######## dbus_periph_bridge ########
dbus_periph_bridge/layer_met2.png
Bar = 50 um.
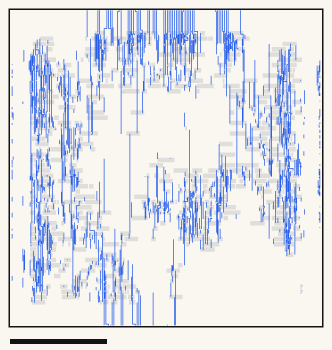

<file path="config.mk">
export PLATFORM = sky130hd
export DESIGN_NAME = dbus_periph_bridge
export DESIGN_NICKNAME = d
export VERILOG_FILES = /design/src/rtl/dbus_periph_bridge.sv
export SDC_FILE = /design/constraint.sdc
export NUM_CORES = 1
export LEC_CHECK = 0
export ABC_AREA = 1
export CORE_AREA = 10 10 151 153
export CTS_CLUSTER_DIAMETER = 60
export DETAILED_ROUTE_END_ITERATION = 12
export DIE_AREA = 0 0 161 163
export DONT_BUFFER_PORTS = 1
export PLACE_DENSITY = 0.36
export SKIP_CTS_REPAIR_TIMING = 1
export SYNTH_ARGS = -nofsm -noshare
export SYNTH_HDL_FRONTEND = slang
export SYNTH_SLANG_ARGS = --single-unit
</file>
<file path="constraint.sdc">
create_clock -name clk -period 1.21 [get_ports clk]
set_input_delay 0.242 -clock clk [delete_from_list [all_inputs] [get_ports clk]]
set_output_delay 0.242 -clock clk [all_outputs]
set_load 0.05 [all_outputs]
</file>
<file path="src/rtl/dbus_periph_bridge.sv">
// dbus_periph_bridge: data-bus to peripheral bridge with N decoded slaves.
// Registered request capture, unmapped-address and timeout error acks.
//
// Optional macro DBUS_BRIDGE_ERR_CAPTURE_EN adds error capture outputs:
//   err_addr_o, err_cause_o (0 unmapped, 1 timeout), err_cnt_o (saturating).
//
// Ports:
//   clk, rst            clock, synchronous active-high reset
//   m_req_i .. m_be_i   master request (held until m_ack_o)
//   m_ack_o/err/rdata   one-cycle completion with error flag and read data
//   s_sel_o             one-hot slave select
//   s_we_o .. s_be_o    registered request bus shared by all slaves
//   s_ack_i, s_rdata_i  per-slave ack and read data
//   busy_o              transaction in flight
module dbus_periph_bridge #(
   parameter int NUM_SLAVES = 7,
   parameter int ADDR_W = 32,
   parameter int DATA_W = 32,
   parameter logic [NUM_SLAVES*ADDR_W-1:0] SLV_BASE = '0,
   parameter logic [NUM_SLAVES*ADDR_W-1:0] SLV_MASK = '0,
   parameter int TIMEOUT_CYCLES = 256
) (
   input  logic                         clk,
   input  logic                         rst,
   input  logic                         m_req_i,
   input  logic                         m_we_i,
   input  logic [ADDR_W-1:0]            m_addr_i,
   input  logic [DATA_W-1:0]            m_wdata_i,
   input  logic [DATA_W/8-1:0]          m_be_i,
   output logic                         m_ack_o,
   output logic                         m_err_o,
   output logic [DATA_W-1:0]            m_rdata_o,
   output logic [NUM_SLAVES-1:0]        s_sel_o,
   output logic                         s_we_o,
   output logic [ADDR_W-1:0]            s_addr_o,
   output logic [DATA_W-1:0]            s_wdata_o,
   output logic [DATA_W/8-1:0]          s_be_o,
   input  logic [NUM_SLAVES-1:0]        s_ack_i,
   input  logic [NUM_SLAVES*DATA_W-1:0] s_rdata_i,
   output logic                         busy_o
`ifdef DBUS_BRIDGE_ERR_CAPTURE_EN
   ,
   output logic [ADDR_W-1:0]            err_addr_o,
   output logic                         err_cause_o,
   output logic [15:0]                  err_cnt_o
`endif
);

   localparam int CNT_W = (TIMEOUT_CYCLES > 1) ? $clog2(TIMEOUT_CYCLES) : 1;
   localparam bit TO_EN = (TIMEOUT_CYCLES != 0);
   localparam logic [CNT_W-1:0] CNT_LAST =
      TO_EN ? CNT_W'(TIMEOUT_CYCLES - 1) : '0;

   typedef enum logic [1:0] {
      IDLE,
      WAIT,
      RESP
   } state_t;

   state_t                state;
   logic [CNT_W-1:0]      cnt;
   logic [NUM_SLAVES-1:0] dec_hit;
   logic                  dec_any;
   logic                  sel_ack;
   logic [DATA_W-1:0]     sel_rdata;
   logic                  unmapped_fire;
   logic                  timeout_fire;

   // Priority decode: scan high to low so the lowest matching index wins.
   always_comb begin
      dec_hit = '0;
      for (int i = NUM_SLAVES - 1; i >= 0; i--) begin
         if ((m_addr_i & SLV_MASK[i*ADDR_W +: ADDR_W]) ==
             (SLV_BASE[i*ADDR_W +: ADDR_W] & SLV_MASK[i*ADDR_W +: ADDR_W])) begin
            dec_hit    = '0;
            dec_hit[i] = 1'b1;
         end
      end
   end

   assign dec_any = |dec_hit;

   // s_sel_o is the registered hit vector, so it also gates ack and rdata;
   // acks from non-selected slaves fall out of the AND.
   always_comb begin
      sel_ack   = |(s_ack_i & s_sel_o);
      sel_rdata = '0;
      for (int i = 0; i < NUM_SLAVES; i++) begin
         if (s_sel_o[i]) begin
            sel_rdata = sel_rdata | s_rdata_i[i*DATA_W +: DATA_W];
         end
      end
   end

   assign unmapped_fire = (state == IDLE) && m_req_i && !dec_any;
   assign timeout_fire  = (state == WAIT) && !sel_ack &&
                          TO_EN && (cnt == CNT_LAST);

   assign busy_o = (state != IDLE);

   always_ff @(posedge clk) begin
      if (rst) begin
         state     <= IDLE;
         cnt       <= '0;
         m_ack_o   <= 1'b0;
         m_err_o   <= 1'b0;
         m_rdata_o <= '0;
         s_sel_o   <= '0;
         s_we_o    <= 1'b0;
         s_addr_o  <= '0;
         s_wdata_o <= '0;
         s_be_o    <= '0;
      end else begin
         unique case (state)
            IDLE: begin
               m_ack_o   <= 1'b0;
               m_err_o   <= 1'b0;
               m_rdata_o <= '0;
               cnt       <= '0;
               if (m_req_i) begin
                  s_we_o    <= m_we_i;
                  s_addr_o  <= m_addr_i;
                  s_wdata_o <= m_wdata_i;
                  s_be_o    <= m_be_i;
                  if (dec_any) begin
                     s_sel_o <= dec_hit;
                     state   <= WAIT;
                  end else begin
                     m_ack_o <= 1'b1;
                     m_err_o <= 1'b1;
                     state   <= RESP;
                  end
               end
            end
            WAIT: begin
               cnt <= cnt + CNT_W'(1);
               // Ack is tested first so it beats a same-cycle expiry.
               if (sel_ack) begin
                  m_ack_o   <= 1'b1;
                  m_err_o   <= 1'b0;
                  m_rdata_o <= s_we_o ? '0 : sel_rdata;
                  s_sel_o   <= '0;
                  state     <= RESP;
               end else if (timeout_fire) begin
                  m_ack_o   <= 1'b1;
                  m_err_o   <= 1'b1;
                  m_rdata_o <= '0;
                  s_sel_o   <= '0;
                  state     <= RESP;
               end
            end
            RESP: begin
               m_ack_o   <= 1'b0;
               m_err_o   <= 1'b0;
               m_rdata_o <= '0;
               cnt       <= '0;
               state     <= IDLE;
            end
            default: begin
               state <= IDLE;
            end
         endcase
      end
   end

`ifdef DBUS_BRIDGE_ERR_CAPTURE_EN
   always_ff @(posedge clk) begin
      if (rst) begin
         err_addr_o  <= '0;
         err_cause_o <= 1'b0;
         err_cnt_o   <= '0;
      end else if (unmapped_fire || timeout_fire) begin
         // Unmapped fires before capture, so take the live address there.
         err_addr_o  <= unmapped_fire ? m_addr_i : s_addr_o;
         err_cause_o <= timeout_fire;
         if (err_cnt_o != 16'hFFFF) begin
            err_cnt_o <= err_cnt_o + 16'd1;
         end
      end
   end
`endif

endmodule

</file>
######## bitser_flat ########
## src/rtl/bitser_if.sv

```systemverilog
// rtl/bitser_if.sv - handshake bundle between operand source, bitser and plane consumer
//
// Purpose: carries the parallel-word input stream and the bit-plane output stream.
//   master : producer of words / consumer of planes (memory side + MVU side)
//   slave  : the serializer itself
// Signals:
//   in_valid/in_ready   word handshake
//   in_data  [N*B]      lane i at in_data[i*B +: B]
//   in_prec  [PW]       precision of the word
//   in_sgn              word is two's complement
//   out_valid/out_ready plane handshake
//   out_plane [N]       current bit of every lane
//   out_first/out_last  framing of the word's planes
//   out_msb             plane carries negative weight
interface bitser_if #(
    parameter int N  = 64,
    parameter int B  = 8,
    parameter int PW = 4
);
    logic            in_valid;
    logic            in_ready;
    logic [N*B-1:0]  in_data;
    logic [PW-1:0]   in_prec;
    logic            in_sgn;
    logic            out_valid;
    logic            out_ready;
    logic [N-1:0]    out_plane;
    logic            out_first;
    logic            out_last;
    logic            out_msb;

    modport master (
        output in_valid, in_data, in_prec, in_sgn, out_ready,
        input  in_ready, out_valid, out_plane, out_first, out_last, out_msb
    );

    modport slave (
        input  in_valid, in_data, in_prec, in_sgn, out_ready,
        output in_ready, out_valid, out_plane, out_first, out_last, out_msb
    );
endinterface

```

## src/rtl/bitser.sv

```systemverilog
// rtl/bitser.sv - bit-plane serializer, N lanes of up-to-B-bit operands, MSB plane first
//
// Purpose: takes one parallel word of N lanes and emits its bit-planes one per cycle,
//   MSB first, with first/last/msb framing that drives a shift-accumulator downstream.
// Ports:
//   clk   clock, all logic on posedge
//   clr   synchronous active-high reset; discards active and pending words
//   bus   bitser_if.slave: word input stream and plane output stream
module bitser #(
    parameter int N  = 64,
    parameter int B  = 8,
    parameter int PW = 4
) (
    input  logic     clk,
    input  logic     clr,
    bitser_if.slave  bus
);
    localparam logic [PW-1:0] BMAX = PW'(B);

    // Active word: stored unshifted, cnt is the bit index currently on out_plane.
    logic [N*B-1:0] sr_data;
    logic [PW-1:0]  cnt;

    // One-deep pending slot, filled while the active word is still being emitted.
    logic [N*B-1:0] pend_data;
    logic [PW-1:0]  pend_p;
    logic           pend_sgn;
    logic           pend_full;

    logic           out_valid_r;
    logic [N-1:0]   out_plane_r;
    logic           out_first_r;
    logic           out_last_r;
    logic           out_msb_r;

    logic           in_ready_c;
    logic           accept;
    logic           sr_free;
    logic           advance;
    logic           ld_en;
    logic [N*B-1:0] ld_data;
    logic [PW-1:0]  ld_p;
    logic           ld_sgn;
    logic [PW-1:0]  ld_idx;
    logic [PW-1:0]  adv_idx;
    logic [PW-1:0]  in_p;

    function automatic logic [PW-1:0] clamp_prec(input logic [PW-1:0] p);
        if (p == '0)
            return PW'(1);
        else if (p > BMAX)
            return BMAX;
        else
            return p;
    endfunction

    // Gather bit idx of every lane into one plane.
    function automatic logic [N-1:0] plane_at(input logic [N*B-1:0] d, input logic [PW-1:0] idx);
        logic [N-1:0] pl;
        logic [B-1:0] lane;
        pl = '0;
        for (int i = 0; i < N; i++) begin
            lane  = d[i*B +: B] >> idx;
            pl[i] = lane[0];
        end
        return pl;
    endfunction

    always_comb begin
        // in_ready depends only on registered state and clr, never on out_ready.
        in_ready_c = !pend_full && !clr;
        accept     = bus.in_valid && in_ready_c;
        sr_free    = !out_valid_r || (bus.out_ready && out_last_r);
        advance    = out_valid_r && bus.out_ready && !out_last_r;
        in_p       = clamp_prec(bus.in_prec);
        // Pending word always wins over a new one; a new word goes straight
        // into SR when nothing is pending, which gives one-cycle latency.
        ld_data    = pend_full ? pend_data : bus.in_data;
        ld_p       = pend_full ? pend_p    : in_p;
        ld_sgn     = pend_full ? pend_sgn  : bus.in_sgn;
        ld_en      = sr_free && (pend_full || accept);
        ld_idx     = ld_p - PW'(1);
        adv_idx    = cnt - PW'(1);
    end

    always_ff @(posedge clk) begin
        if (clr) begin
            out_valid_r <= 1'b0;
            out_plane_r <= '0;
            out_first_r <= 1'b0;
            out_last_r  <= 1'b0;
            out_msb_r   <= 1'b0;
            pend_full   <= 1'b0;
        end else if (sr_free) begin
            if (ld_en) begin
                sr_data     <= ld_data;
                cnt         <= ld_idx;
                out_plane_r <= plane_at(ld_data, ld_idx);
                out_first_r <= 1'b1;
                out_last_r  <= (ld_idx == '0);
                out_msb_r   <= ld_sgn;
                out_valid_r <= 1'b1;
                pend_full   <= 1'b0;
            end else begin
                out_valid_r <= 1'b0;
            end
        end else begin
            if (accept) begin
                pend_data <= bus.in_data;
                pend_p    <= in_p;
                pend_sgn  <= bus.in_sgn;
                pend_full <= 1'b1;
            end
            if (advance) begin
                cnt         <= adv_idx;
                out_plane_r <= plane_at(sr_data, adv_idx);
                out_first_r <= 1'b0;
                out_msb_r   <= 1'b0;
                out_last_r  <= (adv_idx == '0);
            end
        end
    end

    assign bus.in_ready  = in_ready_c;
    assign bus.out_valid = out_valid_r;
    assign bus.out_plane = out_plane_r;
    assign bus.out_first = out_first_r;
    assign bus.out_last  = out_last_r;
    assign bus.out_msb   = out_msb_r;
endmodule

```

## src/flat_wrapper.sv

```systemverilog
// flat-port wrapper written by rule: the top's interface ports become plain ports
module bitser_flat 
#(
    parameter int N  = 64,
    parameter int B  = 8,
    parameter int PW = 4
)
  (clk, clr, bus_in_valid, bus_in_data, bus_in_prec, bus_in_sgn, bus_out_ready, bus_in_ready, bus_out_valid, bus_out_plane, bus_out_first, bus_out_last, bus_out_msb);
  bitser_if #(.N(N), .B(B), .PW(PW)) bus_i ();
  input  logic clk;
  input  logic clr;
  input wire logic [$bits(bus_i.in_valid)-1:0] bus_in_valid;
  input wire logic [$bits(bus_i.in_data)-1:0] bus_in_data;
  input wire logic [$bits(bus_i.in_prec)-1:0] bus_in_prec;
  input wire logic [$bits(bus_i.in_sgn)-1:0] bus_in_sgn;
  input wire logic [$bits(bus_i.out_ready)-1:0] bus_out_ready;
  output wire logic [$bits(bus_i.in_ready)-1:0] bus_in_ready;
  output wire logic [$bits(bus_i.out_valid)-1:0] bus_out_valid;
  output wire logic [$bits(bus_i.out_plane)-1:0] bus_out_plane;
  output wire logic [$bits(bus_i.out_first)-1:0] bus_out_first;
  output wire logic [$bits(bus_i.out_last)-1:0] bus_out_last;
  output wire logic [$bits(bus_i.out_msb)-1:0] bus_out_msb;
  assign bus_i.in_valid = bus_in_valid;
  assign bus_i.in_data = bus_in_data;
  assign bus_i.in_prec = bus_in_prec;
  assign bus_i.in_sgn = bus_in_sgn;
  assign bus_i.out_ready = bus_out_ready;
  assign bus_in_ready = bus_i.in_ready;
  assign bus_out_valid = bus_i.out_valid;
  assign bus_out_plane = bus_i.out_plane;
  assign bus_out_first = bus_i.out_first;
  assign bus_out_last = bus_i.out_last;
  assign bus_out_msb = bus_i.out_msb;
  bitser #(.N(N), .B(B), .PW(PW)) u_core (.clk(clk), .clr(clr), .bus(bus_i));
endmodule
```

## config.mk

```make
export PLATFORM = sky130hd
export DESIGN_NAME = bitser_flat
export DESIGN_NICKNAME = d
export VERILOG_FILES = /design/src/rtl/bitser_if.sv /design/src/rtl/bitser.sv /design/src/flat_wrapper.sv
export SDC_FILE = /design/constraint.sdc
export NUM_CORES = 1
export LEC_CHECK = 0
export CORE_ASPECT_RATIO = 1.1
export CORE_MARGIN = 1.5
export CORE_UTILIZATION = 45
export CTS_BUF_LIST = sky130_fd_sc_hd__clkbuf_16
export DETAILED_ROUTE_END_ITERATION = 10
export PLACE_DENSITY = 0.67
export SYNTH_ARGS = -nofsm -noshare
export SYNTH_HDL_FRONTEND = slang
export SYNTH_SLANG_ARGS = --single-unit
```

## constraint.sdc

```tcl
create_clock -name clk -period 75.9 [get_ports clk]
set_input_delay 22.77 -clock clk [delete_from_list [all_inputs] [get_ports clk]]
set_output_delay 22.77 -clock clk [all_outputs]
set_load 0.05 [all_outputs]
```

######## sdram_req_queue ########
`src/rtl/sdram_req_queue.sv`:
```
// rtl/sdram_req_queue.sv - SoC request FIFO and one-at-a-time issue sequencer for sdram_controller
//
// Queues SoC read/write requests in a DEPTH-entry FIFO. Requests are issued one at
// a time over the controller soc_side_* handshake. Read data comes back to the SoC
// as a one-cycle response pulse.
// Optional feature macro: SDRAM_REQ_QUEUE_TIMEOUT_EN adds a WAIT-state watchdog that
// gives up after TIMEOUT_CYCLES and returns an error response.
//
// Ports:
//   clk, reset_n_port             clock, asynchronous active-low reset
//   req_valid/ready/we/addr/wdata/wmask_port
//                                 SoC request push side (ready = FIFO not full)
//   rsp_valid/rdata/err_port      one-cycle read response (err only with watchdog)
//   fifo_level_port               current FIFO occupancy
//   ctrl_busy/ready/rd_data_port  controller status and read data
//   ctrl_addr/wr_data/wr_mask/wr_en/rd_en_port
//                                 registered command to the controller
module sdram_req_queue #(
  parameter int ADDR_WIDTH     = 23,
  parameter int DEPTH          = 4,
  parameter int TIMEOUT_CYCLES = 4096
) (
  input  logic                    clk,
  input  logic                    reset_n_port,
  input  logic                    req_valid_port,
  output logic                    req_ready_port,
  input  logic                    req_we_port,
  input  logic [ADDR_WIDTH-1:0]   req_addr_port,
  input  logic [31:0]             req_wdata_port,
  input  logic [3:0]              req_wmask_port,
  output logic                    rsp_valid_port,
  output logic [31:0]             rsp_rdata_port,
  output logic                    rsp_err_port,
  output logic [$clog2(DEPTH):0]  fifo_level_port,
  input  logic                    ctrl_busy_port,
  input  logic                    ctrl_ready_port,
  output logic [ADDR_WIDTH-1:0]   ctrl_addr_port,
  output logic [31:0]             ctrl_wr_data_port,
  output logic [3:0]              ctrl_wr_mask_port,
  output logic                    ctrl_wr_en_port,
  output logic                    ctrl_rd_en_port,
  input  logic [31:0]             ctrl_rd_data_port
);

  localparam int PW = $clog2(DEPTH);
  localparam int CW = PW + 1;
  localparam int EW = 1 + ADDR_WIDTH + 32 + 4;
  localparam logic [CW-1:0] FULL_CNT = CW'(DEPTH);

  typedef enum logic [1:0] {S_IDLE, S_ISSUE, S_WAIT} state_e;

  state_e                state_q, state_d;
  logic [EW-1:0]         mem_q [DEPTH];
  logic [PW-1:0]         wr_ptr_q, wr_ptr_d, rd_ptr_q, rd_ptr_d;
  logic [CW-1:0]         count_q, count_d;
  logic [ADDR_WIDTH-1:0] addr_q, addr_d;
  logic [31:0]           wdata_q, wdata_d;
  logic [3:0]            wmask_q, wmask_d;
  logic                  wr_en_q, wr_en_d, rd_en_q, rd_en_d;
  logic                  is_read_q, is_read_d;
  logic                  rsp_valid_q, rsp_valid_d;
  logic [31:0]           rsp_rdata_q, rsp_rdata_d;
  logic                  full, empty, push, pop;
  logic [EW-1:0]         head;

`ifdef SDRAM_REQ_QUEUE_TIMEOUT_EN
  localparam int TW = $clog2(TIMEOUT_CYCLES + 1);
  // Counter value seen during the last allowed WAIT cycle.
  localparam logic [TW-1:0] TMO_LAST = TW'(TIMEOUT_CYCLES - 1);
  logic [TW-1:0] tmo_cnt_q, tmo_cnt_d;
  logic          rsp_err_q, rsp_err_d;
`endif

  // No bypass: a pop in the same cycle does not reopen a full FIFO.
  assign full  = (count_q == FULL_CNT);
  assign empty = (count_q == '0);
  assign push  = req_valid_port && !full;
  assign head  = mem_q[rd_ptr_q];

  assign req_ready_port    = !full;
  assign fifo_level_port   = count_q;
  assign ctrl_addr_port    = addr_q;
  assign ctrl_wr_data_port = wdata_q;
  assign ctrl_wr_mask_port = wmask_q;
  assign ctrl_wr_en_port   = wr_en_q;
  assign ctrl_rd_en_port   = rd_en_q;
  assign rsp_valid_port    = rsp_valid_q;
  assign rsp_rdata_port    = rsp_rdata_q;
`ifdef SDRAM_REQ_QUEUE_TIMEOUT_EN
  assign rsp_err_port      = rsp_err_q;
`else
  assign rsp_err_port      = 1'b0;
`endif

  // Storage is not reset; the pointers and count define which entries are live.
  always_ff @(posedge clk) begin
    if (push) begin
      mem_q[wr_ptr_q] <= {req_we_port, req_addr_port, req_wdata_port, req_wmask_port};
    end
  end

  always_ff @(posedge clk or negedge reset_n_port) begin
    if (!reset_n_port) begin
      state_q     <= S_IDLE;
      wr_ptr_q    <= '0;
      rd_ptr_q    <= '0;
      count_q     <= '0;
      addr_q      <= '0;
      wdata_q     <= '0;
      wmask_q     <= '0;
      wr_en_q     <= 1'b0;
      rd_en_q     <= 1'b0;
      is_read_q   <= 1'b0;
      rsp_valid_q <= 1'b0;
      rsp_rdata_q <= '0;
`ifdef SDRAM_REQ_QUEUE_TIMEOUT_EN
      tmo_cnt_q   <= '0;
      rsp_err_q   <= 1'b0;
`endif
    end else begin
      state_q     <= state_d;
      wr_ptr_q    <= wr_ptr_d;
      rd_ptr_q    <= rd_ptr_d;
      count_q     <= count_d;
      addr_q      <= addr_d;
      wdata_q     <= wdata_d;
      wmask_q     <= wmask_d;
      wr_en_q     <= wr_en_d;
      rd_en_q     <= rd_en_d;
      is_read_q   <= is_read_d;
      rsp_valid_q <= rsp_valid_d;
      rsp_rdata_q <= rsp_rdata_d;
`ifdef SDRAM_REQ_QUEUE_TIMEOUT_EN
      tmo_cnt_q   <= tmo_cnt_d;
      rsp_err_q   <= rsp_err_d;
`endif
    end
  end

  always_comb begin
    state_d     = state_q;
    wr_ptr_d    = wr_ptr_q;
    rd_ptr_d    = rd_ptr_q;
    count_d     = count_q;
    addr_d      = addr_q;
    wdata_d     = wdata_q;
    wmask_d     = wmask_q;
    wr_en_d     = 1'b0;
    rd_en_d     = 1'b0;
    is_read_d   = is_read_q;
    rsp_valid_d = 1'b0;
    rsp_rdata_d = rsp_rdata_q;
    pop         = 1'b0;
`ifdef SDRAM_REQ_QUEUE_TIMEOUT_EN
    tmo_cnt_d   = tmo_cnt_q;
    rsp_err_d   = 1'b0;
`endif

    case (state_q)
      S_IDLE: begin
        if (!empty && !ctrl_busy_port) begin
          pop       = 1'b1;
          is_read_d = !head[EW-1];
          addr_d    = head[EW-2 -: ADDR_WIDTH];
          wdata_d   = head[35:4];
          wmask_d   = head[3:0];
          wr_en_d   = head[EW-1];
          rd_en_d   = !head[EW-1];
          state_d   = S_ISSUE;
        end
      end
      S_ISSUE: begin
        state_d = S_WAIT;
`ifdef SDRAM_REQ_QUEUE_TIMEOUT_EN
        tmo_cnt_d = '0;
`endif
      end
      S_WAIT: begin
        if (ctrl_ready_port) begin
          state_d = S_IDLE;
          if (is_read_q) begin
            rsp_valid_d = 1'b1;
            rsp_rdata_d = ctrl_rd_data_port;
          end
        end
`ifdef SDRAM_REQ_QUEUE_TIMEOUT_EN
        else if (tmo_cnt_q == TMO_LAST) begin
          // Give up on the controller; a ready arriving later lands in IDLE and is ignored.
          state_d     = S_IDLE;
          rsp_valid_d = 1'b1;
          rsp_err_d   = 1'b1;
          rsp_rdata_d = '0;
        end else begin
          tmo_cnt_d = tmo_cnt_q + TW'(1);
        end
`endif
      end
      default: state_d = S_IDLE;
    endcase

    if (push) wr_ptr_d = wr_ptr_q + PW'(1);
    if (pop)  rd_ptr_d = rd_ptr_q + PW'(1);
    case ({push, pop})
      2'b10:   count_d = count_q + CW'(1);
      2'b01:   count_d = count_q - CW'(1);
      default: count_d = count_q;
    endcase
  end

endmodule

```
`config.mk`:
```
export PLATFORM = sky130hd
export DESIGN_NAME = sdram_req_queue
export DESIGN_NICKNAME = d
export VERILOG_FILES = /design/src/rtl/sdram_req_queue.sv
export SDC_FILE = /design/constraint.sdc
export NUM_CORES = 1
export LEC_CHECK = 0
export CORE_MARGIN = 2
export CORE_UTILIZATION = 49
export DETAILED_ROUTE_END_ITERATION = 16
export PLACE_DENSITY_LB_ADDON = 0.15
export SLEW_MARGIN = 5
export SYNTH_ARGS = -nofsm -noshare
export SYNTH_HDL_FRONTEND = slang
export SYNTH_SLANG_ARGS = --single-unit
```
`constraint.sdc`:
```
create_clock -name clk -period 2.4 [get_ports clk]
set_clock_uncertainty 0.05 [all_clocks]
set_input_delay 0.48 -clock clk [delete_from_list [all_inputs] [get_ports clk]]
set_output_delay 0.48 -clock clk [all_outputs]
set_load 0.02 [all_outputs]
```
######## mem_arbiter ########
===== config.mk =====
export PLATFORM = sky130hd
export DESIGN_NAME = mem_arbiter
export DESIGN_NICKNAME = d
export VERILOG_FILES = /design/src/rtl/mem_arbiter.sv
export SDC_FILE = /design/constraint.sdc
export NUM_CORES = 1
export LEC_CHECK = 0
export CAP_MARGIN = 20
export CORE_ASPECT_RATIO = 0.7
export CORE_MARGIN = 2
export CORE_UTILIZATION = 25
export CTS_CLUSTER_SIZE = 16
export DETAILED_ROUTE_END_ITERATION = 12
export SYNTH_ARGS = -nofsm -noshare
export SYNTH_HDL_FRONTEND = slang
export SYNTH_SLANG_ARGS = --single-unit

===== constraint.sdc =====
create_clock -name clk -period 1.8 [get_ports clk]
set_clock_uncertainty 0.2 [all_clocks]
set_input_delay 0.18 -clock clk [delete_from_list [all_inputs] [get_ports clk]]
set_output_delay 0.18 -clock clk [all_outputs]
set_load 0.05 [all_outputs]

===== src/rtl/mem_arbiter.sv =====
// ---------------------------------------------------------------------------
// mem_arbiter
//
// Shares one single-port data RAM between the CPU load/store path and the
// UART program/debug loader. One transaction is in flight at a time:
// IDLE -> ACCESS (ram_en strobe) -> [WAIT while read data is in flight]
// -> DONE (ack to the owner) -> IDLE.
//
// Ports
//   clk, reset        system clock; synchronous active-high reset
//   boot_mode         1 = loader only, CPU requests are held off
//   cpu_req/we/addr/wdata   CPU request (level, held until cpu_ack)
//   cpu_ack, cpu_rdata      CPU completion pulse and read data
//   cpu_busy          to the CU busyFlag; high while a CPU access is pending
//   ldr_req/we/addr/wdata   loader request (level, held until ldr_ack)
//   ldr_ack, ldr_rdata      loader completion pulse and read data
//   ram_en/we/addr/wdata    RAM strobe and request fields
//   ram_rdata         RAM read data, valid RAM_LAT cycles after ram_en
//   owner             0 = CPU, 1 = loader; owner of current/last transaction
// ---------------------------------------------------------------------------
module mem_arbiter #(
    parameter int ADDR_W  = 8,
    parameter int DATA_W  = 8,
    parameter int RAM_LAT = 1
) (
    input  logic              clk,
    input  logic              reset,
    input  logic              boot_mode,
    input  logic              cpu_req,
    input  logic              cpu_we,
    input  logic [ADDR_W-1:0] cpu_addr,
    input  logic [DATA_W-1:0] cpu_wdata,
    output logic              cpu_ack,
    output logic [DATA_W-1:0] cpu_rdata,
    output logic              cpu_busy,
    input  logic              ldr_req,
    input  logic              ldr_we,
    input  logic [ADDR_W-1:0] ldr_addr,
    input  logic [DATA_W-1:0] ldr_wdata,
    output logic              ldr_ack,
    output logic [DATA_W-1:0] ldr_rdata,
    output logic              ram_en,
    output logic              ram_we,
    output logic [ADDR_W-1:0] ram_addr,
    output logic [DATA_W-1:0] ram_wdata,
    input  logic [DATA_W-1:0] ram_rdata,
    output logic              owner
);

    typedef enum logic [1:0] {IDLE, ACCESS, WAIT, DONE} state_t;

    // WAIT counts down from RAM_LAT-2 so that DONE is entered on the edge
    // where the RAM read data is valid.
    localparam logic [3:0] LP_WAIT_INIT = (RAM_LAT > 1) ? 4'(RAM_LAT - 2) : 4'd0;
    localparam bit         LP_NO_WAIT   = (RAM_LAT <= 1);

    state_t            r_state;
    state_t            w_state_next;
    logic [3:0]        r_cnt;
    logic [3:0]        w_cnt_next;
    logic              r_owner;
    logic              r_last_grant;
    logic              r_ram_we;
    logic [ADDR_W-1:0] r_ram_addr;
    logic [DATA_W-1:0] r_ram_wdata;
    logic [DATA_W-1:0] r_cpu_rdata;
    logic [DATA_W-1:0] r_ldr_rdata;

    logic              w_cpu_elig;
    logic              w_ldr_elig;
    logic              w_grant;
    logic              w_grant_ldr;
    logic              w_capture;

    assign w_cpu_elig = cpu_req & ~boot_mode;
    assign w_ldr_elig = ldr_req;

    // Loader wins when it is the only eligible requester, or when both are
    // eligible and the CPU held the last grant (round-robin).
    assign w_grant_ldr = w_ldr_elig & (~w_cpu_elig | ~r_last_grant);

    // State register
    always_ff @(posedge clk) begin
        if (reset) begin
            r_state <= IDLE;
            r_cnt   <= 4'd0;
        end else begin
            r_state <= w_state_next;
            r_cnt   <= w_cnt_next;
        end
    end

    // Next-state logic
    always_comb begin
        w_state_next = r_state;
        w_cnt_next   = r_cnt;
        w_grant      = 1'b0;
        case (r_state)
            IDLE: begin
                if (w_cpu_elig || w_ldr_elig) begin
                    w_grant      = 1'b1;
                    w_state_next = ACCESS;
                end
            end
            ACCESS: begin
                if (r_ram_we || LP_NO_WAIT) begin
                    w_state_next = DONE;
                end else begin
                    w_cnt_next   = LP_WAIT_INIT;
                    w_state_next = WAIT;
                end
            end
            WAIT: begin
                if (r_cnt == 4'd0) begin
                    w_state_next = DONE;
                end else begin
                    w_cnt_next = r_cnt - 4'd1;
                end
            end
            DONE: begin
                w_state_next = IDLE;
            end
            default: begin
                w_state_next = IDLE;
            end
        endcase
    end

    // Read data is sampled on the edge that enters DONE; writes leave the
    // requesters' read data untouched.
    assign w_capture = (w_state_next == DONE) && (r_state != DONE) && !r_ram_we;

    // Request latch, ownership and read-data registers
    always_ff @(posedge clk) begin
        if (reset) begin
            r_owner      <= 1'b1;
            r_last_grant <= 1'b1;
            r_ram_we     <= 1'b0;
            r_ram_addr   <= '0;
            r_ram_wdata  <= '0;
            r_cpu_rdata  <= '0;
            r_ldr_rdata  <= '0;
        end else begin
            if (w_grant) begin
                r_owner     <= w_grant_ldr;
                r_ram_we    <= w_grant_ldr ? ldr_we    : cpu_we;
                r_ram_addr  <= w_grant_ldr ? ldr_addr  : cpu_addr;
                r_ram_wdata <= w_grant_ldr ? ldr_wdata : cpu_wdata;
            end
            if (w_capture) begin
                if (r_owner) begin
                    r_ldr_rdata <= ram_rdata;
                end else begin
                    r_cpu_rdata <= ram_rdata;
                end
            end
            if (r_state == DONE) begin
                r_last_grant <= r_owner;
            end
        end
    end

    assign ram_en    = (r_state == ACCESS);
    assign ram_we    = r_ram_we;
    assign ram_addr  = r_ram_addr;
    assign ram_wdata = r_ram_wdata;
    assign owner     = r_owner;
    assign cpu_ack   = (r_state == DONE) & ~r_owner;
    assign ldr_ack   = (r_state == DONE) &  r_owner;
    assign cpu_rdata = r_cpu_rdata;
    assign ldr_rdata = r_ldr_rdata;

    // Combinational so the CU step counter resumes in the ack cycle itself.
    assign cpu_busy  = cpu_req & ~cpu_ack;

endmodule


dbus_periph_bridge/io_placement.png
Bar = 50 um. Pins as bars across the die edge, other pins in gray.
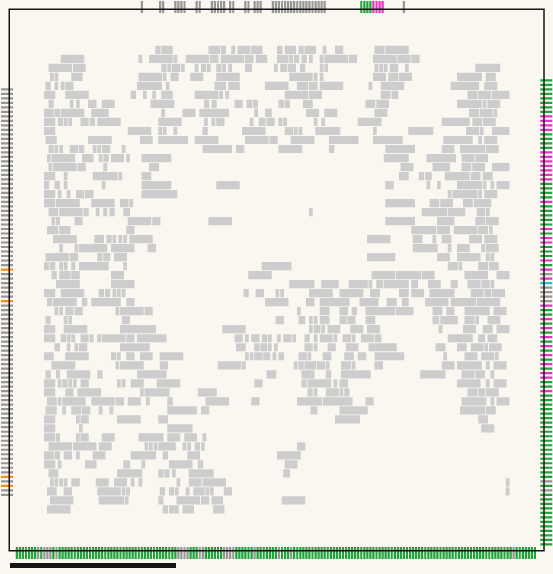
| port | color | pins | direction | edge |
|---|---|---|---|---|
| s_rdata_i | green | 224 | input | 152 south, 68 east, 4 north |
| m_ack_o | cyan | 1 | output | east |
| m_rdata_o | magenta | 32 | output | 28 east, 4 north |
| m_be_i | orange | 4 | input | west |
all pins by edge: 171 south, 104 east, 91 west, 48 north

## Picture notes: dbus_periph_bridge/layer_met2.png
nets with wire on the layer: 684
share of all routed wire: 45%
wire length on this layer: 7130 um
longest straight run: 51.0 um
main direction: vertical

==> results.txt, dbus_periph_bridge <==
Numbers from the implementation run.

met2 is the most crowded layer. The run finished, with violations left. The internal portion of the total power is 8.21 mW.

The synthesized netlist devotes 23.5% of its cell area to simple gates. The launch instance of the worst register-to-register path is cnt[1]. The number of hold-slack violations in the final timing report is 46. The setup violation total in the final timing report is 106.

The worst-case hold slack is -0.107 ns. The script extracted a net switching power of 3.78 mW. The proportion of register bits with asynchronous set or reset after synthesis is 0%. The root cell of the clock tree is sky130_fd_sc_hd__clkbuf_16.

The aoi/oai-family share of the synthesized area is 14.7%. The final reports fail on hold timing, setup timing. Setup slack on the critical path of the routed design comes to -0.183 ns.

For reference, the mux area share after synthesis is 0%. The TritonCTS clock tree is built.
## dbus_periph_bridge: through the flow
| stage | hold WS, ns | setup slack (ns) | power (mW) | std cells | setup TNS [ns] |
|---|---|---|---|---|---|
| after global placement | 0.313 | -0.164 | 6.44 | 902 | -10.31 |
| final | -0.107 | -0.183 | 12.0 | 988 | -9.69 |
| after CTS | -0.130 | -0.353 | 11.5 | 934 | -14.37 |
| after global routing | -0.135 | -0.241 | 12.5 | 987 | -17.88 |
| after detailed placement | 0.314 | -0.206 | 6.47 | 902 | -11.66 |
| after floorplan | 0.389 | -0.0168 | 5.76 | 531 | -0.165 |
## dbus_periph_bridge: flip-flops by register name (all words and copies together), names as in the netlist
name and flops:
s_we_o 1, cnt 8, s_be_o 4, m_ack_o 1, s_wdata_o 32, state 2, m_rdata_o 32, s_addr_o 32
s_sel_o 1, m_err_o 1
## dbus_periph_bridge: cell type report
cell class / instances / area, um^2
fillers: 2051 / 12500
flip-flops and latches: 114 / 2350
multi-input cells: 368 / 2110
repair buffers: 190 / 2000
clock buffers: 20 / 458
well taps: 270 / 338
clock inverters: 12 / 133
inverters: 12 / 60.1
diodes: 2 / 5.00
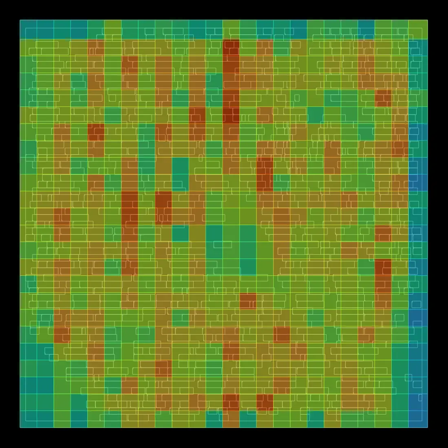
sdram_req_queue/congestion.png
global routing usage summed across all routing layers: 18.0%
grt met3 use: 4.25%
Final Util: 64.0%
DR WL/cell: 21.2 um

sdram_req_queue/layer_met2.png
Bar = 50 um.
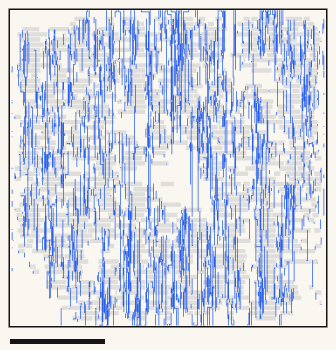
wire length on this layer: 12600 um
longest straight run: 52.5 um
nets with wire on the layer: 844
share of all routed wire: 51%
main direction: vertical

==> results.txt, sdram_req_queue <==
Numbers from the implementation run.

Timing would allow up to 0.453 GHz. The initial core utilization is 49.8%. The combinational fraction of design power is 35.4%. STA lists the maximum fanout along the critical path as 4. The clock network contribution to total cell area is 6.77%.

Sequential cells account for 41.2% of the total power. Per the detailed placement report, the placed cell area equals 0.0155 mm^2. The highest metal layer carrying signal wires in the routed design is met4. The internal power is 15.7 mW. The clock net in this run drives a total of 344 sinks. Once detailed placement completed, the half-perimeter wirelength came to 15600 um.

At the placement stage, the worst setup path has a slack of -0.0570 ns. The synthesized netlist occupies a cell area of 0.0129 mm^2. The worst setup path is launched from a flip-flop. Dividing total power by cell area gives a power density of 1330 mW/mm^2.

The worst slew margin relative to its limit is 65.3%. Among the non-sequential cells, multiplexers take the most area. The flop-to-flop setup slack is 0.19 ns.

Yosys mapped a number of flops with a built-in enable equal to 240. The tally of filler cells in the layout is 1808. The layout report lists the multi-input gate area as 0.00290 mm^2. The share of the synthesized area in the top cell type is 55.7%.

The number of standard cells reported by yosys is 561. In the final layout, excluding clock inverters the inverter count is 7. In this run the remaining antenna-violating nets after routing total 0.

Per the GRT log, the top usage layer is met2. The flip-flop count of the largest register, all copies and words added is 240. In the final routing, the length of wire on met1 measures 10300 um. The run finished with clean final reports. The number of global-route vias before repair came to 6772. The slew at the pin with the worst max-slew slack is 0.520 ns.

The worst setup path is captured at a flip-flop. The critical path class is flip-flop to flip-flop. The most common logic cell in the routed design is sky130_fd_sc_hd__edfxtp_1.

The launch instance of the worst register-to-register path is fifo_level_port[1]. Entering global routing, the biggest net connects 40 pins. The level count of the clock H-tree is 2. According to the floorplan report, the placeable core area is 0.0260 mm^2.

The kind of cell with the highest combined delay along the critical path is simple AND/OR/NAND/NOR gates. The met2 wirelength from detailed routing is 12600 um. met1 track demand over resource after global routing is 23.2%.
sdram_req_queue: timing repair:
action,CTS,global route
setup buffers,0,0
endpoints found under the setup margin,1,1
cloned,0,0
hold buffers,1,0
hold endpoints to repair,29,0
gates resized,2,1
sdram_req_queue: power groups by stage:
| stage | sequential (mW) | clock (mW) | combinational, mW |
|---|---|---|---|
| finish | 9.12 | 5.19 | 7.83 |
| global route | 9.32 | 5.58 | 8.32 |
| CTS | 9.16 | 5.33 | 7.99 |
| detailed placement | 9.23 | 0 | 7.98 |
| global placement | 9.14 | 0 | 7.84 |
| floorplan | 9.88 | 0 | 4.09 |
sdram_req_queue: worst min path at each step:
stage	depth (start not counted)	from	endpoint	slack [ns]
4_1_cts	2	reset_n_port	ctrl_wr_data_port[21]	0.45
5_1_grt	2	reset_n_port	ctrl_wr_data_port[22]	0.47
2_1_floorplan	0	reset_n_port	ctrl_addr_port[0]	0.13
3_5_place_dp	1	reset_n_port	ctrl_wr_data_port[21]	0.43
6_report	2	reset_n_port	ctrl_wr_data_port[21]	0.44
3_3_place_gp	1	reset_n_port	ctrl_wr_data_port[21]	0.42
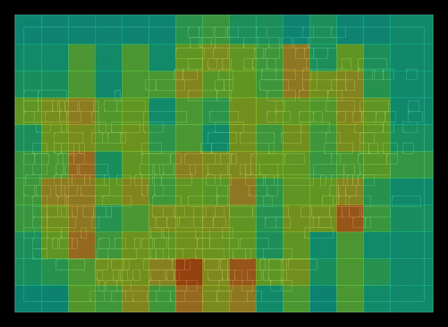
mem_arbiter/congestion.png
Final Util: 43.1%
DR WL/cell: 12.3 um
fraction of met1 tracks used by global routing: 16.8%

mem_arbiter/io_placement.png
Bar = 20 um. Pins as bars across the die edge, other pins in gray.
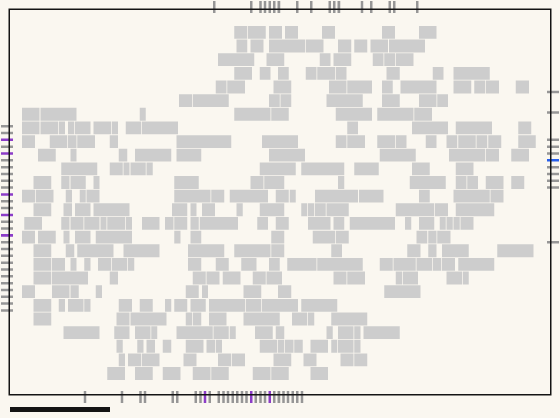
| port | color | pins | direction | edge |
|---|---|---|---|---|
| ldr_addr | purple | 8 | input | 5 west, 3 south |
| reset | blue | 1 | input | east |
all pins by edge: 29 south, 28 west, 17 north, 11 east

==> results.txt, mem_arbiter <==
Numbers from the implementation run.

In the post-route analysis, the smallest setup slack over all paths is -0.0948 ns. Counting cells, the worst reg-to-reg path comes to 6. The share of the synthesized area in the top cell type is 43.7%. The residual DRC count is 0. Summing all placed instances gives a cell area of 0.00301 mm^2. The post-layout minimum cycle time is 1.89 ns. The number of global-route vias before repair is 1735. The checks that failed: setup timing. As reported, the later end of the worst-skew pair has a clock insertion delay of 0.29 ns. The first-pass iteration count of the detailed router is 4. Entering global routing, the biggest net connects 50 pins. The final antenna diode tally reported by the flow is 0. The flow ran to the end, but the final reports show violations. The multi-input gate share of total cell area is 32.3%. The setup violation total in the final timing report is 16. For flop-to-flop paths, the worst setup slack is -0.09 ns. Per the timing report, the biggest fanout along the worst path comes to 8.

The violation tally recorded at the end of detailed-routing iteration 0 is 52. In this run the maximum-capacitance check reported violations numbering 0. The biggest area consumer among cell classes is buffers.
[mem_arbiter: cells in the final DEF, fill, tap and decap left out, types with 3 or more instances in the layout]
master	synthesis	routed
sky130_fd_sc_hd__clkdlybuf4s50_1	0	46
sky130_fd_sc_hd__buf_12	0	7
sky130_fd_sc_hd__nand2_1	19	19
sky130_fd_sc_hd__nor2_1	24	22
sky130_fd_sc_hd__ha_1	6	3
sky130_fd_sc_hd__dfxtp_2	0	3
sky130_fd_sc_hd__inv_2	0	4
sky130_fd_sc_hd__nand3_1	19	19
sky130_fd_sc_hd__nand2b_1	25	25
sky130_fd_sc_hd__dfxtp_1	41	36
sky130_fd_sc_hd__a311oi_1	17	17
sky130_fd_sc_hd__mux2i_1	16	16
sky130_fd_sc_hd__buf_4	0	57
sky130_fd_sc_hd__clkbuf_8	0	6
[mem_arbiter: repair_timing]
action | in CTS | in global routing
gates resized | 2 | 8
endpoints found under the setup margin | 17 | 18
pin swaps | 0 | 1
buffers inserted | 0 | 1
[mem_arbiter: metal layers]
metal	vias up	routed length, um
met4	0	55
met5	-	0
met2	50	2160
li1	924	-
met3	5	371
met1	818	2460
bitser_flat/congestion.png
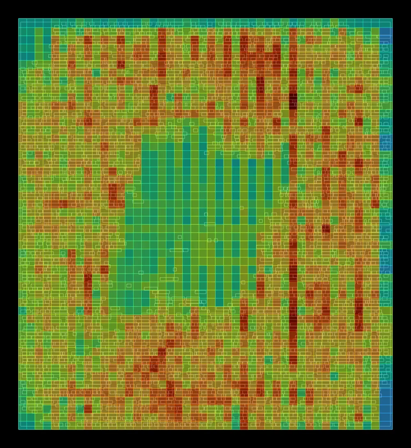
global routing usage summed across all routing layers: 23.3%
met2 track demand over resource: 38.7%

==> results.txt, bitser_flat <==
Numbers from the implementation run.

The flow ran to the end, and the final reports show no timing, DRC or antenna violations. The synthesized netlist was found by Yosys to have 2919 cells. The analysis reports a worst IR drop on VDD of 19.9 uV. The max-capacitance violation count is 0.

The launch point of the critical path was reported as clr. Of the total synthesized cell area, the portion taken by AND, OR, NAND and NOR gates is 2.48%. The layout has 8474 filler cells.

Summed over all cells, the static leakage comes to 20.0 nW. Per the CTS log, the root buffer master is sky130_fd_sc_hd__clkbuf_16. The power report attributes to the combinational group a share of 16.5%. The residual DRC count is 0.

Internal power comes to 1.12 mW. Timing analysis after detailed placement gives a worst setup slack of 28.76 ns. The total global routing overflow is 0.

The tally of OpenROAD warnings is 35. Entering global routing, the biggest net connects 138 pins. Summing all multiplexer cells gives an area fraction of 20.0%. The tightest hold path in the finished design has a slack of 0.463 ns. The core region is 0.106 mm^2.

The critical path class is input port to primary output. The routed design shows a via density per instance of 5.78. The net switching power is 401 uW. The mapped netlist covers 0.0480 mm^2. The initial antenna violation count is 35. For this configuration, the core starts out at a cell density of 45.4%.

The worst setup path is captured at a primary output. In this run, power in the clock network comes to 559 uW. The number of nets in the final layout is 3998. The final timing report lists clock skew as 0.0175 ns. The most common logic cell in the routed design is sky130_fd_sc_hd__edfxtp_1. For hold timing, the worst endpoint is u_core.bus.out_first.

The required time of the critical path is 53.13 ns. The number of hold-slack violations in the final timing report is 0. The count of nets left with antenna violations once routing finished came out at 0. Measured along the y axis, the die boundary spans 346 um.

The synthesis area per yosys is 0.0480 mm^2. The clock transition at the registers of the reported paths is 0.06 ns.
[bitser_flat: sequential cells by signal (all words and copies together), names as in the netlist]
| register | count |
|---|---|
| u_core.bus.out_first | 1 |
| u_core.bus.out_last | 1 |
| u_core.pend_p | 4 |
| u_core.bus.out_valid | 1 |
| u_core.sr_data | 512 |
| u_core.pend_data | 512 |
| u_core.pend_full | 1 |
| u_core.cnt | 4 |
| u_core.pend_sgn | 1 |
| u_core.bus.out_msb | 1 |
| u_core.bus.out_plane | 64 |
[bitser_flat: per-layer routing]
layer / routed length [um] / up-vias
met5: 279 / -
met4: 2740 / 48
met3: 9510 / 213
li1: - / 12900
met1: 54300 / 14700
met2: 63600 / 988
[bitser_flat: worst max-delay path, stage by stage]
cell                              delay [ns]
sky130_fd_sc_hd__clkdlybuf4s50_1        0.57
sky130_fd_sc_hd__nor2_1                 0.21
sky130_fd_sc_hd__clkdlybuf4s50_1        0.83
[bitser_flat: final cells by class]
type	count	area, um^2	area share (%)
repair buffers	639	6300	10.7
diodes	11	27.5	0.0467
inverters	5	26.3	0.0445
flip-flops and latches	1102	32400	54.9
clock inverters	101	827	1.40
multi-input cells	1610	14800	25.0
well taps	1397	1750	2.96
clock buffers	116	2900	4.92

==> screenshots <==
Metal 1.
shot_01.png
Bar = 100 um.
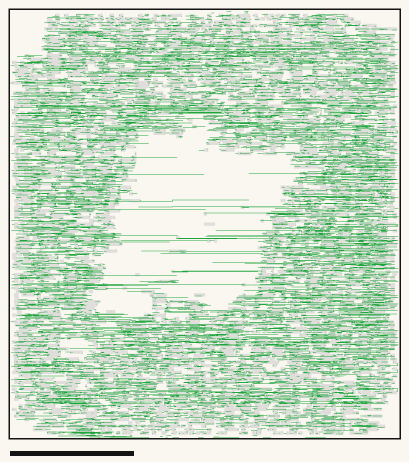
shot_02.png
Bar = 20 um.
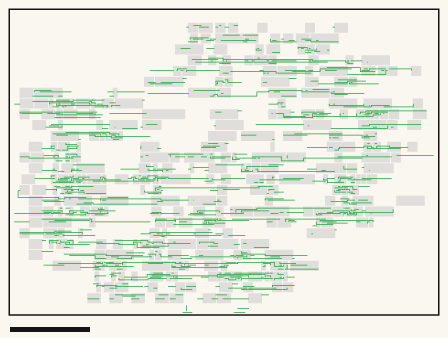
shot_03.png
Bar = 50 um.
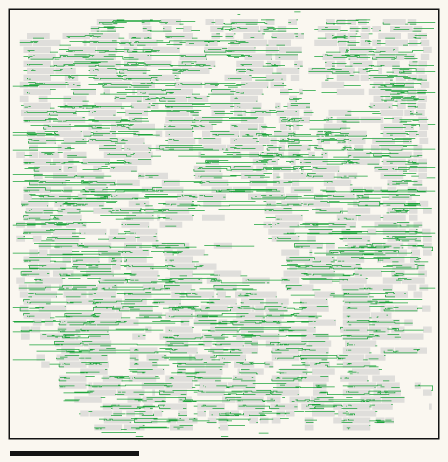
shot_04.png
Bar = 50 um.
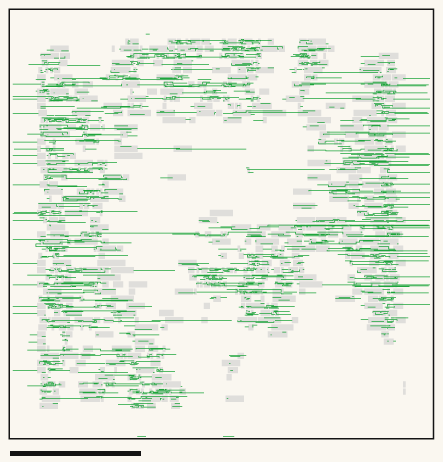
shot_01.png is bitser_flat.
shot_04.png is dbus_periph_bridge.
shot_03.png is sdram_req_queue.
shot_02.png is mem_arbiter.
Of these, largest die: shot_01.png


######## spi_slave_flat ########
===== src/rtl/spi_slave_if.sv =====
// rtl/spi_slave_if.sv - SPI pins and host-side byte interface for spi_slave
interface spi_slave_if;
    logic       sck;
    logic       mosi;
    logic       miso;
    logic       ss_n;
    logic       cpol;
    logic       cpha;
    logic [7:0] tx_data;
    logic       tx_load;
    logic       tx_ready;
    logic [7:0] rx_data;
    logic       rx_valid;
    logic       rx_ack;
    logic       busy;
    logic       overrun;

    modport slave (
        input  sck, mosi, ss_n, cpol, cpha, tx_data, tx_load, rx_ack,
        output miso, tx_ready, rx_data, rx_valid, busy, overrun
    );

    modport master (
        output sck, mosi, ss_n, cpol, cpha, tx_data, tx_load, rx_ack,
        input  miso, tx_ready, rx_data, rx_valid, busy, overrun
    );
endinterface


===== src/rtl/spi_slave.sv =====
// rtl/spi_slave.sv - oversampled SPI slave, modes 0-3, single tx buffer and rx holding register
// Optional sticky overrun flag enabled by defining SPI_SLAVE_OVERRUN_EN.
module spi_slave #(
    parameter int SYNC_STAGES = 2
) (
    input logic        clk,
    input logic        reset,
    spi_slave_if.slave bus
);

    typedef enum logic {IDLE, SHIFT} state_t;

    state_t state_q, state_d;

    logic [SYNC_STAGES-1:0] sck_sync_q, sck_sync_d;
    logic [SYNC_STAGES-1:0] mosi_sync_q, mosi_sync_d;
    logic [SYNC_STAGES-1:0] ss_sync_q, ss_sync_d;

    logic       sck_prev_q, sck_prev_d;
    logic       ss_prev_q, ss_prev_d;
    logic       sync_live_q, sync_live_d;
    logic       ss_armed_q, ss_armed_d;
    logic [2:0] bit_cnt_q, bit_cnt_d;
    logic [7:0] rx_shift_q, rx_shift_d;
    logic [7:0] tx_shift_q, tx_shift_d;
    logic [7:0] tx_buf_q, tx_buf_d;
    logic [7:0] rx_data_q, rx_data_d;
    logic       rx_valid_q, rx_valid_d;
    logic       tx_ready_q, tx_ready_d;
    logic       miso_q, miso_d;
    logic       byte_done_q, byte_done_d;

    logic       sck_s, mosi_s, ss_s;
    logic       lead_edge, trail_edge, sample_edge, shift_edge;
    logic       ss_fall, ss_rise;
    logic [7:0] tx_next;

    assign sck_s  = sck_sync_q[SYNC_STAGES-1];
    assign mosi_s = mosi_sync_q[SYNC_STAGES-1];
    assign ss_s   = ss_sync_q[SYNC_STAGES-1];

    assign lead_edge   = (sck_prev_q == bus.cpol) && (sck_s != bus.cpol);
    assign trail_edge  = (sck_prev_q != bus.cpol) && (sck_s == bus.cpol);
    assign sample_edge = bus.cpha ? trail_edge : lead_edge;
    assign shift_edge  = bus.cpha ? lead_edge : trail_edge;

    // A select that was already low when reset released must not start a transfer:
    // only arm once the live pin has been seen high.
    assign ss_fall = ss_armed_q && ss_prev_q && !ss_s;
    assign ss_rise = !ss_prev_q && ss_s;

    assign tx_next = tx_ready_q ? 8'h00 : tx_buf_q;

    always_comb begin
        state_d     = state_q;
        sck_sync_d  = {sck_sync_q[SYNC_STAGES-2:0], bus.sck};
        mosi_sync_d = {mosi_sync_q[SYNC_STAGES-2:0], bus.mosi};
        ss_sync_d   = {ss_sync_q[SYNC_STAGES-2:0], bus.ss_n};
        sck_prev_d  = sck_s;
        ss_prev_d   = ss_s;
        sync_live_d = 1'b1;
        ss_armed_d  = ss_armed_q | (sync_live_q & ss_sync_q[0]);
        bit_cnt_d   = bit_cnt_q;
        rx_shift_d  = rx_shift_q;
        tx_shift_d  = tx_shift_q;
        tx_buf_d    = tx_buf_q;
        rx_data_d   = rx_data_q;
        rx_valid_d  = rx_valid_q;
        tx_ready_d  = tx_ready_q;
        miso_d      = miso_q;
        byte_done_d = 1'b0;

        case (state_q)
            IDLE: begin
                miso_d    = 1'b0;
                bit_cnt_d = 3'd0;
                if (ss_fall) begin
                    state_d    = SHIFT;
                    tx_ready_d = 1'b1;
                    // cpha=0 drives bit 7 now, so the trailing edges only need bits 6..0
                    if (bus.cpha) begin
                        tx_shift_d = tx_next;
                    end else begin
                        tx_shift_d = {tx_next[6:0], 1'b0};
                        miso_d     = tx_next[7];
                    end
                end
            end
            SHIFT: begin
                if (ss_rise) begin
                    state_d   = IDLE;
                    miso_d    = 1'b0;
                    bit_cnt_d = 3'd0;
                end else begin
                    if (sample_edge) begin
                        rx_shift_d  = {rx_shift_q[6:0], mosi_s};
                        bit_cnt_d   = bit_cnt_q + 3'd1;
                        byte_done_d = (bit_cnt_q == 3'd7);
                    end
                    if (shift_edge) begin
                        miso_d     = tx_shift_q[7];
                        tx_shift_d = {tx_shift_q[6:0], 1'b0};
                    end
                    // Full byte kept here: with cpha=0 the pending trailing edge re-presents bit 7
                    if (byte_done_q) begin
                        tx_shift_d = tx_next;
                        tx_ready_d = 1'b1;
                        if (!bus.cpha) begin
                            miso_d = tx_next[7];
                        end
                    end
                end
            end
            default: state_d = IDLE;
        endcase

        if (bus.rx_ack) begin
            rx_valid_d = 1'b0;
        end
        if (byte_done_q) begin
            rx_data_d  = rx_shift_q;
            rx_valid_d = 1'b1;
        end

        if (bus.tx_load && tx_ready_q) begin
            tx_buf_d   = bus.tx_data;
            tx_ready_d = 1'b0;
        end
    end

    always_ff @(posedge clk) begin
        if (reset) begin
            state_q     <= IDLE;
            sck_sync_q  <= {SYNC_STAGES{bus.cpol}};
            mosi_sync_q <= '0;
            ss_sync_q   <= '1;
            sck_prev_q  <= bus.cpol;
            ss_prev_q   <= 1'b1;
            sync_live_q <= 1'b0;
            ss_armed_q  <= 1'b0;
            bit_cnt_q   <= 3'd0;
            rx_shift_q  <= 8'h00;
            tx_shift_q  <= 8'h00;
            tx_buf_q    <= 8'h00;
            rx_data_q   <= 8'h00;
            rx_valid_q  <= 1'b0;
            tx_ready_q  <= 1'b1;
            miso_q      <= 1'b0;
            byte_done_q <= 1'b0;
        end else begin
            state_q     <= state_d;
            sck_sync_q  <= sck_sync_d;
            mosi_sync_q <= mosi_sync_d;
            ss_sync_q   <= ss_sync_d;
            sck_prev_q  <= sck_prev_d;
            ss_prev_q   <= ss_prev_d;
            sync_live_q <= sync_live_d;
            ss_armed_q  <= ss_armed_d;
            bit_cnt_q   <= bit_cnt_d;
            rx_shift_q  <= rx_shift_d;
            tx_shift_q  <= tx_shift_d;
            tx_buf_q    <= tx_buf_d;
            rx_data_q   <= rx_data_d;
            rx_valid_q  <= rx_valid_d;
            tx_ready_q  <= tx_ready_d;
            miso_q      <= miso_d;
            byte_done_q <= byte_done_d;
        end
    end

`ifdef SPI_SLAVE_OVERRUN_EN
    logic overrun_q, overrun_d;

    always_comb begin
        overrun_d = overrun_q;
        if (byte_done_q && rx_valid_q && !bus.rx_ack) begin
            overrun_d = 1'b1;
        end else if (bus.rx_ack) begin
            overrun_d = 1'b0;
        end
    end

    always_ff @(posedge clk) begin
        if (reset) begin
            overrun_q <= 1'b0;
        end else begin
            overrun_q <= overrun_d;
        end
    end

    assign bus.overrun = overrun_q;
`else
    assign bus.overrun = 1'b0;
`endif

    assign bus.miso     = miso_q;
    assign bus.tx_ready = tx_ready_q;
    assign bus.rx_data  = rx_data_q;
    assign bus.rx_valid = rx_valid_q;
    assign bus.busy     = (state_q == SHIFT);

endmodule


===== src/flat_wrapper.sv =====
// flat-port wrapper written by rule: the top's interface ports become plain ports
module spi_slave_flat 
#(
    parameter int SYNC_STAGES = 2
)
  (clk, reset, bus_sck, bus_mosi, bus_ss_n, bus_cpol, bus_cpha, bus_tx_data, bus_tx_load, bus_rx_ack, bus_miso, bus_tx_ready, bus_rx_data, bus_rx_valid, bus_busy, bus_overrun);
  spi_slave_if bus_i ();
  input logic clk;
  input logic reset;
  input wire logic [$bits(bus_i.sck)-1:0] bus_sck;
  input wire logic [$bits(bus_i.mosi)-1:0] bus_mosi;
  input wire logic [$bits(bus_i.ss_n)-1:0] bus_ss_n;
  input wire logic [$bits(bus_i.cpol)-1:0] bus_cpol;
  input wire logic [$bits(bus_i.cpha)-1:0] bus_cpha;
  input wire logic [$bits(bus_i.tx_data)-1:0] bus_tx_data;
  input wire logic [$bits(bus_i.tx_load)-1:0] bus_tx_load;
  input wire logic [$bits(bus_i.rx_ack)-1:0] bus_rx_ack;
  output wire logic [$bits(bus_i.miso)-1:0] bus_miso;
  output wire logic [$bits(bus_i.tx_ready)-1:0] bus_tx_ready;
  output wire logic [$bits(bus_i.rx_data)-1:0] bus_rx_data;
  output wire logic [$bits(bus_i.rx_valid)-1:0] bus_rx_valid;
  output wire logic [$bits(bus_i.busy)-1:0] bus_busy;
  output wire logic [$bits(bus_i.overrun)-1:0] bus_overrun;
  assign bus_i.sck = bus_sck;
  assign bus_i.mosi = bus_mosi;
  assign bus_i.ss_n = bus_ss_n;
  assign bus_i.cpol = bus_cpol;
  assign bus_i.cpha = bus_cpha;
  assign bus_i.tx_data = bus_tx_data;
  assign bus_i.tx_load = bus_tx_load;
  assign bus_i.rx_ack = bus_rx_ack;
  assign bus_miso = bus_i.miso;
  assign bus_tx_ready = bus_i.tx_ready;
  assign bus_rx_data = bus_i.rx_data;
  assign bus_rx_valid = bus_i.rx_valid;
  assign bus_busy = bus_i.busy;
  assign bus_overrun = bus_i.overrun;
  spi_slave #(.SYNC_STAGES(SYNC_STAGES)) u_core (.clk(clk), .reset(reset), .bus(bus_i));
endmodule

===== config.mk =====
export PLATFORM = sky130hd
export DESIGN_NAME = spi_slave_flat
export DESIGN_NICKNAME = d
export VERILOG_FILES = /design/src/rtl/spi_slave_if.sv /design/src/rtl/spi_slave.sv /design/src/flat_wrapper.sv
export SDC_FILE = /design/constraint.sdc
export NUM_CORES = 1
export LEC_CHECK = 0
export ABC_AREA = 1
export CORE_MARGIN = 2
export CORE_UTILIZATION = 35
export CTS_CLUSTER_DIAMETER = 40
export DETAILED_ROUTE_END_ITERATION = 8
export SLEW_MARGIN = 20
export SYNTH_ARGS = -nofsm -noshare
export SYNTH_HDL_FRONTEND = slang
export SYNTH_SLANG_ARGS = --single-unit

===== constraint.sdc =====
create_clock -name clk -period 4.3 [get_ports clk]
set_clock_uncertainty 0.15 [all_clocks]
set_input_delay 0.645 -clock clk [delete_from_list [all_inputs] [get_ports clk]]
set_output_delay 0.645 -clock clk [all_outputs]
set_load 0.03 [all_outputs]

######## switch_capture_frontend ########
<file path="src/rtl/switch_capture_frontend.sv">
// -----------------------------------------------------------------------------
// switch_capture_frontend
//
// Input-side companion to the LED jackpot game. The four raw slide switches
// are synchronised, debounced and turned into clean levels and single-cycle
// rising-edge events. A small three-state capture FSM records the first
// switch flip after an arm request, so the game logic can compare it against
// the lit LED.
//
// Parameters
//   DEBOUNCE_CYCLES : consecutive stable cycles before a new level is accepted
//                     (1 .. 2^24-1; 1250000 = 10 ms at 125 MHz)
//   CNT_W           : width of each per-channel counter, must hold
//                     DEBOUNCE_CYCLES-1
//
// Ports
//   CLOCK      in   system clock, 125 MHz
//   RESET      in   asynchronous, active-high reset
//   SWITCHES   in   [3:0] raw asynchronous switch levels
//   ARM        in   one-cycle request to open a capture window
//   HIT_CLEAR  in   one-cycle request to drop a capture and disarm
//   SW_CLEAN   out  [3:0] debounced switch levels
//   SW_RISE    out  [3:0] one-cycle pulse per channel on a clean 0->1
//   ARMED      out  high while the capture window is open
//   HIT_VALID  out  high while a capture is held
//   HIT_ONEHOT out  [3:0] captured channel, one-hot; 0 when HIT_VALID=0
//   HIT_MULTI  out  more than one rise was present in the capture cycle
// -----------------------------------------------------------------------------
module switch_capture_frontend #(
  parameter int DEBOUNCE_CYCLES = 1250000,
  parameter int CNT_W           = 24
) (
  input  logic       CLOCK,
  input  logic       RESET,
  input  logic [3:0] SWITCHES,
  input  logic       ARM,
  input  logic       HIT_CLEAR,
  output logic [3:0] SW_CLEAN,
  output logic [3:0] SW_RISE,
  output logic       ARMED,
  output logic       HIT_VALID,
  output logic [3:0] HIT_ONEHOT,
  output logic       HIT_MULTI
);

  // Terminal count: the level is accepted on the edge where the counter
  // already holds DEBOUNCE_CYCLES-1, so the counter itself never reaches
  // DEBOUNCE_CYCLES and can never wrap.
  localparam logic [CNT_W-1:0] LP_CNT_MAX = CNT_W'(DEBOUNCE_CYCLES - 1);

  localparam logic [1:0] S_DISARMED = 2'd0;
  localparam logic [1:0] S_ARMED    = 2'd1;
  localparam logic [1:0] S_CAPTURED = 2'd2;

  logic [3:0] r_sync1;
  logic [3:0] r_sync2;
  logic [3:0] r_clean;
  logic [3:0] r_rise;
  logic [3:0] w_clean_nxt;

  logic [1:0] r_state;
  logic       r_hit_valid;
  logic [3:0] r_hit_onehot;
  logic       r_hit_multi;

  logic [3:0] w_rise_lowest;
  logic       w_rise_multi;
  logic       w_rise_any;

  // ---------------------------------------------------------------------------
  // Two-flop synchroniser for all four asynchronous switch inputs
  // ---------------------------------------------------------------------------
  always_ff @(posedge CLOCK or posedge RESET) begin
    if (RESET) begin
      r_sync1 <= 4'b0000;
      r_sync2 <= 4'b0000;
    end else begin
      r_sync1 <= SWITCHES;
      r_sync2 <= r_sync1;
    end
  end

  // ---------------------------------------------------------------------------
  // Per-channel debounce counters. Each channel is fully independent: the
  // counter runs only while the synchronised level differs from the accepted
  // clean level, and any return to the clean level restarts it from zero.
  // ---------------------------------------------------------------------------
  for (genvar g = 0; g < 4; g++) begin : g_ch
    logic [CNT_W-1:0] r_cnt;
    logic             w_differs;
    logic             w_expire;

    assign w_differs = r_sync2[g] ^ r_clean[g];
    assign w_expire  = w_differs && (r_cnt == LP_CNT_MAX);

    always_ff @(posedge CLOCK or posedge RESET) begin
      if (RESET) begin
        r_cnt <= '0;
      end else if (!w_differs || w_expire) begin
        r_cnt <= '0;
      end else begin
        r_cnt <= r_cnt + CNT_W'(1);
      end
    end

    assign w_clean_nxt[g] = w_expire ? r_sync2[g] : r_clean[g];
  end

  // ---------------------------------------------------------------------------
  // Clean level and rise event. The rise pulse is registered on the same edge
  // that updates the clean level, so it is visible for exactly the cycle that
  // follows the 0->1 change; falling transitions never produce a pulse.
  // ---------------------------------------------------------------------------
  always_ff @(posedge CLOCK or posedge RESET) begin
    if (RESET) begin
      r_clean <= 4'b0000;
      r_rise  <= 4'b0000;
    end else begin
      r_clean <= w_clean_nxt;
      r_rise  <= w_clean_nxt & ~r_clean;
    end
  end

  // ---------------------------------------------------------------------------
  // Capture decode. Two's-complement trick isolates the lowest set bit, which
  // gives channel 0 the highest priority. Clearing the lowest set bit and
  // testing for anything left tells whether more than one rise coincided.
  // ---------------------------------------------------------------------------
  assign w_rise_lowest = r_rise & (~r_rise + 4'd1);
  assign w_rise_multi  = |(r_rise & (r_rise - 4'd1));
  assign w_rise_any    = |r_rise;

  // ---------------------------------------------------------------------------
  // Capture FSM. HIT_CLEAR has priority over everything, including an ARM in
  // the same cycle. Rises seen outside ARMED are simply dropped, and ARM is
  // only honoured from DISARMED, so a rise coincident with ARM is not taken.
  // ---------------------------------------------------------------------------
  always_ff @(posedge CLOCK or posedge RESET) begin
    if (RESET) begin
      r_state      <= S_DISARMED;
      r_hit_valid  <= 1'b0;
      r_hit_onehot <= 4'b0000;
      r_hit_multi  <= 1'b0;
    end else if (HIT_CLEAR) begin
      r_state      <= S_DISARMED;
      r_hit_valid  <= 1'b0;
      r_hit_onehot <= 4'b0000;
      r_hit_multi  <= 1'b0;
    end else begin
      case (r_state)
        S_DISARMED: begin
          if (ARM) begin
            r_state <= S_ARMED;
          end
        end
        S_ARMED: begin
          if (w_rise_any) begin
            r_state      <= S_CAPTURED;
            r_hit_valid  <= 1'b1;
            r_hit_onehot <= w_rise_lowest;
            r_hit_multi  <= w_rise_multi;
          end
        end
        S_CAPTURED: begin
          // Hold the capture until HIT_CLEAR.
        end
        default: begin
          // Unreachable encoding: recover to a clean disarmed state.
          r_state      <= S_DISARMED;
          r_hit_valid  <= 1'b0;
          r_hit_onehot <= 4'b0000;
          r_hit_multi  <= 1'b0;
        end
      endcase
    end
  end

  assign SW_CLEAN   = r_clean;
  assign SW_RISE    = r_rise;
  assign ARMED      = (r_state == S_ARMED);
  assign HIT_VALID  = r_hit_valid;
  assign HIT_ONEHOT = r_hit_onehot;
  assign HIT_MULTI  = r_hit_multi;

endmodule

</file>
<file path="config.mk">
export PLATFORM = sky130hd
export DESIGN_NAME = switch_capture_frontend
export DESIGN_NICKNAME = d
export VERILOG_FILES = /design/src/rtl/switch_capture_frontend.sv
export SDC_FILE = /design/constraint.sdc
export NUM_CORES = 1
export LEC_CHECK = 0
export ABC_AREA = 1
export CAP_MARGIN = 15
export CORE_ASPECT_RATIO = 0.75
export CORE_UTILIZATION = 44
export CTS_BUF_LIST = sky130_fd_sc_hd__clkbuf_8
export DETAILED_ROUTE_END_ITERATION = 6
export PLACE_DENSITY = 0.67
export SYNTH_ARGS = -nofsm -noshare
export SYNTH_HDL_FRONTEND = slang
export SYNTH_SLANG_ARGS = --single-unit
</file>
<file path="constraint.sdc">
create_clock -name CLOCK -period 7.7 [get_ports CLOCK]
set_clock_uncertainty 0.2 [all_clocks]
set_input_delay 1.925 -clock CLOCK [delete_from_list [all_inputs] [get_ports CLOCK]]
set_output_delay 1.925 -clock CLOCK [all_outputs]
set_load 0.02 [all_outputs]
</file>
spi_slave_flat/io_placement.png
Bar = 20 um. Pins as bars across the die edge, other pins in gray.
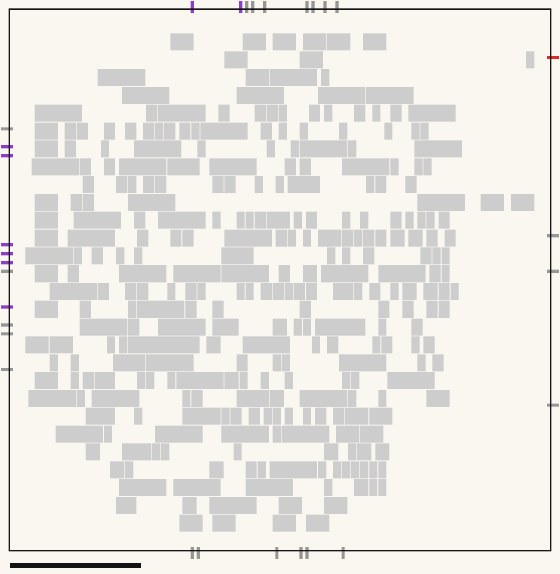
| port | color | pins | direction | edge |
|---|---|---|---|---|
| bus_rx_data | purple | 8 | output | 6 west, 2 north |
| bus_overrun | red | 1 | output | east |

==> results.txt, spi_slave_flat <==
Numbers from the implementation run.

At the end of routability-driven placement, the weighted congestion stood at 0.772. The sequential cell area is 0.00100 mm^2. The final timing report lists a max-slew violation count of 0. The number of sinks driven by the clock tree is 50. The mean routed wirelength per cell is 11.8 um. STA lists the startpoint of the worst hold path as u_core.mosi_sync_q[0]. The worst ir drop on vdd is 172 uV. Summed over all nets, wire length on met2 after detailed routing comes to 2030 um. The number of hold buffers added after CTS was 0. Clock buffers in the final layout number 5. The wire length of the first global-routing pass is 7470 um.

For this run, the leading register cell type out of synthesis is sky130_fd_sc_hd__dfxtp_1. The run finished with clean final reports. The later-pin clock latency in the skew report is 0.29 ns. Endpoints failing hold in the final report were tallied at 0. The flow reported a cell area power density of 354 mW/mm^2. The tally of OpenROAD warnings is 26. Counting the inverters off the clock network in the layout gives 24.

The endpoint of the worst setup timing path is bus_busy. Setup repair after global routing left no endpoint under its margin. The most critical hold endpoint after final layout shows a slack of 0.262 ns.
## spi_slave_flat: metrics by stage
| stage | power [mW] | instance area [um^2] |
|---|---|---|
| 2_1_floorplan | 0.561 | 2150 |
| 3_3_place_gp | 0.588 | 2430 |
| 3_5_place_dp | 0.589 | 2430 |
| 4_1_cts | 0.914 | 2540 |
| 5_1_grt | 0.946 | 2540 |
| 6_report | 0.900 | 2540 |
## spi_slave_flat: where the power goes
group	switching, mW	leakage, nW	total, mW	internal [mW]
clock	0.151	0.0579	0.323	0.171
sequential	0.0104	0.408	0.488	0.478
combinational	0.0548	0.551	0.0894	0.0346
## spi_slave_flat: logic make-up after synthesis
group	share of synthesized area, %
and+or+nand+nor	25.2
AOI/OAI and AO/OA	18.4
DFF	46.5
buffers and inverters	8.49
adders and majority gates	1.16
other	0.174
## spi_slave_flat: layer usage
metal / track usage, % / vias to the layer above
met3: 3.59 / 6
met1: 19.4 / 793
met4: 4.00 / 0
met5: 0 / -
li1: - / 956
met2: 22.3 / 38
switch_capture_frontend/layer_met2.png
Bar = 50 um.
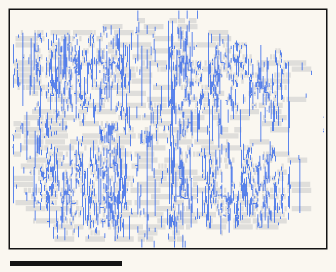
nets with wire on the layer: 677
main direction: vertical
wire length on this layer: 5380 um

==> results.txt, switch_capture_frontend <==
Numbers from the implementation run.

The nature of the critical path startpoint is a flip-flop. Per STA, the highest per-stage delay on the worst path measures 0.61 ns. The data required time reported for the critical path is 5.58 ns.

The share of the core area taken by cells at floorplan is 46.0%. 681 cells are multi-input combinational gates. Of the cells placed in the final design, the portion with a size suffix greater than 1 is 4.91%. Entering global routing, the biggest net connects 71 pins. The initial antenna violation count is 0. The flop count is 120.

The CTS report gives the tree buffer count as 17. The number of design-rule violations left by the first detailed-router iteration is 395. The post-route core utilization is 51.7%. The share of the synthesized area in the top cell type is 46.7%. The count of non-filler cells in the finished layout is 1132. Endpoints with negative setup slack in the final report add up to 0.

The met2 demand-to-capacity share in global routing is 27.3%. The multi-input gate share of total cell area is 42.3%. The run finished with clean final reports. The sequential cell area is 0.00300 mm^2. The aoi/oai-family share of the synthesized area is 1.63%. The number of antenna diodes is 0. The wire length recorded after detailed routing is 13800 um. The cts-stage hold buffer count is 0.

The worst-case hold slack is 0.153 ns. The well-tap cell count is 195. Following the worst setup path forward leads to its endpoint at ARMED. Per the CTS log, the maximum H-tree level is 4.

The overall die size recorded for this design is 0.0151 mm^2. The residual DRC count is 0. The startpoint of the most critical setup path is r_state[1]. The number of standard cells reported by yosys is 890. The yosys synthesis warning count is 0. The worst setup path is of the flip-flop to primary output kind.

The worst VDD IR drop from the latest analysis is 101 uV. STA lists the startpoint of the worst hold path as r_sync1[2]. The first TritonRoute pass finished after 5 iterations. For reference, the final report shows the max-slew violation count at 0.
switch_capture_frontend: power groups by stage:
stage / combinational, mW / sequential [mW] / clock (mW)
2_1_floorplan: 0.0401 / 0.663 / 0
3_3_place_gp: 0.0603 / 0.663 / 0
3_5_place_dp: 0.0618 / 0.663 / 0
4_1_cts: 0.0619 / 0.651 / 0.577
5_1_grt: 0.0704 / 0.653 / 0.608
6_report: 0.0602 / 0.651 / 0.563
switch_capture_frontend: registers in the layout, summed over array words and instances (netlist names):
name	count
r_state	2
r_sync2	4
SW_CLEAN	4
r_sync1	4
g_ch.r_cnt	96
HIT_ONEHOT	4
HIT_VALID	1
HIT_MULTI	1
SW_RISE	4
switch_capture_frontend: synthesized netlist by cell type, drive strengths merged (2+ instances only):
library cell  count
nand3b            2
a21oi             5
nor3              5
xor2             35
nor2            253
nand3            60
inv              81
nand4             6
xnor2            20
buf               8
ha                4
nand2           274
o21ai            13
dfrtp           120
switch_capture_frontend: logic make-up (layout without fill, tap and decap cells):
kind of cell | after synthesis | in the layout
xor+xnor | 55 | 55
compound gates | 20 | 20
fa+ha+maj | 4 | 4
flops | 120 | 120
buf+inv | 89 | 136
simple gates | 602 | 602

==> screenshots <==
Track usage over the die.
picture 1
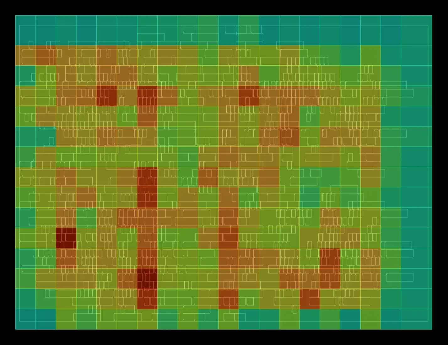
picture 2
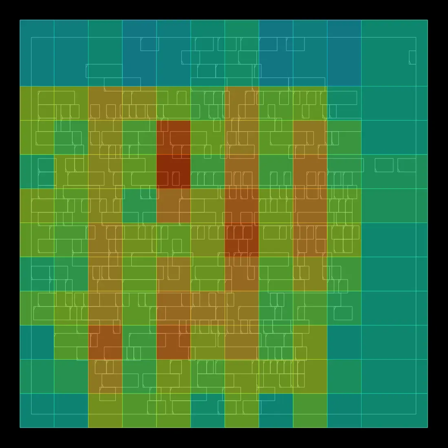
spi_slave_flat -> picture 2
switch_capture_frontend -> picture 1
Of these, highest track usage: picture 1


######## timer_irq_unit ########
timer_irq_unit/layer_met4.png
Bar = 50 um.
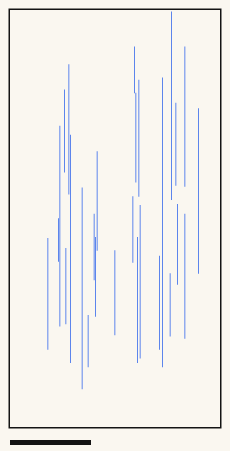

==> src/rtl/timer_irq_unit.sv <==
`default_nettype none
// ============================================================================
//  Module      : timer_irq_unit
//  Description : Multi-channel programmable timer and interrupt source.
//                Each channel has a compare limit, auto-reload or one-shot
//                mode and a sticky pending flag (write 1 to clear). A global
//                prescaler divides the channel tick when the build macro
//                TIMER_PRESCALER_EN is defined; without it the tick fires
//                every cycle and address 0x80 is unmapped.
//  Revision    : 1.0 - initial release
// ============================================================================
module timer_irq_unit #(
    parameter int NUM_CHANNELS   = 2,
    parameter int COUNTER_WIDTH  = 32,
    parameter int PRESCALE_WIDTH = 8
) (
    input  logic                    clock,
    input  logic                    resetActiveLow,
    input  logic [31:0]             axiWriteAddress,
    input  logic [31:0]             axiWriteData,
    input  logic                    axiWriteValid,
    input  logic [31:0]             axiReadAddress,
    output logic [31:0]             axiReadData,
    output logic [NUM_CHANNELS-1:0] irqPending,
    output logic                    timerInterrupt
);

    // Register offsets within a channel window, selected by address bits [3:2]
    localparam logic [1:0] c_regCtrl   = 2'd0;
    localparam logic [1:0] c_regLimit  = 2'd1;
    localparam logic [1:0] c_regCount  = 2'd2;
    localparam logic [1:0] c_regStatus = 2'd3;

    localparam logic [7:0]               c_prescaleAddr = 8'h80;
    localparam logic [COUNTER_WIDTH-1:0] c_countOne     = COUNTER_WIDTH'(1);

    // ------------------------------------------------------------------------
    // Address decode
    // ------------------------------------------------------------------------
    logic [7:0]              w_wrOffset;
    logic [7:0]              w_rdOffset;
    logic                    w_wrChanWindow;
    logic [NUM_CHANNELS-1:0] w_ctrlWr;
    logic [NUM_CHANNELS-1:0] w_limitWr;
    logic [NUM_CHANNELS-1:0] w_countWr;
    logic [NUM_CHANNELS-1:0] w_statusWr;
    logic                    w_unusedBits;

    assign w_wrOffset = axiWriteAddress[7:0];
    assign w_rdOffset = axiReadAddress[7:0];

    // Only the low address byte is decoded; the rest is deliberately ignored.
    assign w_unusedBits = ^{axiWriteAddress[31:8], axiReadAddress[31:8], axiWriteData};

    // A channel window is the lower half of the map with word-aligned offsets.
    assign w_wrChanWindow = axiWriteValid && !w_wrOffset[7] && (w_wrOffset[1:0] == 2'b00);

    // Per-channel write strobes; channel numbers at or above NUM_CHANNELS never match
    always_comb begin
        w_ctrlWr   = '0;
        w_limitWr  = '0;
        w_countWr  = '0;
        w_statusWr = '0;
        for (int ch = 0; ch < NUM_CHANNELS; ch++) begin
            if (w_wrChanWindow && (int'(w_wrOffset[6:4]) == ch)) begin
                w_ctrlWr[ch]   = (w_wrOffset[3:2] == c_regCtrl);
                w_limitWr[ch]  = (w_wrOffset[3:2] == c_regLimit);
                w_countWr[ch]  = (w_wrOffset[3:2] == c_regCount);
                w_statusWr[ch] = (w_wrOffset[3:2] == c_regStatus);
            end
        end
    end

    // ------------------------------------------------------------------------
    // Tick generation
    // ------------------------------------------------------------------------
    logic w_tick;

`ifdef TIMER_PRESCALER_EN
    logic [PRESCALE_WIDTH-1:0] r_prescale;
    logic [PRESCALE_WIDTH-1:0] r_prescaleCount;
    logic                      w_prescaleWr;

    assign w_prescaleWr = axiWriteValid && (w_wrOffset == c_prescaleAddr);
    assign w_tick       = (r_prescaleCount == r_prescale);

    // Prescaler counts 0..PRESCALE and restarts whenever PRESCALE is written
    always_ff @(posedge clock or negedge resetActiveLow) begin
        if (!resetActiveLow) begin
            r_prescale      <= '0;
            r_prescaleCount <= '0;
        end else if (w_prescaleWr) begin
            r_prescale      <= axiWriteData[PRESCALE_WIDTH-1:0];
            r_prescaleCount <= '0;
        end else if (w_tick) begin
            r_prescaleCount <= '0;
        end else begin
            r_prescaleCount <= r_prescaleCount + PRESCALE_WIDTH'(1);
        end
    end
`else
    localparam int c_unusedPrescaleWidth = PRESCALE_WIDTH;

    assign w_tick = 1'b1;
`endif

    // ------------------------------------------------------------------------
    // Channel state
    // ------------------------------------------------------------------------
    logic [NUM_CHANNELS-1:0]  r_enable;
    logic [NUM_CHANNELS-1:0]  r_autoReload;
    logic [NUM_CHANNELS-1:0]  r_irqEnable;
    logic [NUM_CHANNELS-1:0]  r_pending;
    logic [COUNTER_WIDTH-1:0] r_limit [NUM_CHANNELS];
    logic [COUNTER_WIDTH-1:0] r_count [NUM_CHANNELS];
    logic [NUM_CHANNELS-1:0]  w_match;

    // A channel matches on a tick once COUNT has reached or passed LIMIT
    always_comb begin
        w_match = '0;
        for (int ch = 0; ch < NUM_CHANNELS; ch++) begin
            w_match[ch] = r_enable[ch] && w_tick && (r_count[ch] >= r_limit[ch]);
        end
    end

    // Channel registers: software writes take priority, except that a new
    // match always sets pending and zeroes COUNT unless COUNT itself is written
    always_ff @(posedge clock or negedge resetActiveLow) begin
        if (!resetActiveLow) begin
            r_enable     <= '0;
            r_autoReload <= '0;
            r_irqEnable  <= '0;
            r_pending    <= '0;
            for (int ch = 0; ch < NUM_CHANNELS; ch++) begin
                r_limit[ch] <= '0;
                r_count[ch] <= '0;
            end
        end else begin
            for (int ch = 0; ch < NUM_CHANNELS; ch++) begin
                // Enable: a CTRL write wins over the one-shot auto-disable
                if (w_ctrlWr[ch]) begin
                    r_enable[ch]     <= axiWriteData[0];
                    r_autoReload[ch] <= axiWriteData[1];
                    r_irqEnable[ch]  <= axiWriteData[2];
                end else if (w_match[ch] && !r_autoReload[ch]) begin
                    r_enable[ch] <= 1'b0;
                end

                if (w_limitWr[ch]) begin
                    r_limit[ch] <= axiWriteData[COUNTER_WIDTH-1:0];
                end

                // COUNT: a software write suppresses that cycle's advance
                if (w_countWr[ch]) begin
                    r_count[ch] <= axiWriteData[COUNTER_WIDTH-1:0];
                end else if (w_match[ch]) begin
                    r_count[ch] <= '0;
                end else if (r_enable[ch] && w_tick) begin
                    r_count[ch] <= r_count[ch] + c_countOne;
                end

                // Pending: set beats a simultaneous write-1-to-clear
                if (w_match[ch]) begin
                    r_pending[ch] <= 1'b1;
                end else if (w_statusWr[ch] && axiWriteData[0]) begin
                    r_pending[ch] <= 1'b0;
                end
            end
        end
    end

    // ------------------------------------------------------------------------
    // Read-back and interrupt outputs
    // ------------------------------------------------------------------------
    logic [31:0] w_rdLimit;
    logic [31:0] w_rdCount;

    // Combinational read mux; anything unmapped reads as zero
    always_comb begin
        axiReadData = '0;
        w_rdLimit   = '0;
        w_rdCount   = '0;
        if (!w_rdOffset[7] && (w_rdOffset[1:0] == 2'b00)) begin
            for (int ch = 0; ch < NUM_CHANNELS; ch++) begin
                if (int'(w_rdOffset[6:4]) == ch) begin
                    w_rdLimit[COUNTER_WIDTH-1:0] = r_limit[ch];
                    w_rdCount[COUNTER_WIDTH-1:0] = r_count[ch];
                    case (w_rdOffset[3:2])
                        c_regCtrl:   axiReadData = {29'd0, r_irqEnable[ch], r_autoReload[ch], r_enable[ch]};
                        c_regLimit:  axiReadData = w_rdLimit;
                        c_regCount:  axiReadData = w_rdCount;
                        c_regStatus: axiReadData = {31'd0, r_pending[ch]};
                        default:     axiReadData = '0;
                    endcase
                end
            end
        end
`ifdef TIMER_PRESCALER_EN
        if (w_rdOffset == c_prescaleAddr) begin
            axiReadData[PRESCALE_WIDTH-1:0] = r_prescale;
        end
`endif
    end

    assign irqPending     = r_pending & r_irqEnable;
    assign timerInterrupt = |irqPending;

endmodule
`default_nettype wire

==> config.mk <==
export PLATFORM = sky130hd
export DESIGN_NAME = timer_irq_unit
export DESIGN_NICKNAME = d
export VERILOG_FILES = /design/src/rtl/timer_irq_unit.sv
export SDC_FILE = /design/constraint.sdc
export NUM_CORES = 1
export LEC_CHECK = 0
export CORE_ASPECT_RATIO = 2
export CORE_MARGIN = 1
export CORE_UTILIZATION = 30
export CTS_CLUSTER_SIZE = 25
export DETAILED_ROUTE_END_ITERATION = 10
export GPL_TIMING_DRIVEN = 1
export HOLD_SLACK_MARGIN = 0.02
export MAX_ROUTING_LAYER = met4
export PLACE_DENSITY = 0.45
export SYNTH_ARGS = -nofsm -noshare
export SYNTH_HDL_FRONTEND = slang
export SYNTH_SLANG_ARGS = --single-unit
export TNS_END_PERCENT = 50
==> constraint.sdc <==
create_clock -name clock -period 7.2 [get_ports clock]
set_clock_uncertainty 0.2 [all_clocks]
set_input_delay 0.72 -clock clock [delete_from_list [all_inputs] [get_ports clock]]
set_output_delay 0.72 -clock clock [all_outputs]
set_load 0.02 [all_outputs]
######## multicycle_main_control ########
### src/rtl/mips_ctrl_pkg.sv
// Shared encodings for the multicycle MIPS-subset control path:
// opcodes, ALU operation codes, mux selects and the main FSM state codes.
package mips_ctrl_pkg;

    // Opcode field values of the supported instructions
    localparam logic [5:0] OP_RTYPE = 6'b000000;
    localparam logic [5:0] OP_LW    = 6'b100011;
    localparam logic [5:0] OP_SW    = 6'b101011;
    localparam logic [5:0] OP_BEQ   = 6'b000100;
    localparam logic [5:0] OP_ADDI  = 6'b001000;
    localparam logic [5:0] OP_J     = 6'b000010;

    // AluOp codes understood by the ALU control decoder
    localparam logic [1:0] ALUOP_ADD   = 2'b00;
    localparam logic [1:0] ALUOP_SUB   = 2'b01;
    localparam logic [1:0] ALUOP_FUNCT = 2'b10;

    // ALU B operand select
    localparam logic [1:0] SRCB_REGB  = 2'b00;
    localparam logic [1:0] SRCB_FOUR  = 2'b01;
    localparam logic [1:0] SRCB_IMM   = 2'b10;
    localparam logic [1:0] SRCB_IMMSH = 2'b11;

    // Next-PC source select
    localparam logic [1:0] PCSRC_ALU    = 2'b00;
    localparam logic [1:0] PCSRC_ALUOUT = 2'b01;
    localparam logic [1:0] PCSRC_JUMP   = 2'b10;

    // Main FSM state codes; 12..15 are unused and recover to FETCH
    typedef enum logic [3:0] {
        FETCH  = 4'd0,
        DECODE = 4'd1,
        MEMADR = 4'd2,
        MEMRD  = 4'd3,
        MEMWB  = 4'd4,
        MEMWR  = 4'd5,
        EXEC   = 4'd6,
        ALUWB  = 4'd7,
        BRANCH = 4'd8,
        ADDIEX = 4'd9,
        ADDIWB = 4'd10,
        JUMP   = 4'd11
    } ctrlState_t;

endpackage

### src/rtl/multicycle_main_control.sv
// Main control FSM of the multicycle MIPS-subset datapath: sequences each
// instruction through fetch/decode/execute/memory/writeback, drives all
// datapath enables and selects, flags unsupported opcodes and counts
// retired instructions.
module multicycle_main_control
    import mips_ctrl_pkg::*;
#(
    parameter int CNT_W = 32
) (
    input  logic             clk,
    input  logic             reset,
    input  logic [5:0]       Op,
    input  logic             MemReady,
    output logic             PCWrite,
    output logic             PCWriteCond,
    output logic             IorD,
    output logic             MemRead,
    output logic             MemWrite,
    output logic             IRWrite,
    output logic             MemtoReg,
    output logic             RegDst,
    output logic             RegWrite,
    output logic             AluSrcA,
    output logic [1:0]       AluSrcB,
    output logic [1:0]       AluOp,
    output logic [1:0]       PCSource,
    output logic             IllegalOp,
    output logic [CNT_W-1:0] InstrCount,
    output logic [3:0]       State
);

    ctrlState_t stateReg;
    ctrlState_t stateNext;

    // Ungated write enables; reset masks them so nothing is written while held
    logic pcWriteRaw;
    logic pcWriteCondRaw;
    logic irWriteRaw;
    logic memWriteRaw;
    logic regWriteRaw;
    logic retire;

    // State register, forced to FETCH asynchronously by reset
    always_ff @(posedge clk or posedge reset) begin
        if (reset) begin
            stateReg <= FETCH;
        end else begin
            stateReg <= stateNext;
        end
    end

    // Retired-instruction counter, bumped on the edge leaving a final state
    always_ff @(posedge clk or posedge reset) begin
        if (reset) begin
            InstrCount <= '0;
        end else if (retire) begin
            InstrCount <= InstrCount + CNT_W'(1);
        end
    end

    // Next-state selection and output decode from the current state
    always_comb begin
        stateNext      = FETCH;
        pcWriteRaw     = 1'b0;
        pcWriteCondRaw = 1'b0;
        irWriteRaw     = 1'b0;
        memWriteRaw    = 1'b0;
        regWriteRaw    = 1'b0;
        retire         = 1'b0;
        IorD           = 1'b0;
        MemRead        = 1'b0;
        MemtoReg       = 1'b0;
        RegDst         = 1'b0;
        AluSrcA        = 1'b0;
        AluSrcB        = SRCB_REGB;
        AluOp          = ALUOP_ADD;
        PCSource       = PCSRC_ALU;
        IllegalOp      = 1'b0;
        case (stateReg)
            FETCH: begin
                MemRead    = 1'b1;
                AluSrcB    = SRCB_FOUR;
                pcWriteRaw = MemReady;
                irWriteRaw = MemReady;
                stateNext  = MemReady ? DECODE : FETCH;
            end
            DECODE: begin
                // Branch target is computed speculatively into ALUOut here
                AluSrcB = SRCB_IMMSH;
                case (Op)
                    OP_RTYPE:     stateNext = EXEC;
                    OP_LW, OP_SW: stateNext = MEMADR;
                    OP_BEQ:       stateNext = BRANCH;
                    OP_ADDI:      stateNext = ADDIEX;
                    OP_J:         stateNext = JUMP;
                    default: begin
                        IllegalOp = 1'b1;
                        stateNext = FETCH;
                    end
                endcase
            end
            MEMADR: begin
                AluSrcA = 1'b1;
                AluSrcB = SRCB_IMM;
                // IR is not reloaded after FETCH, so Op is still the lw/sw opcode
                if (Op == OP_LW) begin
                    stateNext = MEMRD;
                end else if (Op == OP_SW) begin
                    stateNext = MEMWR;
                end else begin
                    stateNext = FETCH;
                end
            end
            MEMRD: begin
                MemRead   = 1'b1;
                IorD      = 1'b1;
                stateNext = MemReady ? MEMWB : MEMRD;
            end
            MEMWB: begin
                regWriteRaw = 1'b1;
                MemtoReg    = 1'b1;
                retire      = 1'b1;
            end
            MEMWR: begin
                memWriteRaw = 1'b1;
                IorD        = 1'b1;
                retire      = MemReady;
                stateNext   = MemReady ? FETCH : MEMWR;
            end
            EXEC: begin
                AluSrcA   = 1'b1;
                AluOp     = ALUOP_FUNCT;
                stateNext = ALUWB;
            end
            ALUWB: begin
                regWriteRaw = 1'b1;
                RegDst      = 1'b1;
                retire      = 1'b1;
            end
            BRANCH: begin
                AluSrcA        = 1'b1;
                AluOp          = ALUOP_SUB;
                pcWriteCondRaw = 1'b1;
                PCSource       = PCSRC_ALUOUT;
                retire         = 1'b1;
            end
            ADDIEX: begin
                AluSrcA   = 1'b1;
                AluSrcB   = SRCB_IMM;
                stateNext = ADDIWB;
            end
            ADDIWB: begin
                regWriteRaw = 1'b1;
                retire      = 1'b1;
            end
            JUMP: begin
                pcWriteRaw = 1'b1;
                PCSource   = PCSRC_JUMP;
                retire     = 1'b1;
            end
            default: begin
                stateNext = FETCH;
            end
        endcase
    end

    assign PCWrite     = pcWriteRaw & ~reset;
    assign PCWriteCond = pcWriteCondRaw & ~reset;
    assign IRWrite     = irWriteRaw & ~reset;
    assign MemWrite    = memWriteRaw & ~reset;
    assign RegWrite    = regWriteRaw & ~reset;
    assign State       = stateReg;

endmodule
### config.mk
export PLATFORM = sky130hd
export DESIGN_NAME = multicycle_main_control
export DESIGN_NICKNAME = d
export VERILOG_FILES = /design/src/rtl/mips_ctrl_pkg.sv /design/src/rtl/multicycle_main_control.sv
export SDC_FILE = /design/constraint.sdc
export NUM_CORES = 1
export LEC_CHECK = 0
export CAP_MARGIN = 20
export CORE_MARGIN = 2
export CORE_UTILIZATION = 49
export CTS_BUF_LIST = sky130_fd_sc_hd__clkbuf_4 sky130_fd_sc_hd__clkbuf_8
export CTS_CLUSTER_SIZE = 40
export DETAILED_ROUTE_END_ITERATION = 10
export GPL_ROUTABILITY_DRIVEN = 0
export HOLD_SLACK_MARGIN = 0.15
export PLACE_DENSITY = 0.81
export SYNTH_ARGS = -nofsm -noshare
export SYNTH_HDL_FRONTEND = slang
export SYNTH_SLANG_ARGS = --single-unit
### constraint.sdc
create_clock -name clk -period 4.6 [get_ports clk]
set_clock_uncertainty 0.05 [all_clocks]
set_input_delay 1.15 -clock clk [delete_from_list [all_inputs] [get_ports clk]]
set_output_delay 1.15 -clock clk [all_outputs]
set_load 0.01 [all_outputs]
######## rf_wb_arbiter ########
### src/rtl/rf_wb_arbiter.sv
// Register-file write-port arbiter: merges pipeline writeback with buffered long-latency results
// and keeps a per-register busy scoreboard. Optional macro WB_BYPASS_EN enables the lr->RF bypass.
module rf_wb_arbiter #(
    parameter int unsigned DEPTH = 4,
    parameter int unsigned DW    = 32,
    parameter int unsigned AW    = 5
) (
    input  logic          clk,
    input  logic          rst,
    input  logic          pipe_we,
    input  logic [AW-1:0] pipe_waddr,
    input  logic [DW-1:0] pipe_wdata,
    output logic          pipe_stall,
    input  logic          lr_valid,
    output logic          lr_ready,
    input  logic [AW-1:0] lr_waddr,
    input  logic [DW-1:0] lr_wdata,
    input  logic          rsv_valid,
    input  logic [AW-1:0] rsv_addr,
    output logic [31:0]   busy,
    output logic          rf_we,
    output logic [AW-1:0] rf_waddr,
    output logic [DW-1:0] rf_wdata
);
    localparam int unsigned PW = (DEPTH > 1) ? $clog2(DEPTH) : 1;
    localparam int unsigned CW = PW + 1;

    logic [AW-1:0] mem_addr [DEPTH];
    logic [DW-1:0] mem_data [DEPTH];
    logic [PW-1:0] wr_ptr;
    logic [PW-1:0] rd_ptr;
    logic [CW-1:0] count;

    logic          full;
    logic          empty;
    logic          pipe_valid;
    logic          lr_fire;
    logic          push;
    logic          pop;
    logic          take_pipe;
    logic          bypass;
    logic [AW-1:0] head_addr;
    logic [DW-1:0] head_data;
    logic          nx_we;
    logic [AW-1:0] nx_addr;
    logic [DW-1:0] nx_data;
    logic [31:0]   busy_nx;

    // Winner selection, handshake and scoreboard next state
    always_comb begin
        full       = (count == CW'(DEPTH));
        empty      = (count == '0);
        pipe_valid = pipe_we && (pipe_waddr != '0);
        lr_ready   = !full && !rst;
        lr_fire    = lr_valid && lr_ready;
        head_addr  = mem_addr[rd_ptr];
        head_data  = mem_data[rd_ptr];
        pipe_stall = 1'b0;
        pop        = 1'b0;
        take_pipe  = 1'b0;
        bypass     = 1'b0;

        if (full) begin
            pop        = 1'b1;
            pipe_stall = pipe_we && !rst;
        end else if (pipe_valid) begin
            take_pipe = 1'b1;
        end else if (!empty) begin
            pop = 1'b1;
        end
`ifdef WB_BYPASS_EN
        else if (lr_fire && (lr_waddr != '0)) begin
            bypass = 1'b1;
        end
`endif

        // Results for r0 are accepted but never reach the FIFO
        push = lr_fire && (lr_waddr != '0) && !bypass;

        nx_we   = 1'b0;
        nx_addr = rf_waddr;
        nx_data = rf_wdata;
        if (take_pipe) begin
            nx_we   = 1'b1;
            nx_addr = pipe_waddr;
            nx_data = pipe_wdata;
        end else if (pop) begin
            nx_we   = 1'b1;
            nx_addr = head_addr;
            nx_data = head_data;
        end else if (bypass) begin
            nx_we   = 1'b1;
            nx_addr = lr_waddr;
            nx_data = lr_wdata;
        end

        busy_nx = busy;
        if (pop) begin
            busy_nx[head_addr] = 1'b0;
        end
        if (bypass) begin
            busy_nx[lr_waddr] = 1'b0;
        end
        if (rsv_valid) begin
            busy_nx[rsv_addr] = 1'b1;
        end
        busy_nx[0] = 1'b0;
    end

    // Control state and registered RF port
    always_ff @(posedge clk or posedge rst) begin
        if (rst) begin
            rf_we    <= 1'b0;
            rf_waddr <= '0;
            rf_wdata <= '0;
            busy     <= '0;
            wr_ptr   <= '0;
            rd_ptr   <= '0;
            count    <= '0;
        end else begin
            rf_we    <= nx_we;
            rf_waddr <= nx_addr;
            rf_wdata <= nx_data;
            busy     <= busy_nx;
            if (push) begin
                wr_ptr <= wr_ptr + PW'(1);
            end
            if (pop) begin
                rd_ptr <= rd_ptr + PW'(1);
            end
            count <= count + CW'(push) - CW'(pop);
        end
    end

    // FIFO payload storage needs no reset; occupancy is tracked by count
    always_ff @(posedge clk) begin
        if (push) begin
            mem_addr[wr_ptr] <= lr_waddr;
            mem_data[wr_ptr] <= lr_wdata;
        end
    end

endmodule

### config.mk
export PLATFORM = sky130hd
export DESIGN_NAME = rf_wb_arbiter
export DESIGN_NICKNAME = d
export VERILOG_FILES = /design/src/rtl/rf_wb_arbiter.sv
export SDC_FILE = /design/constraint.sdc
export NUM_CORES = 1
export LEC_CHECK = 0
export ABC_AREA = 1
export CORE_ASPECT_RATIO = 0.75
export CORE_MARGIN = 2
export CORE_UTILIZATION = 57
export CTS_BUF_LIST = sky130_fd_sc_hd__clkbuf_8 sky130_fd_sc_hd__clkbuf_16
export CTS_CLUSTER_SIZE = 8
export DETAILED_ROUTE_END_ITERATION = 7
export DONT_BUFFER_PORTS = 1
export PLACE_DENSITY = 0.76
export REMOVE_ABC_BUFFERS = 1
export SYNTH_ARGS = -nofsm -noshare
export SYNTH_HDL_FRONTEND = slang
export SYNTH_SLANG_ARGS = --single-unit
### constraint.sdc
create_clock -name clk -period 2.9 [get_ports clk]
set_clock_uncertainty 0.05 [all_clocks]
set_input_delay 0.29 -clock clk [delete_from_list [all_inputs] [get_ports clk]]
set_output_delay 0.29 -clock clk [all_outputs]
set_load 0.01 [all_outputs]
######## mem_access_unit ########
**config.mk**
```make
export PLATFORM = sky130hd
export DESIGN_NAME = mem_access_unit
export DESIGN_NICKNAME = d
export VERILOG_FILES = /design/src/rtl/mem_access_unit.sv
export SDC_FILE = /design/constraint.sdc
export NUM_CORES = 1
export LEC_CHECK = 0
export ABC_AREA = 1
export CAP_MARGIN = 20
export CELL_PAD_IN_SITES_DETAIL_PLACEMENT = 0
export CELL_PAD_IN_SITES_GLOBAL_PLACEMENT = 1
export CORE_MARGIN = 1
export CORE_UTILIZATION = 35
export CTS_BUF_LIST = sky130_fd_sc_hd__clkbuf_8 sky130_fd_sc_hd__clkbuf_16
export DETAILED_ROUTE_END_ITERATION = 10
export PLACE_DENSITY = 0.91
export SLEW_MARGIN = 15
export SYNTH_ARGS = -nofsm -noshare
export SYNTH_HDL_FRONTEND = slang
export SYNTH_SLANG_ARGS = --single-unit
```
**constraint.sdc**
```tcl
create_clock -name clk -period 8.2 [get_ports clk]
set_input_delay 1.23 -clock clk [delete_from_list [all_inputs] [get_ports clk]]
set_output_delay 1.23 -clock clk [all_outputs]
set_load 0.1 [all_outputs]
```
**src/rtl/mem_access_unit.sv**
```systemverilog
// rtl/mem_access_unit.sv - load/store initiator for a word-only synchronous data memory
// Sub-word stores are done as read-modify-write because the memory has no byte enables.
module mem_access_unit #(
    parameter int ADDR_W = 8
) (
    input  logic        clk,
    input  logic        reset,
    input  logic        req_valid,
    output logic        req_ready,
    input  logic        req_write,
    input  logic [1:0]  req_size,
    input  logic        req_signed,
    input  logic [31:0] req_addr,
    input  logic [31:0] req_wdata,
    output logic        resp_valid,
    output logic [31:0] resp_rdata,
    output logic        resp_error,
    output logic        mem_write_enable,
    output logic [31:0] mem_address,
    output logic [31:0] mem_write_data,
    input  logic [31:0] mem_read_data
);

    typedef enum logic [2:0] {
        IDLE,
        RD,
        CAP,
        WR,
        RESP
    } state_t;

    localparam logic [1:0] SIZE_BYTE = 2'b00;
    localparam logic [1:0] SIZE_HALF = 2'b01;
    localparam logic [1:0] SIZE_WORD = 2'b10;

    state_t      state;
    logic        write_q;
    logic [1:0]  size_q;
    logic        signed_q;
    logic [1:0]  lane_q;
    logic [15:0] wdata_q;

    logic        accept;
    logic        req_error;
    logic [31:0] word_index;

    assign accept     = req_valid & req_ready;
    assign word_index = {{(32-ADDR_W){1'b0}}, req_addr[ADDR_W+1:2]};

    always_comb begin
        req_error = 1'b0;
        if (req_size == 2'b11)
            req_error = 1'b1;
        if (req_size == SIZE_HALF && req_addr[0])
            req_error = 1'b1;
        if (req_size == SIZE_WORD && req_addr[1:0] != 2'b00)
            req_error = 1'b1;
        if (|req_addr[31:ADDR_W+2])
            req_error = 1'b1;
    end

    // Pick the addressed lane out of the read word and extend it to 32 bits.
    function automatic logic [31:0] load_extract(
        input logic [31:0] word,
        input logic [1:0]  size,
        input logic [1:0]  lane,
        input logic        sgn
    );
        logic [7:0]  b;
        logic [15:0] h;
        case (lane)
            2'd0:    b = word[7:0];
            2'd1:    b = word[15:8];
            2'd2:    b = word[23:16];
            default: b = word[31:24];
        endcase
        h = lane[1] ? word[31:16] : word[15:0];
        case (size)
            SIZE_BYTE: load_extract = {{24{sgn & b[7]}}, b};
            SIZE_HALF: load_extract = {{16{sgn & h[15]}}, h};
            default:   load_extract = word;
        endcase
    endfunction

    // Overwrite only the addressed lane; other lanes keep what memory returned.
    function automatic logic [31:0] store_merge(
        input logic [31:0] word,
        input logic [1:0]  size,
        input logic [1:0]  lane,
        input logic [15:0] data
    );
        store_merge = word;
        if (size == SIZE_BYTE) begin
            case (lane)
                2'd0:    store_merge[7:0]   = data[7:0];
                2'd1:    store_merge[15:8]  = data[7:0];
                2'd2:    store_merge[23:16] = data[7:0];
                default: store_merge[31:24] = data[7:0];
            endcase
        end else begin
            if (lane[1])
                store_merge[31:16] = data;
            else
                store_merge[15:0]  = data;
        end
    endfunction

    always_ff @(posedge clk or posedge reset) begin
        if (reset) begin
            state            <= IDLE;
            req_ready        <= 1'b0;
            resp_valid       <= 1'b0;
            resp_rdata       <= '0;
            resp_error       <= 1'b0;
            mem_write_enable <= 1'b0;
            mem_address      <= '0;
            mem_write_data   <= '0;
            write_q          <= 1'b0;
            size_q           <= '0;
            signed_q         <= 1'b0;
            lane_q           <= '0;
            wdata_q          <= '0;
        end else begin
            case (state)
                IDLE: begin
                    if (accept) begin
                        req_ready  <= 1'b0;
                        write_q    <= req_write;
                        size_q     <= req_size;
                        signed_q   <= req_signed;
                        lane_q     <= req_addr[1:0];
                        wdata_q    <= req_wdata[15:0];
                        resp_rdata <= '0;
                        resp_error <= req_error;
                        if (req_error) begin
                            resp_valid <= 1'b1;
                            state      <= RESP;
                        end else begin
                            mem_address <= word_index;
                            if (req_write && req_size == SIZE_WORD) begin
                                mem_write_data   <= req_wdata;
                                mem_write_enable <= 1'b1;
                                state            <= WR;
                            end else begin
                                state <= RD;
                            end
                        end
                    end else begin
                        req_ready <= 1'b1;
                    end
                end
                RD: begin
                    state <= CAP;
                end
                CAP: begin
                    if (write_q) begin
                        mem_write_data   <= store_merge(mem_read_data, size_q, lane_q, wdata_q);
                        mem_write_enable <= 1'b1;
                        state            <= WR;
                    end else begin
                        resp_rdata <= load_extract(mem_read_data, size_q, lane_q, signed_q);
                        resp_valid <= 1'b1;
                        state      <= RESP;
                    end
                end
                WR: begin
                    mem_write_enable <= 1'b0;
                    resp_valid       <= 1'b1;
                    state            <= RESP;
                end
                RESP: begin
                    resp_valid <= 1'b0;
                    req_ready  <= 1'b1;
                    state      <= IDLE;
                end
                default: begin
                    state <= IDLE;
                end
            endcase
        end
    end

endmodule
```
rf_wb_arbiter/layer_met4.png
Bar = 50 um.
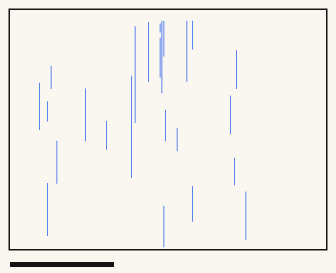
longest straight run: 49.0 um
nets with wire on the layer: 16
wire length on this layer: 504 um

==> results.txt, rf_wb_arbiter <==
Numbers from the implementation run.

The number of nets in the final layout is 1056. The post-route core utilization is 70.2%. The combined area of the multi-input logic cells is 0.00271 mm^2.

The highest clock rate this design can be run at is 0.416 GHz. The synthesis area per yosys is 0.00938 mm^2. The dominant synthesized flop cell is sky130_fd_sc_hd__edfxtp_1. The number of synthesized register bits is 224. The length in cells of the worst reg-to-reg path is 10. Counting every instance in the synthesized netlist gives 876. Per the CTS log, the root buffer master is sky130_fd_sc_hd__clkbuf_16. Overall power consumption after layout is estimated at 11.3 mW. After layout, the worst setup slack is 0.497 ns. The worst-case hold path end point is wr_ptr[0]. The initial core utilization is 58.4%.

The required time of the critical path is 3.26 ns. The layout cell share with drive strength beyond 1 is 8.50%. The number of placed instances with taps included is 1062. The layout overhead on the synthesized area is 20.3%. Setup total negative slack on the finished layout was measured at 0 ns. The finished layout holds 1200 standard cells, fillers aside. The routed design shows a wire length per standard cell of 18.6 um. The critical-path maximum fanout is 4. The flow ran to the end, and the final reports show no timing, DRC or antenna violations. The worst-case max-slew headroom was logged as 29.9%.

Tracing the worst setup path back leads to its startpoint at count[0]. The first-pass iteration count of the detailed router is 6. Power spread over the standard cell area amounts to 999 mW/mm^2.
[rf_wb_arbiter: where the power goes]
| group | internal (mW) | switching [mW] |
|---|---|---|
| Sequential | 4.19 | 0.753 |
| Combinational | 1.00 | 2.21 |
| Clock | 1.89 | 1.24 |
| Total | 7.08 | 4.20 |
[rf_wb_arbiter: cells in the mapped netlist, types with 9 or more instances]
library cell               instances  area (um^2)
sky130_fd_sc_hd__o22ai_1          20          125
sky130_fd_sc_hd__nor3_1           12         60.1
sky130_fd_sc_hd__o211ai_1         14          105
sky130_fd_sc_hd__dfrtp_1          76         1900
sky130_fd_sc_hd__nand3_1          94          470
sky130_fd_sc_hd__nor2_1           51          191
sky130_fd_sc_hd__inv_1            26         97.6
sky130_fd_sc_hd__clkbuf_1          9         33.8
sky130_fd_sc_hd__nand2_1         308         1160
sky130_fd_sc_hd__edfxtp_1        148         4440
sky130_fd_sc_hd__o21ai_0          44          220
sky130_fd_sc_hd__buf_2            21          105
[rf_wb_arbiter: metal layers]
metal  GRT usage (%)  routed length, um  up-vias
met3            5.69               1900       53
li1                -                  -     3163
met2            41.2              10600      333
met4            7.66                503        0
met1            35.2               9300     3198
met5               0                  0        -
mem_access_unit/layer_met2.png
Bar = 50 um.
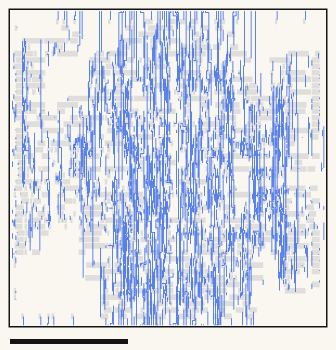
longest straight run: 57.8 um
wire length on this layer: 9510 um
nets with wire on the layer: 843
main direction: vertical
share of all routed wire: 48%

==> results.txt, mem_access_unit <==
Numbers from the implementation run.

In the routed layout, each cell is associated on average with a via count of 5.04. The number of placed instances with taps included is 1230. The number of design-rule violations left by the first detailed-router iteration is 514. The count of cell types in the netlist is 26. Pin placement for this block handled 203 I/O pins.

The combinational fraction of design power is 42.7%. The worst slew margin relative to its limit is 30.7%. Across the whole layout, storage elements account for 0.00253 mm^2. The overall die height is 134 um. The type of destination of the critical path is a flip-flop. The combined area of the multi-input logic cells is 0.00301 mm^2. The DRC violation total left in the routed layout is recorded as 0. The dominant synthesized flop cell is sky130_fd_sc_hd__dfrtp_1.

The group that draws the most power in this run is combinational cells. The critical path's most frequent cell is sky130_fd_sc_hd__nand2_1. Clock buffers in the final layout number 10. The worst-case hold slack is 0.475 ns. The critical path's largest stage delay is 0.81 ns. The count of standard-cell rows is 47.

Setup repair after global routing left no endpoint under its margin. Looking at the critical path, the highest net fanout was 34. Detailed placement reports a standard cell area of 0.00788 mm^2. The registers reported with the highest flop counts are mem_write_data: 32 flops, resp_rdata: 32 flops, wdata_q: 16 flops. The flow ran to the end, and the final reports show no timing, DRC or antenna violations. The mean routed wirelength per cell is 15.8 um.

The gate count after technology mapping is 880. The region available for standard cell placement spans 0.0168 mm^2. Yosys reports that the leading cell type by area covers 41.4% of the netlist area.
-- mem_access_unit: kinds of logic (layout without fill, tap and decap cells) --
| group | count (synthesis) | count (layout) | synth area share, % |
|---|---|---|---|
| compound gates | 144 | 144 | 12.8 |
| buf+inv | 142 | 267 | 10.8 |
| flops | 101 | 101 | 41.4 |
| mux | 6 | 6 | 0.983 |
| other cells | 1 | 24 | 0.0614 |
| simple gates | 486 | 486 | 33.9 |
-- mem_access_unit: metal layers --
metal | vias up | track usage (%) | wire (um)
li1 | 3129 | - | -
met1 | 2887 | 28.8 | 8480
met2 | 249 | 37.6 | 9510
met3 | 24 | 4.91 | 1320
met4 | 0 | 6.68 | 410
met5 | - | 0 | 0
-- mem_access_unit: final timing paths --
path	startpoint	to
setup reg to reg	state[2]	mem_write_data[21]
max in group asynchronous	reset	lane_q[1]
setup / recovery	req_size[1]	mem_write_data[21]
hold reg to reg	mem_write_data[0]	mem_write_data[0]
min in group asynchronous	reset	mem_write_data[18]
hold / removal	mem_write_data[0]	mem_write_data[0]
-- mem_access_unit: worst max-delay path: cells and delay by family --
family	cells	cell delay (ns)
AOI/OAI and AO/OA	1	0.18
buffers and inverters	1	0.46
and+or+nand+nor	7	2.34
timer_irq_unit/layer_met1.png
Bar = 50 um.
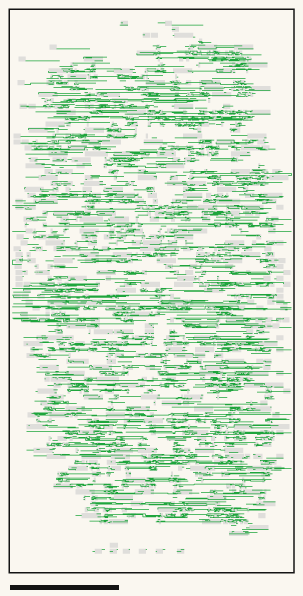
longest straight run: 53.4 um
wire length on this layer: 13300 um

timer_irq_unit/layer_met2.png
Bar = 50 um.
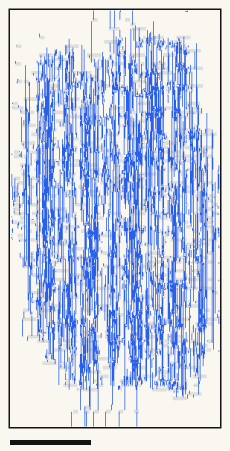
longest straight run: 132 um
nets with wire on the layer: 1081
main direction: vertical

Notes on timer_irq_unit/layer_met4.png above:
main direction: vertical
nets with wire on the layer: 23

==> results.txt, timer_irq_unit <==
Numbers from the implementation run.

The met3 wire length is 1030 um. OpenROAD emitted warnings numbering 74. The fraction of met1 tracks used by global routing is 23.8%.

After detailed routing, the number of remaining DRC violations is 0. The synthesis report gives the async set-or-reset register share as 100%. The worst register-to-register path ends at r_count[53]. The biggest area contributor in the post-synthesis netlist is sky130_fd_sc_hd__dfrtp_1. The post-CTS setup repair buffer count is 0. The routed design uses 20200 um of met2 wire.

The quantity of gates resized following cts is 0. The setup violation total in the final timing report is 0. The flop count is 136. The width of the die is 130 um.

The total negative setup slack is 0 ns. The flow ran to the end, and the final reports show no timing, DRC or antenna violations. Summing internal, switching and leakage power gives 3.11 mW. The synthesis report lists the Yosys warning total as 0. The sequential fraction of total cell area is 29.4%.

The startpoint of the most critical setup path is axiReadAddress[3]. The average cell area after synthesis is 8.34 um^2. The residual antenna-violating net count after detailed routing is 0. Setup repair after global routing left no endpoint under its margin.
-- timer_irq_unit: cell families after synthesis --
group | Yosys count
mux | 46
compound gates | 333
flops | 136
simple gates | 433
buf+inv | 162
fa+ha+maj | 66
-- timer_irq_unit: power by group --
part / switching, mW / leakage, nW / internal, mW
Clock: 0.365 / 0.311 / 0.604
Combinational: 0.545 / 2.88 / 0.413
Sequential: 0.279 / 1.56 / 0.903
Total: 1.19 / 4.75 / 1.92
-- timer_irq_unit: flip-flops by register name, indices dropped and copies added, names as in the netlist --
signal / flops
r_enable: 2
r_limit: 64
r_irqEnable: 2
r_autoReload: 2
r_count: 64
r_pending: 2
-- timer_irq_unit: metrics by stage --
stage	hold WS (ns)	cell area, um^2	utilization [%]
after floorplan	0.224	9810	-
after global placement	0.287	11000	34.0
after detailed placement	0.294	11000	34.0
after CTS	0.120	11600	35.9
after global routing	0.146	11600	35.9
final	0.104	11600	35.9
-- timer_irq_unit: worst max-delay path: cells and delay by family --
family	cells	cell delay, ns
AOI/OAI and AO/OA	2	0.39
buffers and inverters	3	1.88
and+or+nand+nor	2	1.17
multicycle_main_control/layer_met2.png
Bar = 20 um.
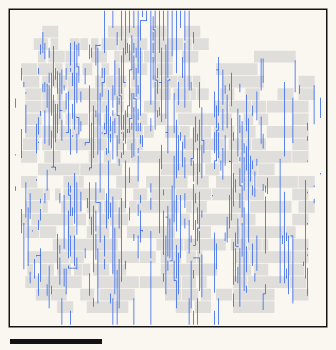
share of all routed wire: 49%
wire length on this layer: 2210 um
main direction: vertical
nets with wire on the layer: 239

==> results.txt, multicycle_main_control <==
Numbers from the implementation run.

The initial core utilization is 51.1%. The flow ran to the end, and the final reports show no timing, DRC or antenna violations. The share of the Yosys chip area taken by registers is 44.1%. Global routing used 20.3% of the available tracks. The total detailed-routing wirelength is 4490 um.

The maximum frequency from static timing analysis is 0.239 GHz. In this run the core area contains 23 standard-cell rows. Counting the buffers created by CTS gives 5. The via density per instance is 5.44. The stage logs contain a warning count of 26.

The proportion of register bits with asynchronous set or reset after synthesis is 100%. The synthesized design devotes to its leading area cell type 44.1% of total area. The critical register-to-register path endpoint is InstrCount[12]. The met3 wire length is 178 um. The worst path in the final design needs a cycle of 4.19 ns, including I/O delays and setup.

The finished layout holds 318 standard cells, fillers aside. The post-route report lists met1 wire length as 2060 um. The post-place setup slack is 0.450 ns. The overall die height is 68.6 um.
[multicycle_main_control: power by group]
group | internal, mW | switching (mW) | leakage (nW)
Combinational | 0.0676 | 0.0570 | 0.595
Clock | 0.109 | 0.106 | 0.0445
Sequential | 0.329 | 0.0271 | 0.499
[multicycle_main_control: sequential cells by signal, indices dropped and copies added (netlist names)]
register    count
State           4
InstrCount     32
[multicycle_main_control: layout make-up]
| type | count | area (um^2) | area share (%) |
|---|---|---|---|
| well taps | 50 | 62.6 | 2.29 |
| flip-flops and latches | 36 | 901 | 32.9 |
| multi-input cells | 161 | 1060 | 38.9 |
| clock inverters | 1 | 5.00 | 0.183 |
| repair buffers | 62 | 618 | 22.6 |
| clock buffers | 6 | 76.3 | 2.79 |
| inverters | 2 | 7.51 | 0.274 |
[multicycle_main_control: worst min-delay path by stage]
stage                              start              to  cells after the start
after floorplan           InstrCount[31]  InstrCount[31]                      1
after detailed placement  InstrCount[31]  InstrCount[31]                      1
after global placement    InstrCount[31]  InstrCount[31]                      1
final                     InstrCount[31]  InstrCount[31]                      1
after global routing      InstrCount[31]  InstrCount[31]                      1
after CTS                 InstrCount[31]  InstrCount[31]                      1


==> gallery <==
Metal 1.
image #1
Bar = 20 um.
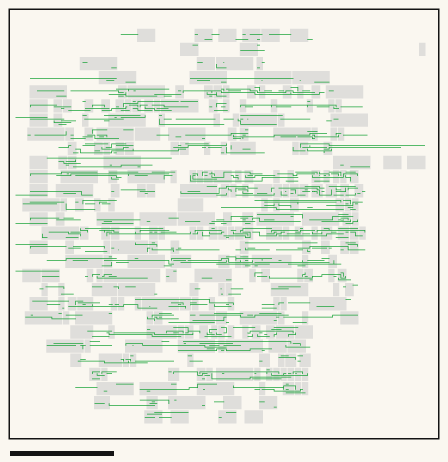
image #2
Bar = 50 um.
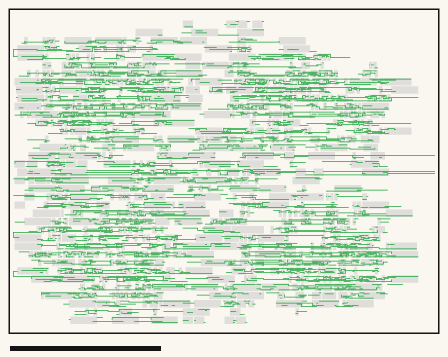
image #3
Bar = 50 um.
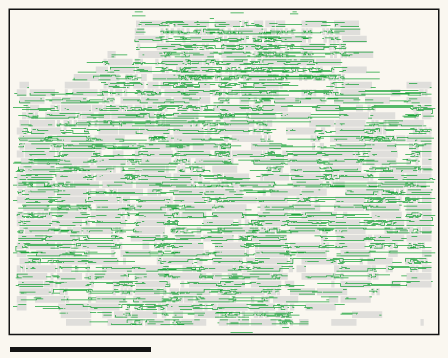
image #4
Bar = 20 um.
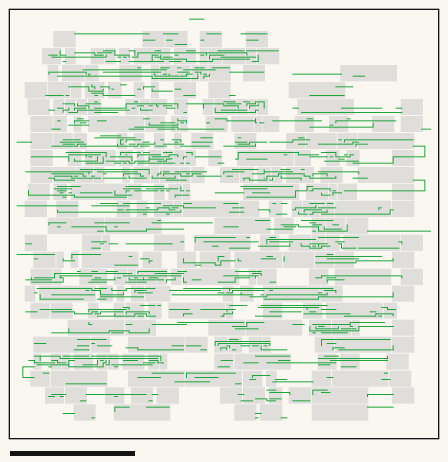
image #5
Bar = 50 um.
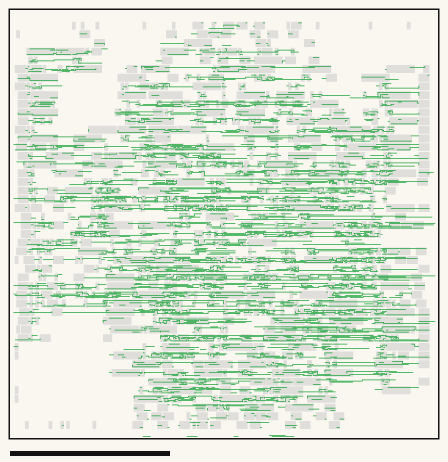
Of these, smallest die: image #4
Image #3 comes from rf_wb_arbiter.
Image #5 comes from mem_access_unit.
Image #2 comes from switch_capture_frontend.
Image #4 comes from multicycle_main_control.
Image #1 comes from spi_slave_flat.

Key to image #3:
main direction: horizontal
wire length on this layer: 9300 um
longest straight run: 36.8 um
share of all routed wire: 42%


==> notes/layouts.md <==
Pictures saved along the way, in no particular order.

M3 wires.
Plate I
Bar = 50 um.
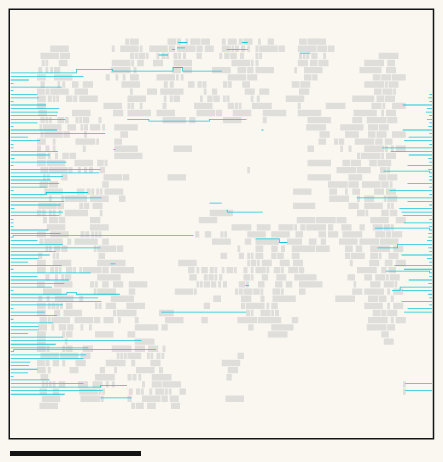
Plate II
Bar = 20 um.
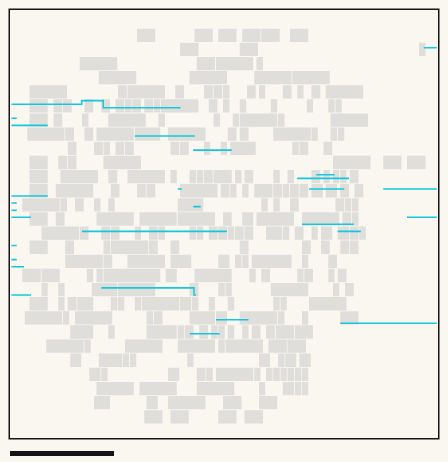
Plate III
Bar = 20 um.
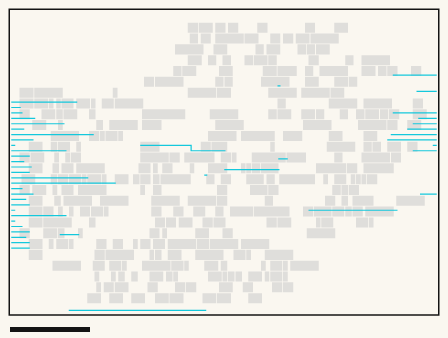
Plate IV
Bar = 50 um.
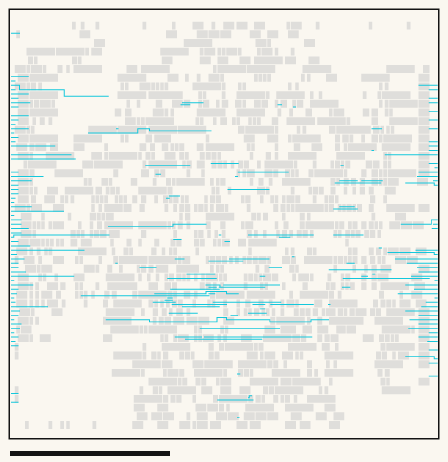
Plate V
Bar = 50 um.
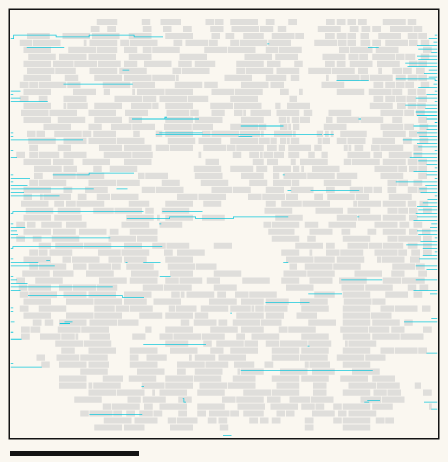
Plate VI
Bar = 20 um.
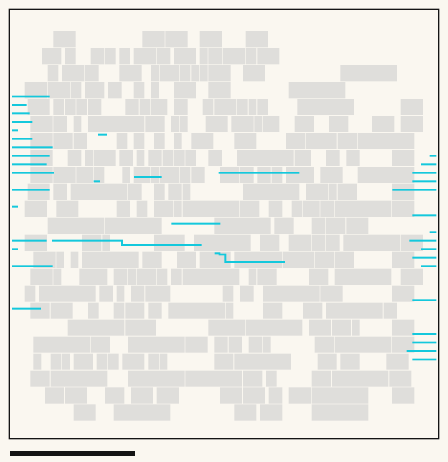
dbus_periph_bridge -> Plate I
mem_arbiter -> Plate III
mem_access_unit -> Plate IV
multicycle_main_control -> Plate VI
sdram_req_queue -> Plate V
spi_slave_flat -> Plate II
- smallest die: Plate VI

Key to Plate IV:
main direction: horizontal
longest straight run: 40.0 um
share of all routed wire: 6.7%
wire length on this layer: 1320 um
nets with wire on the layer: 161

No activity file was given, so power comes from the tool's default toggle rates.
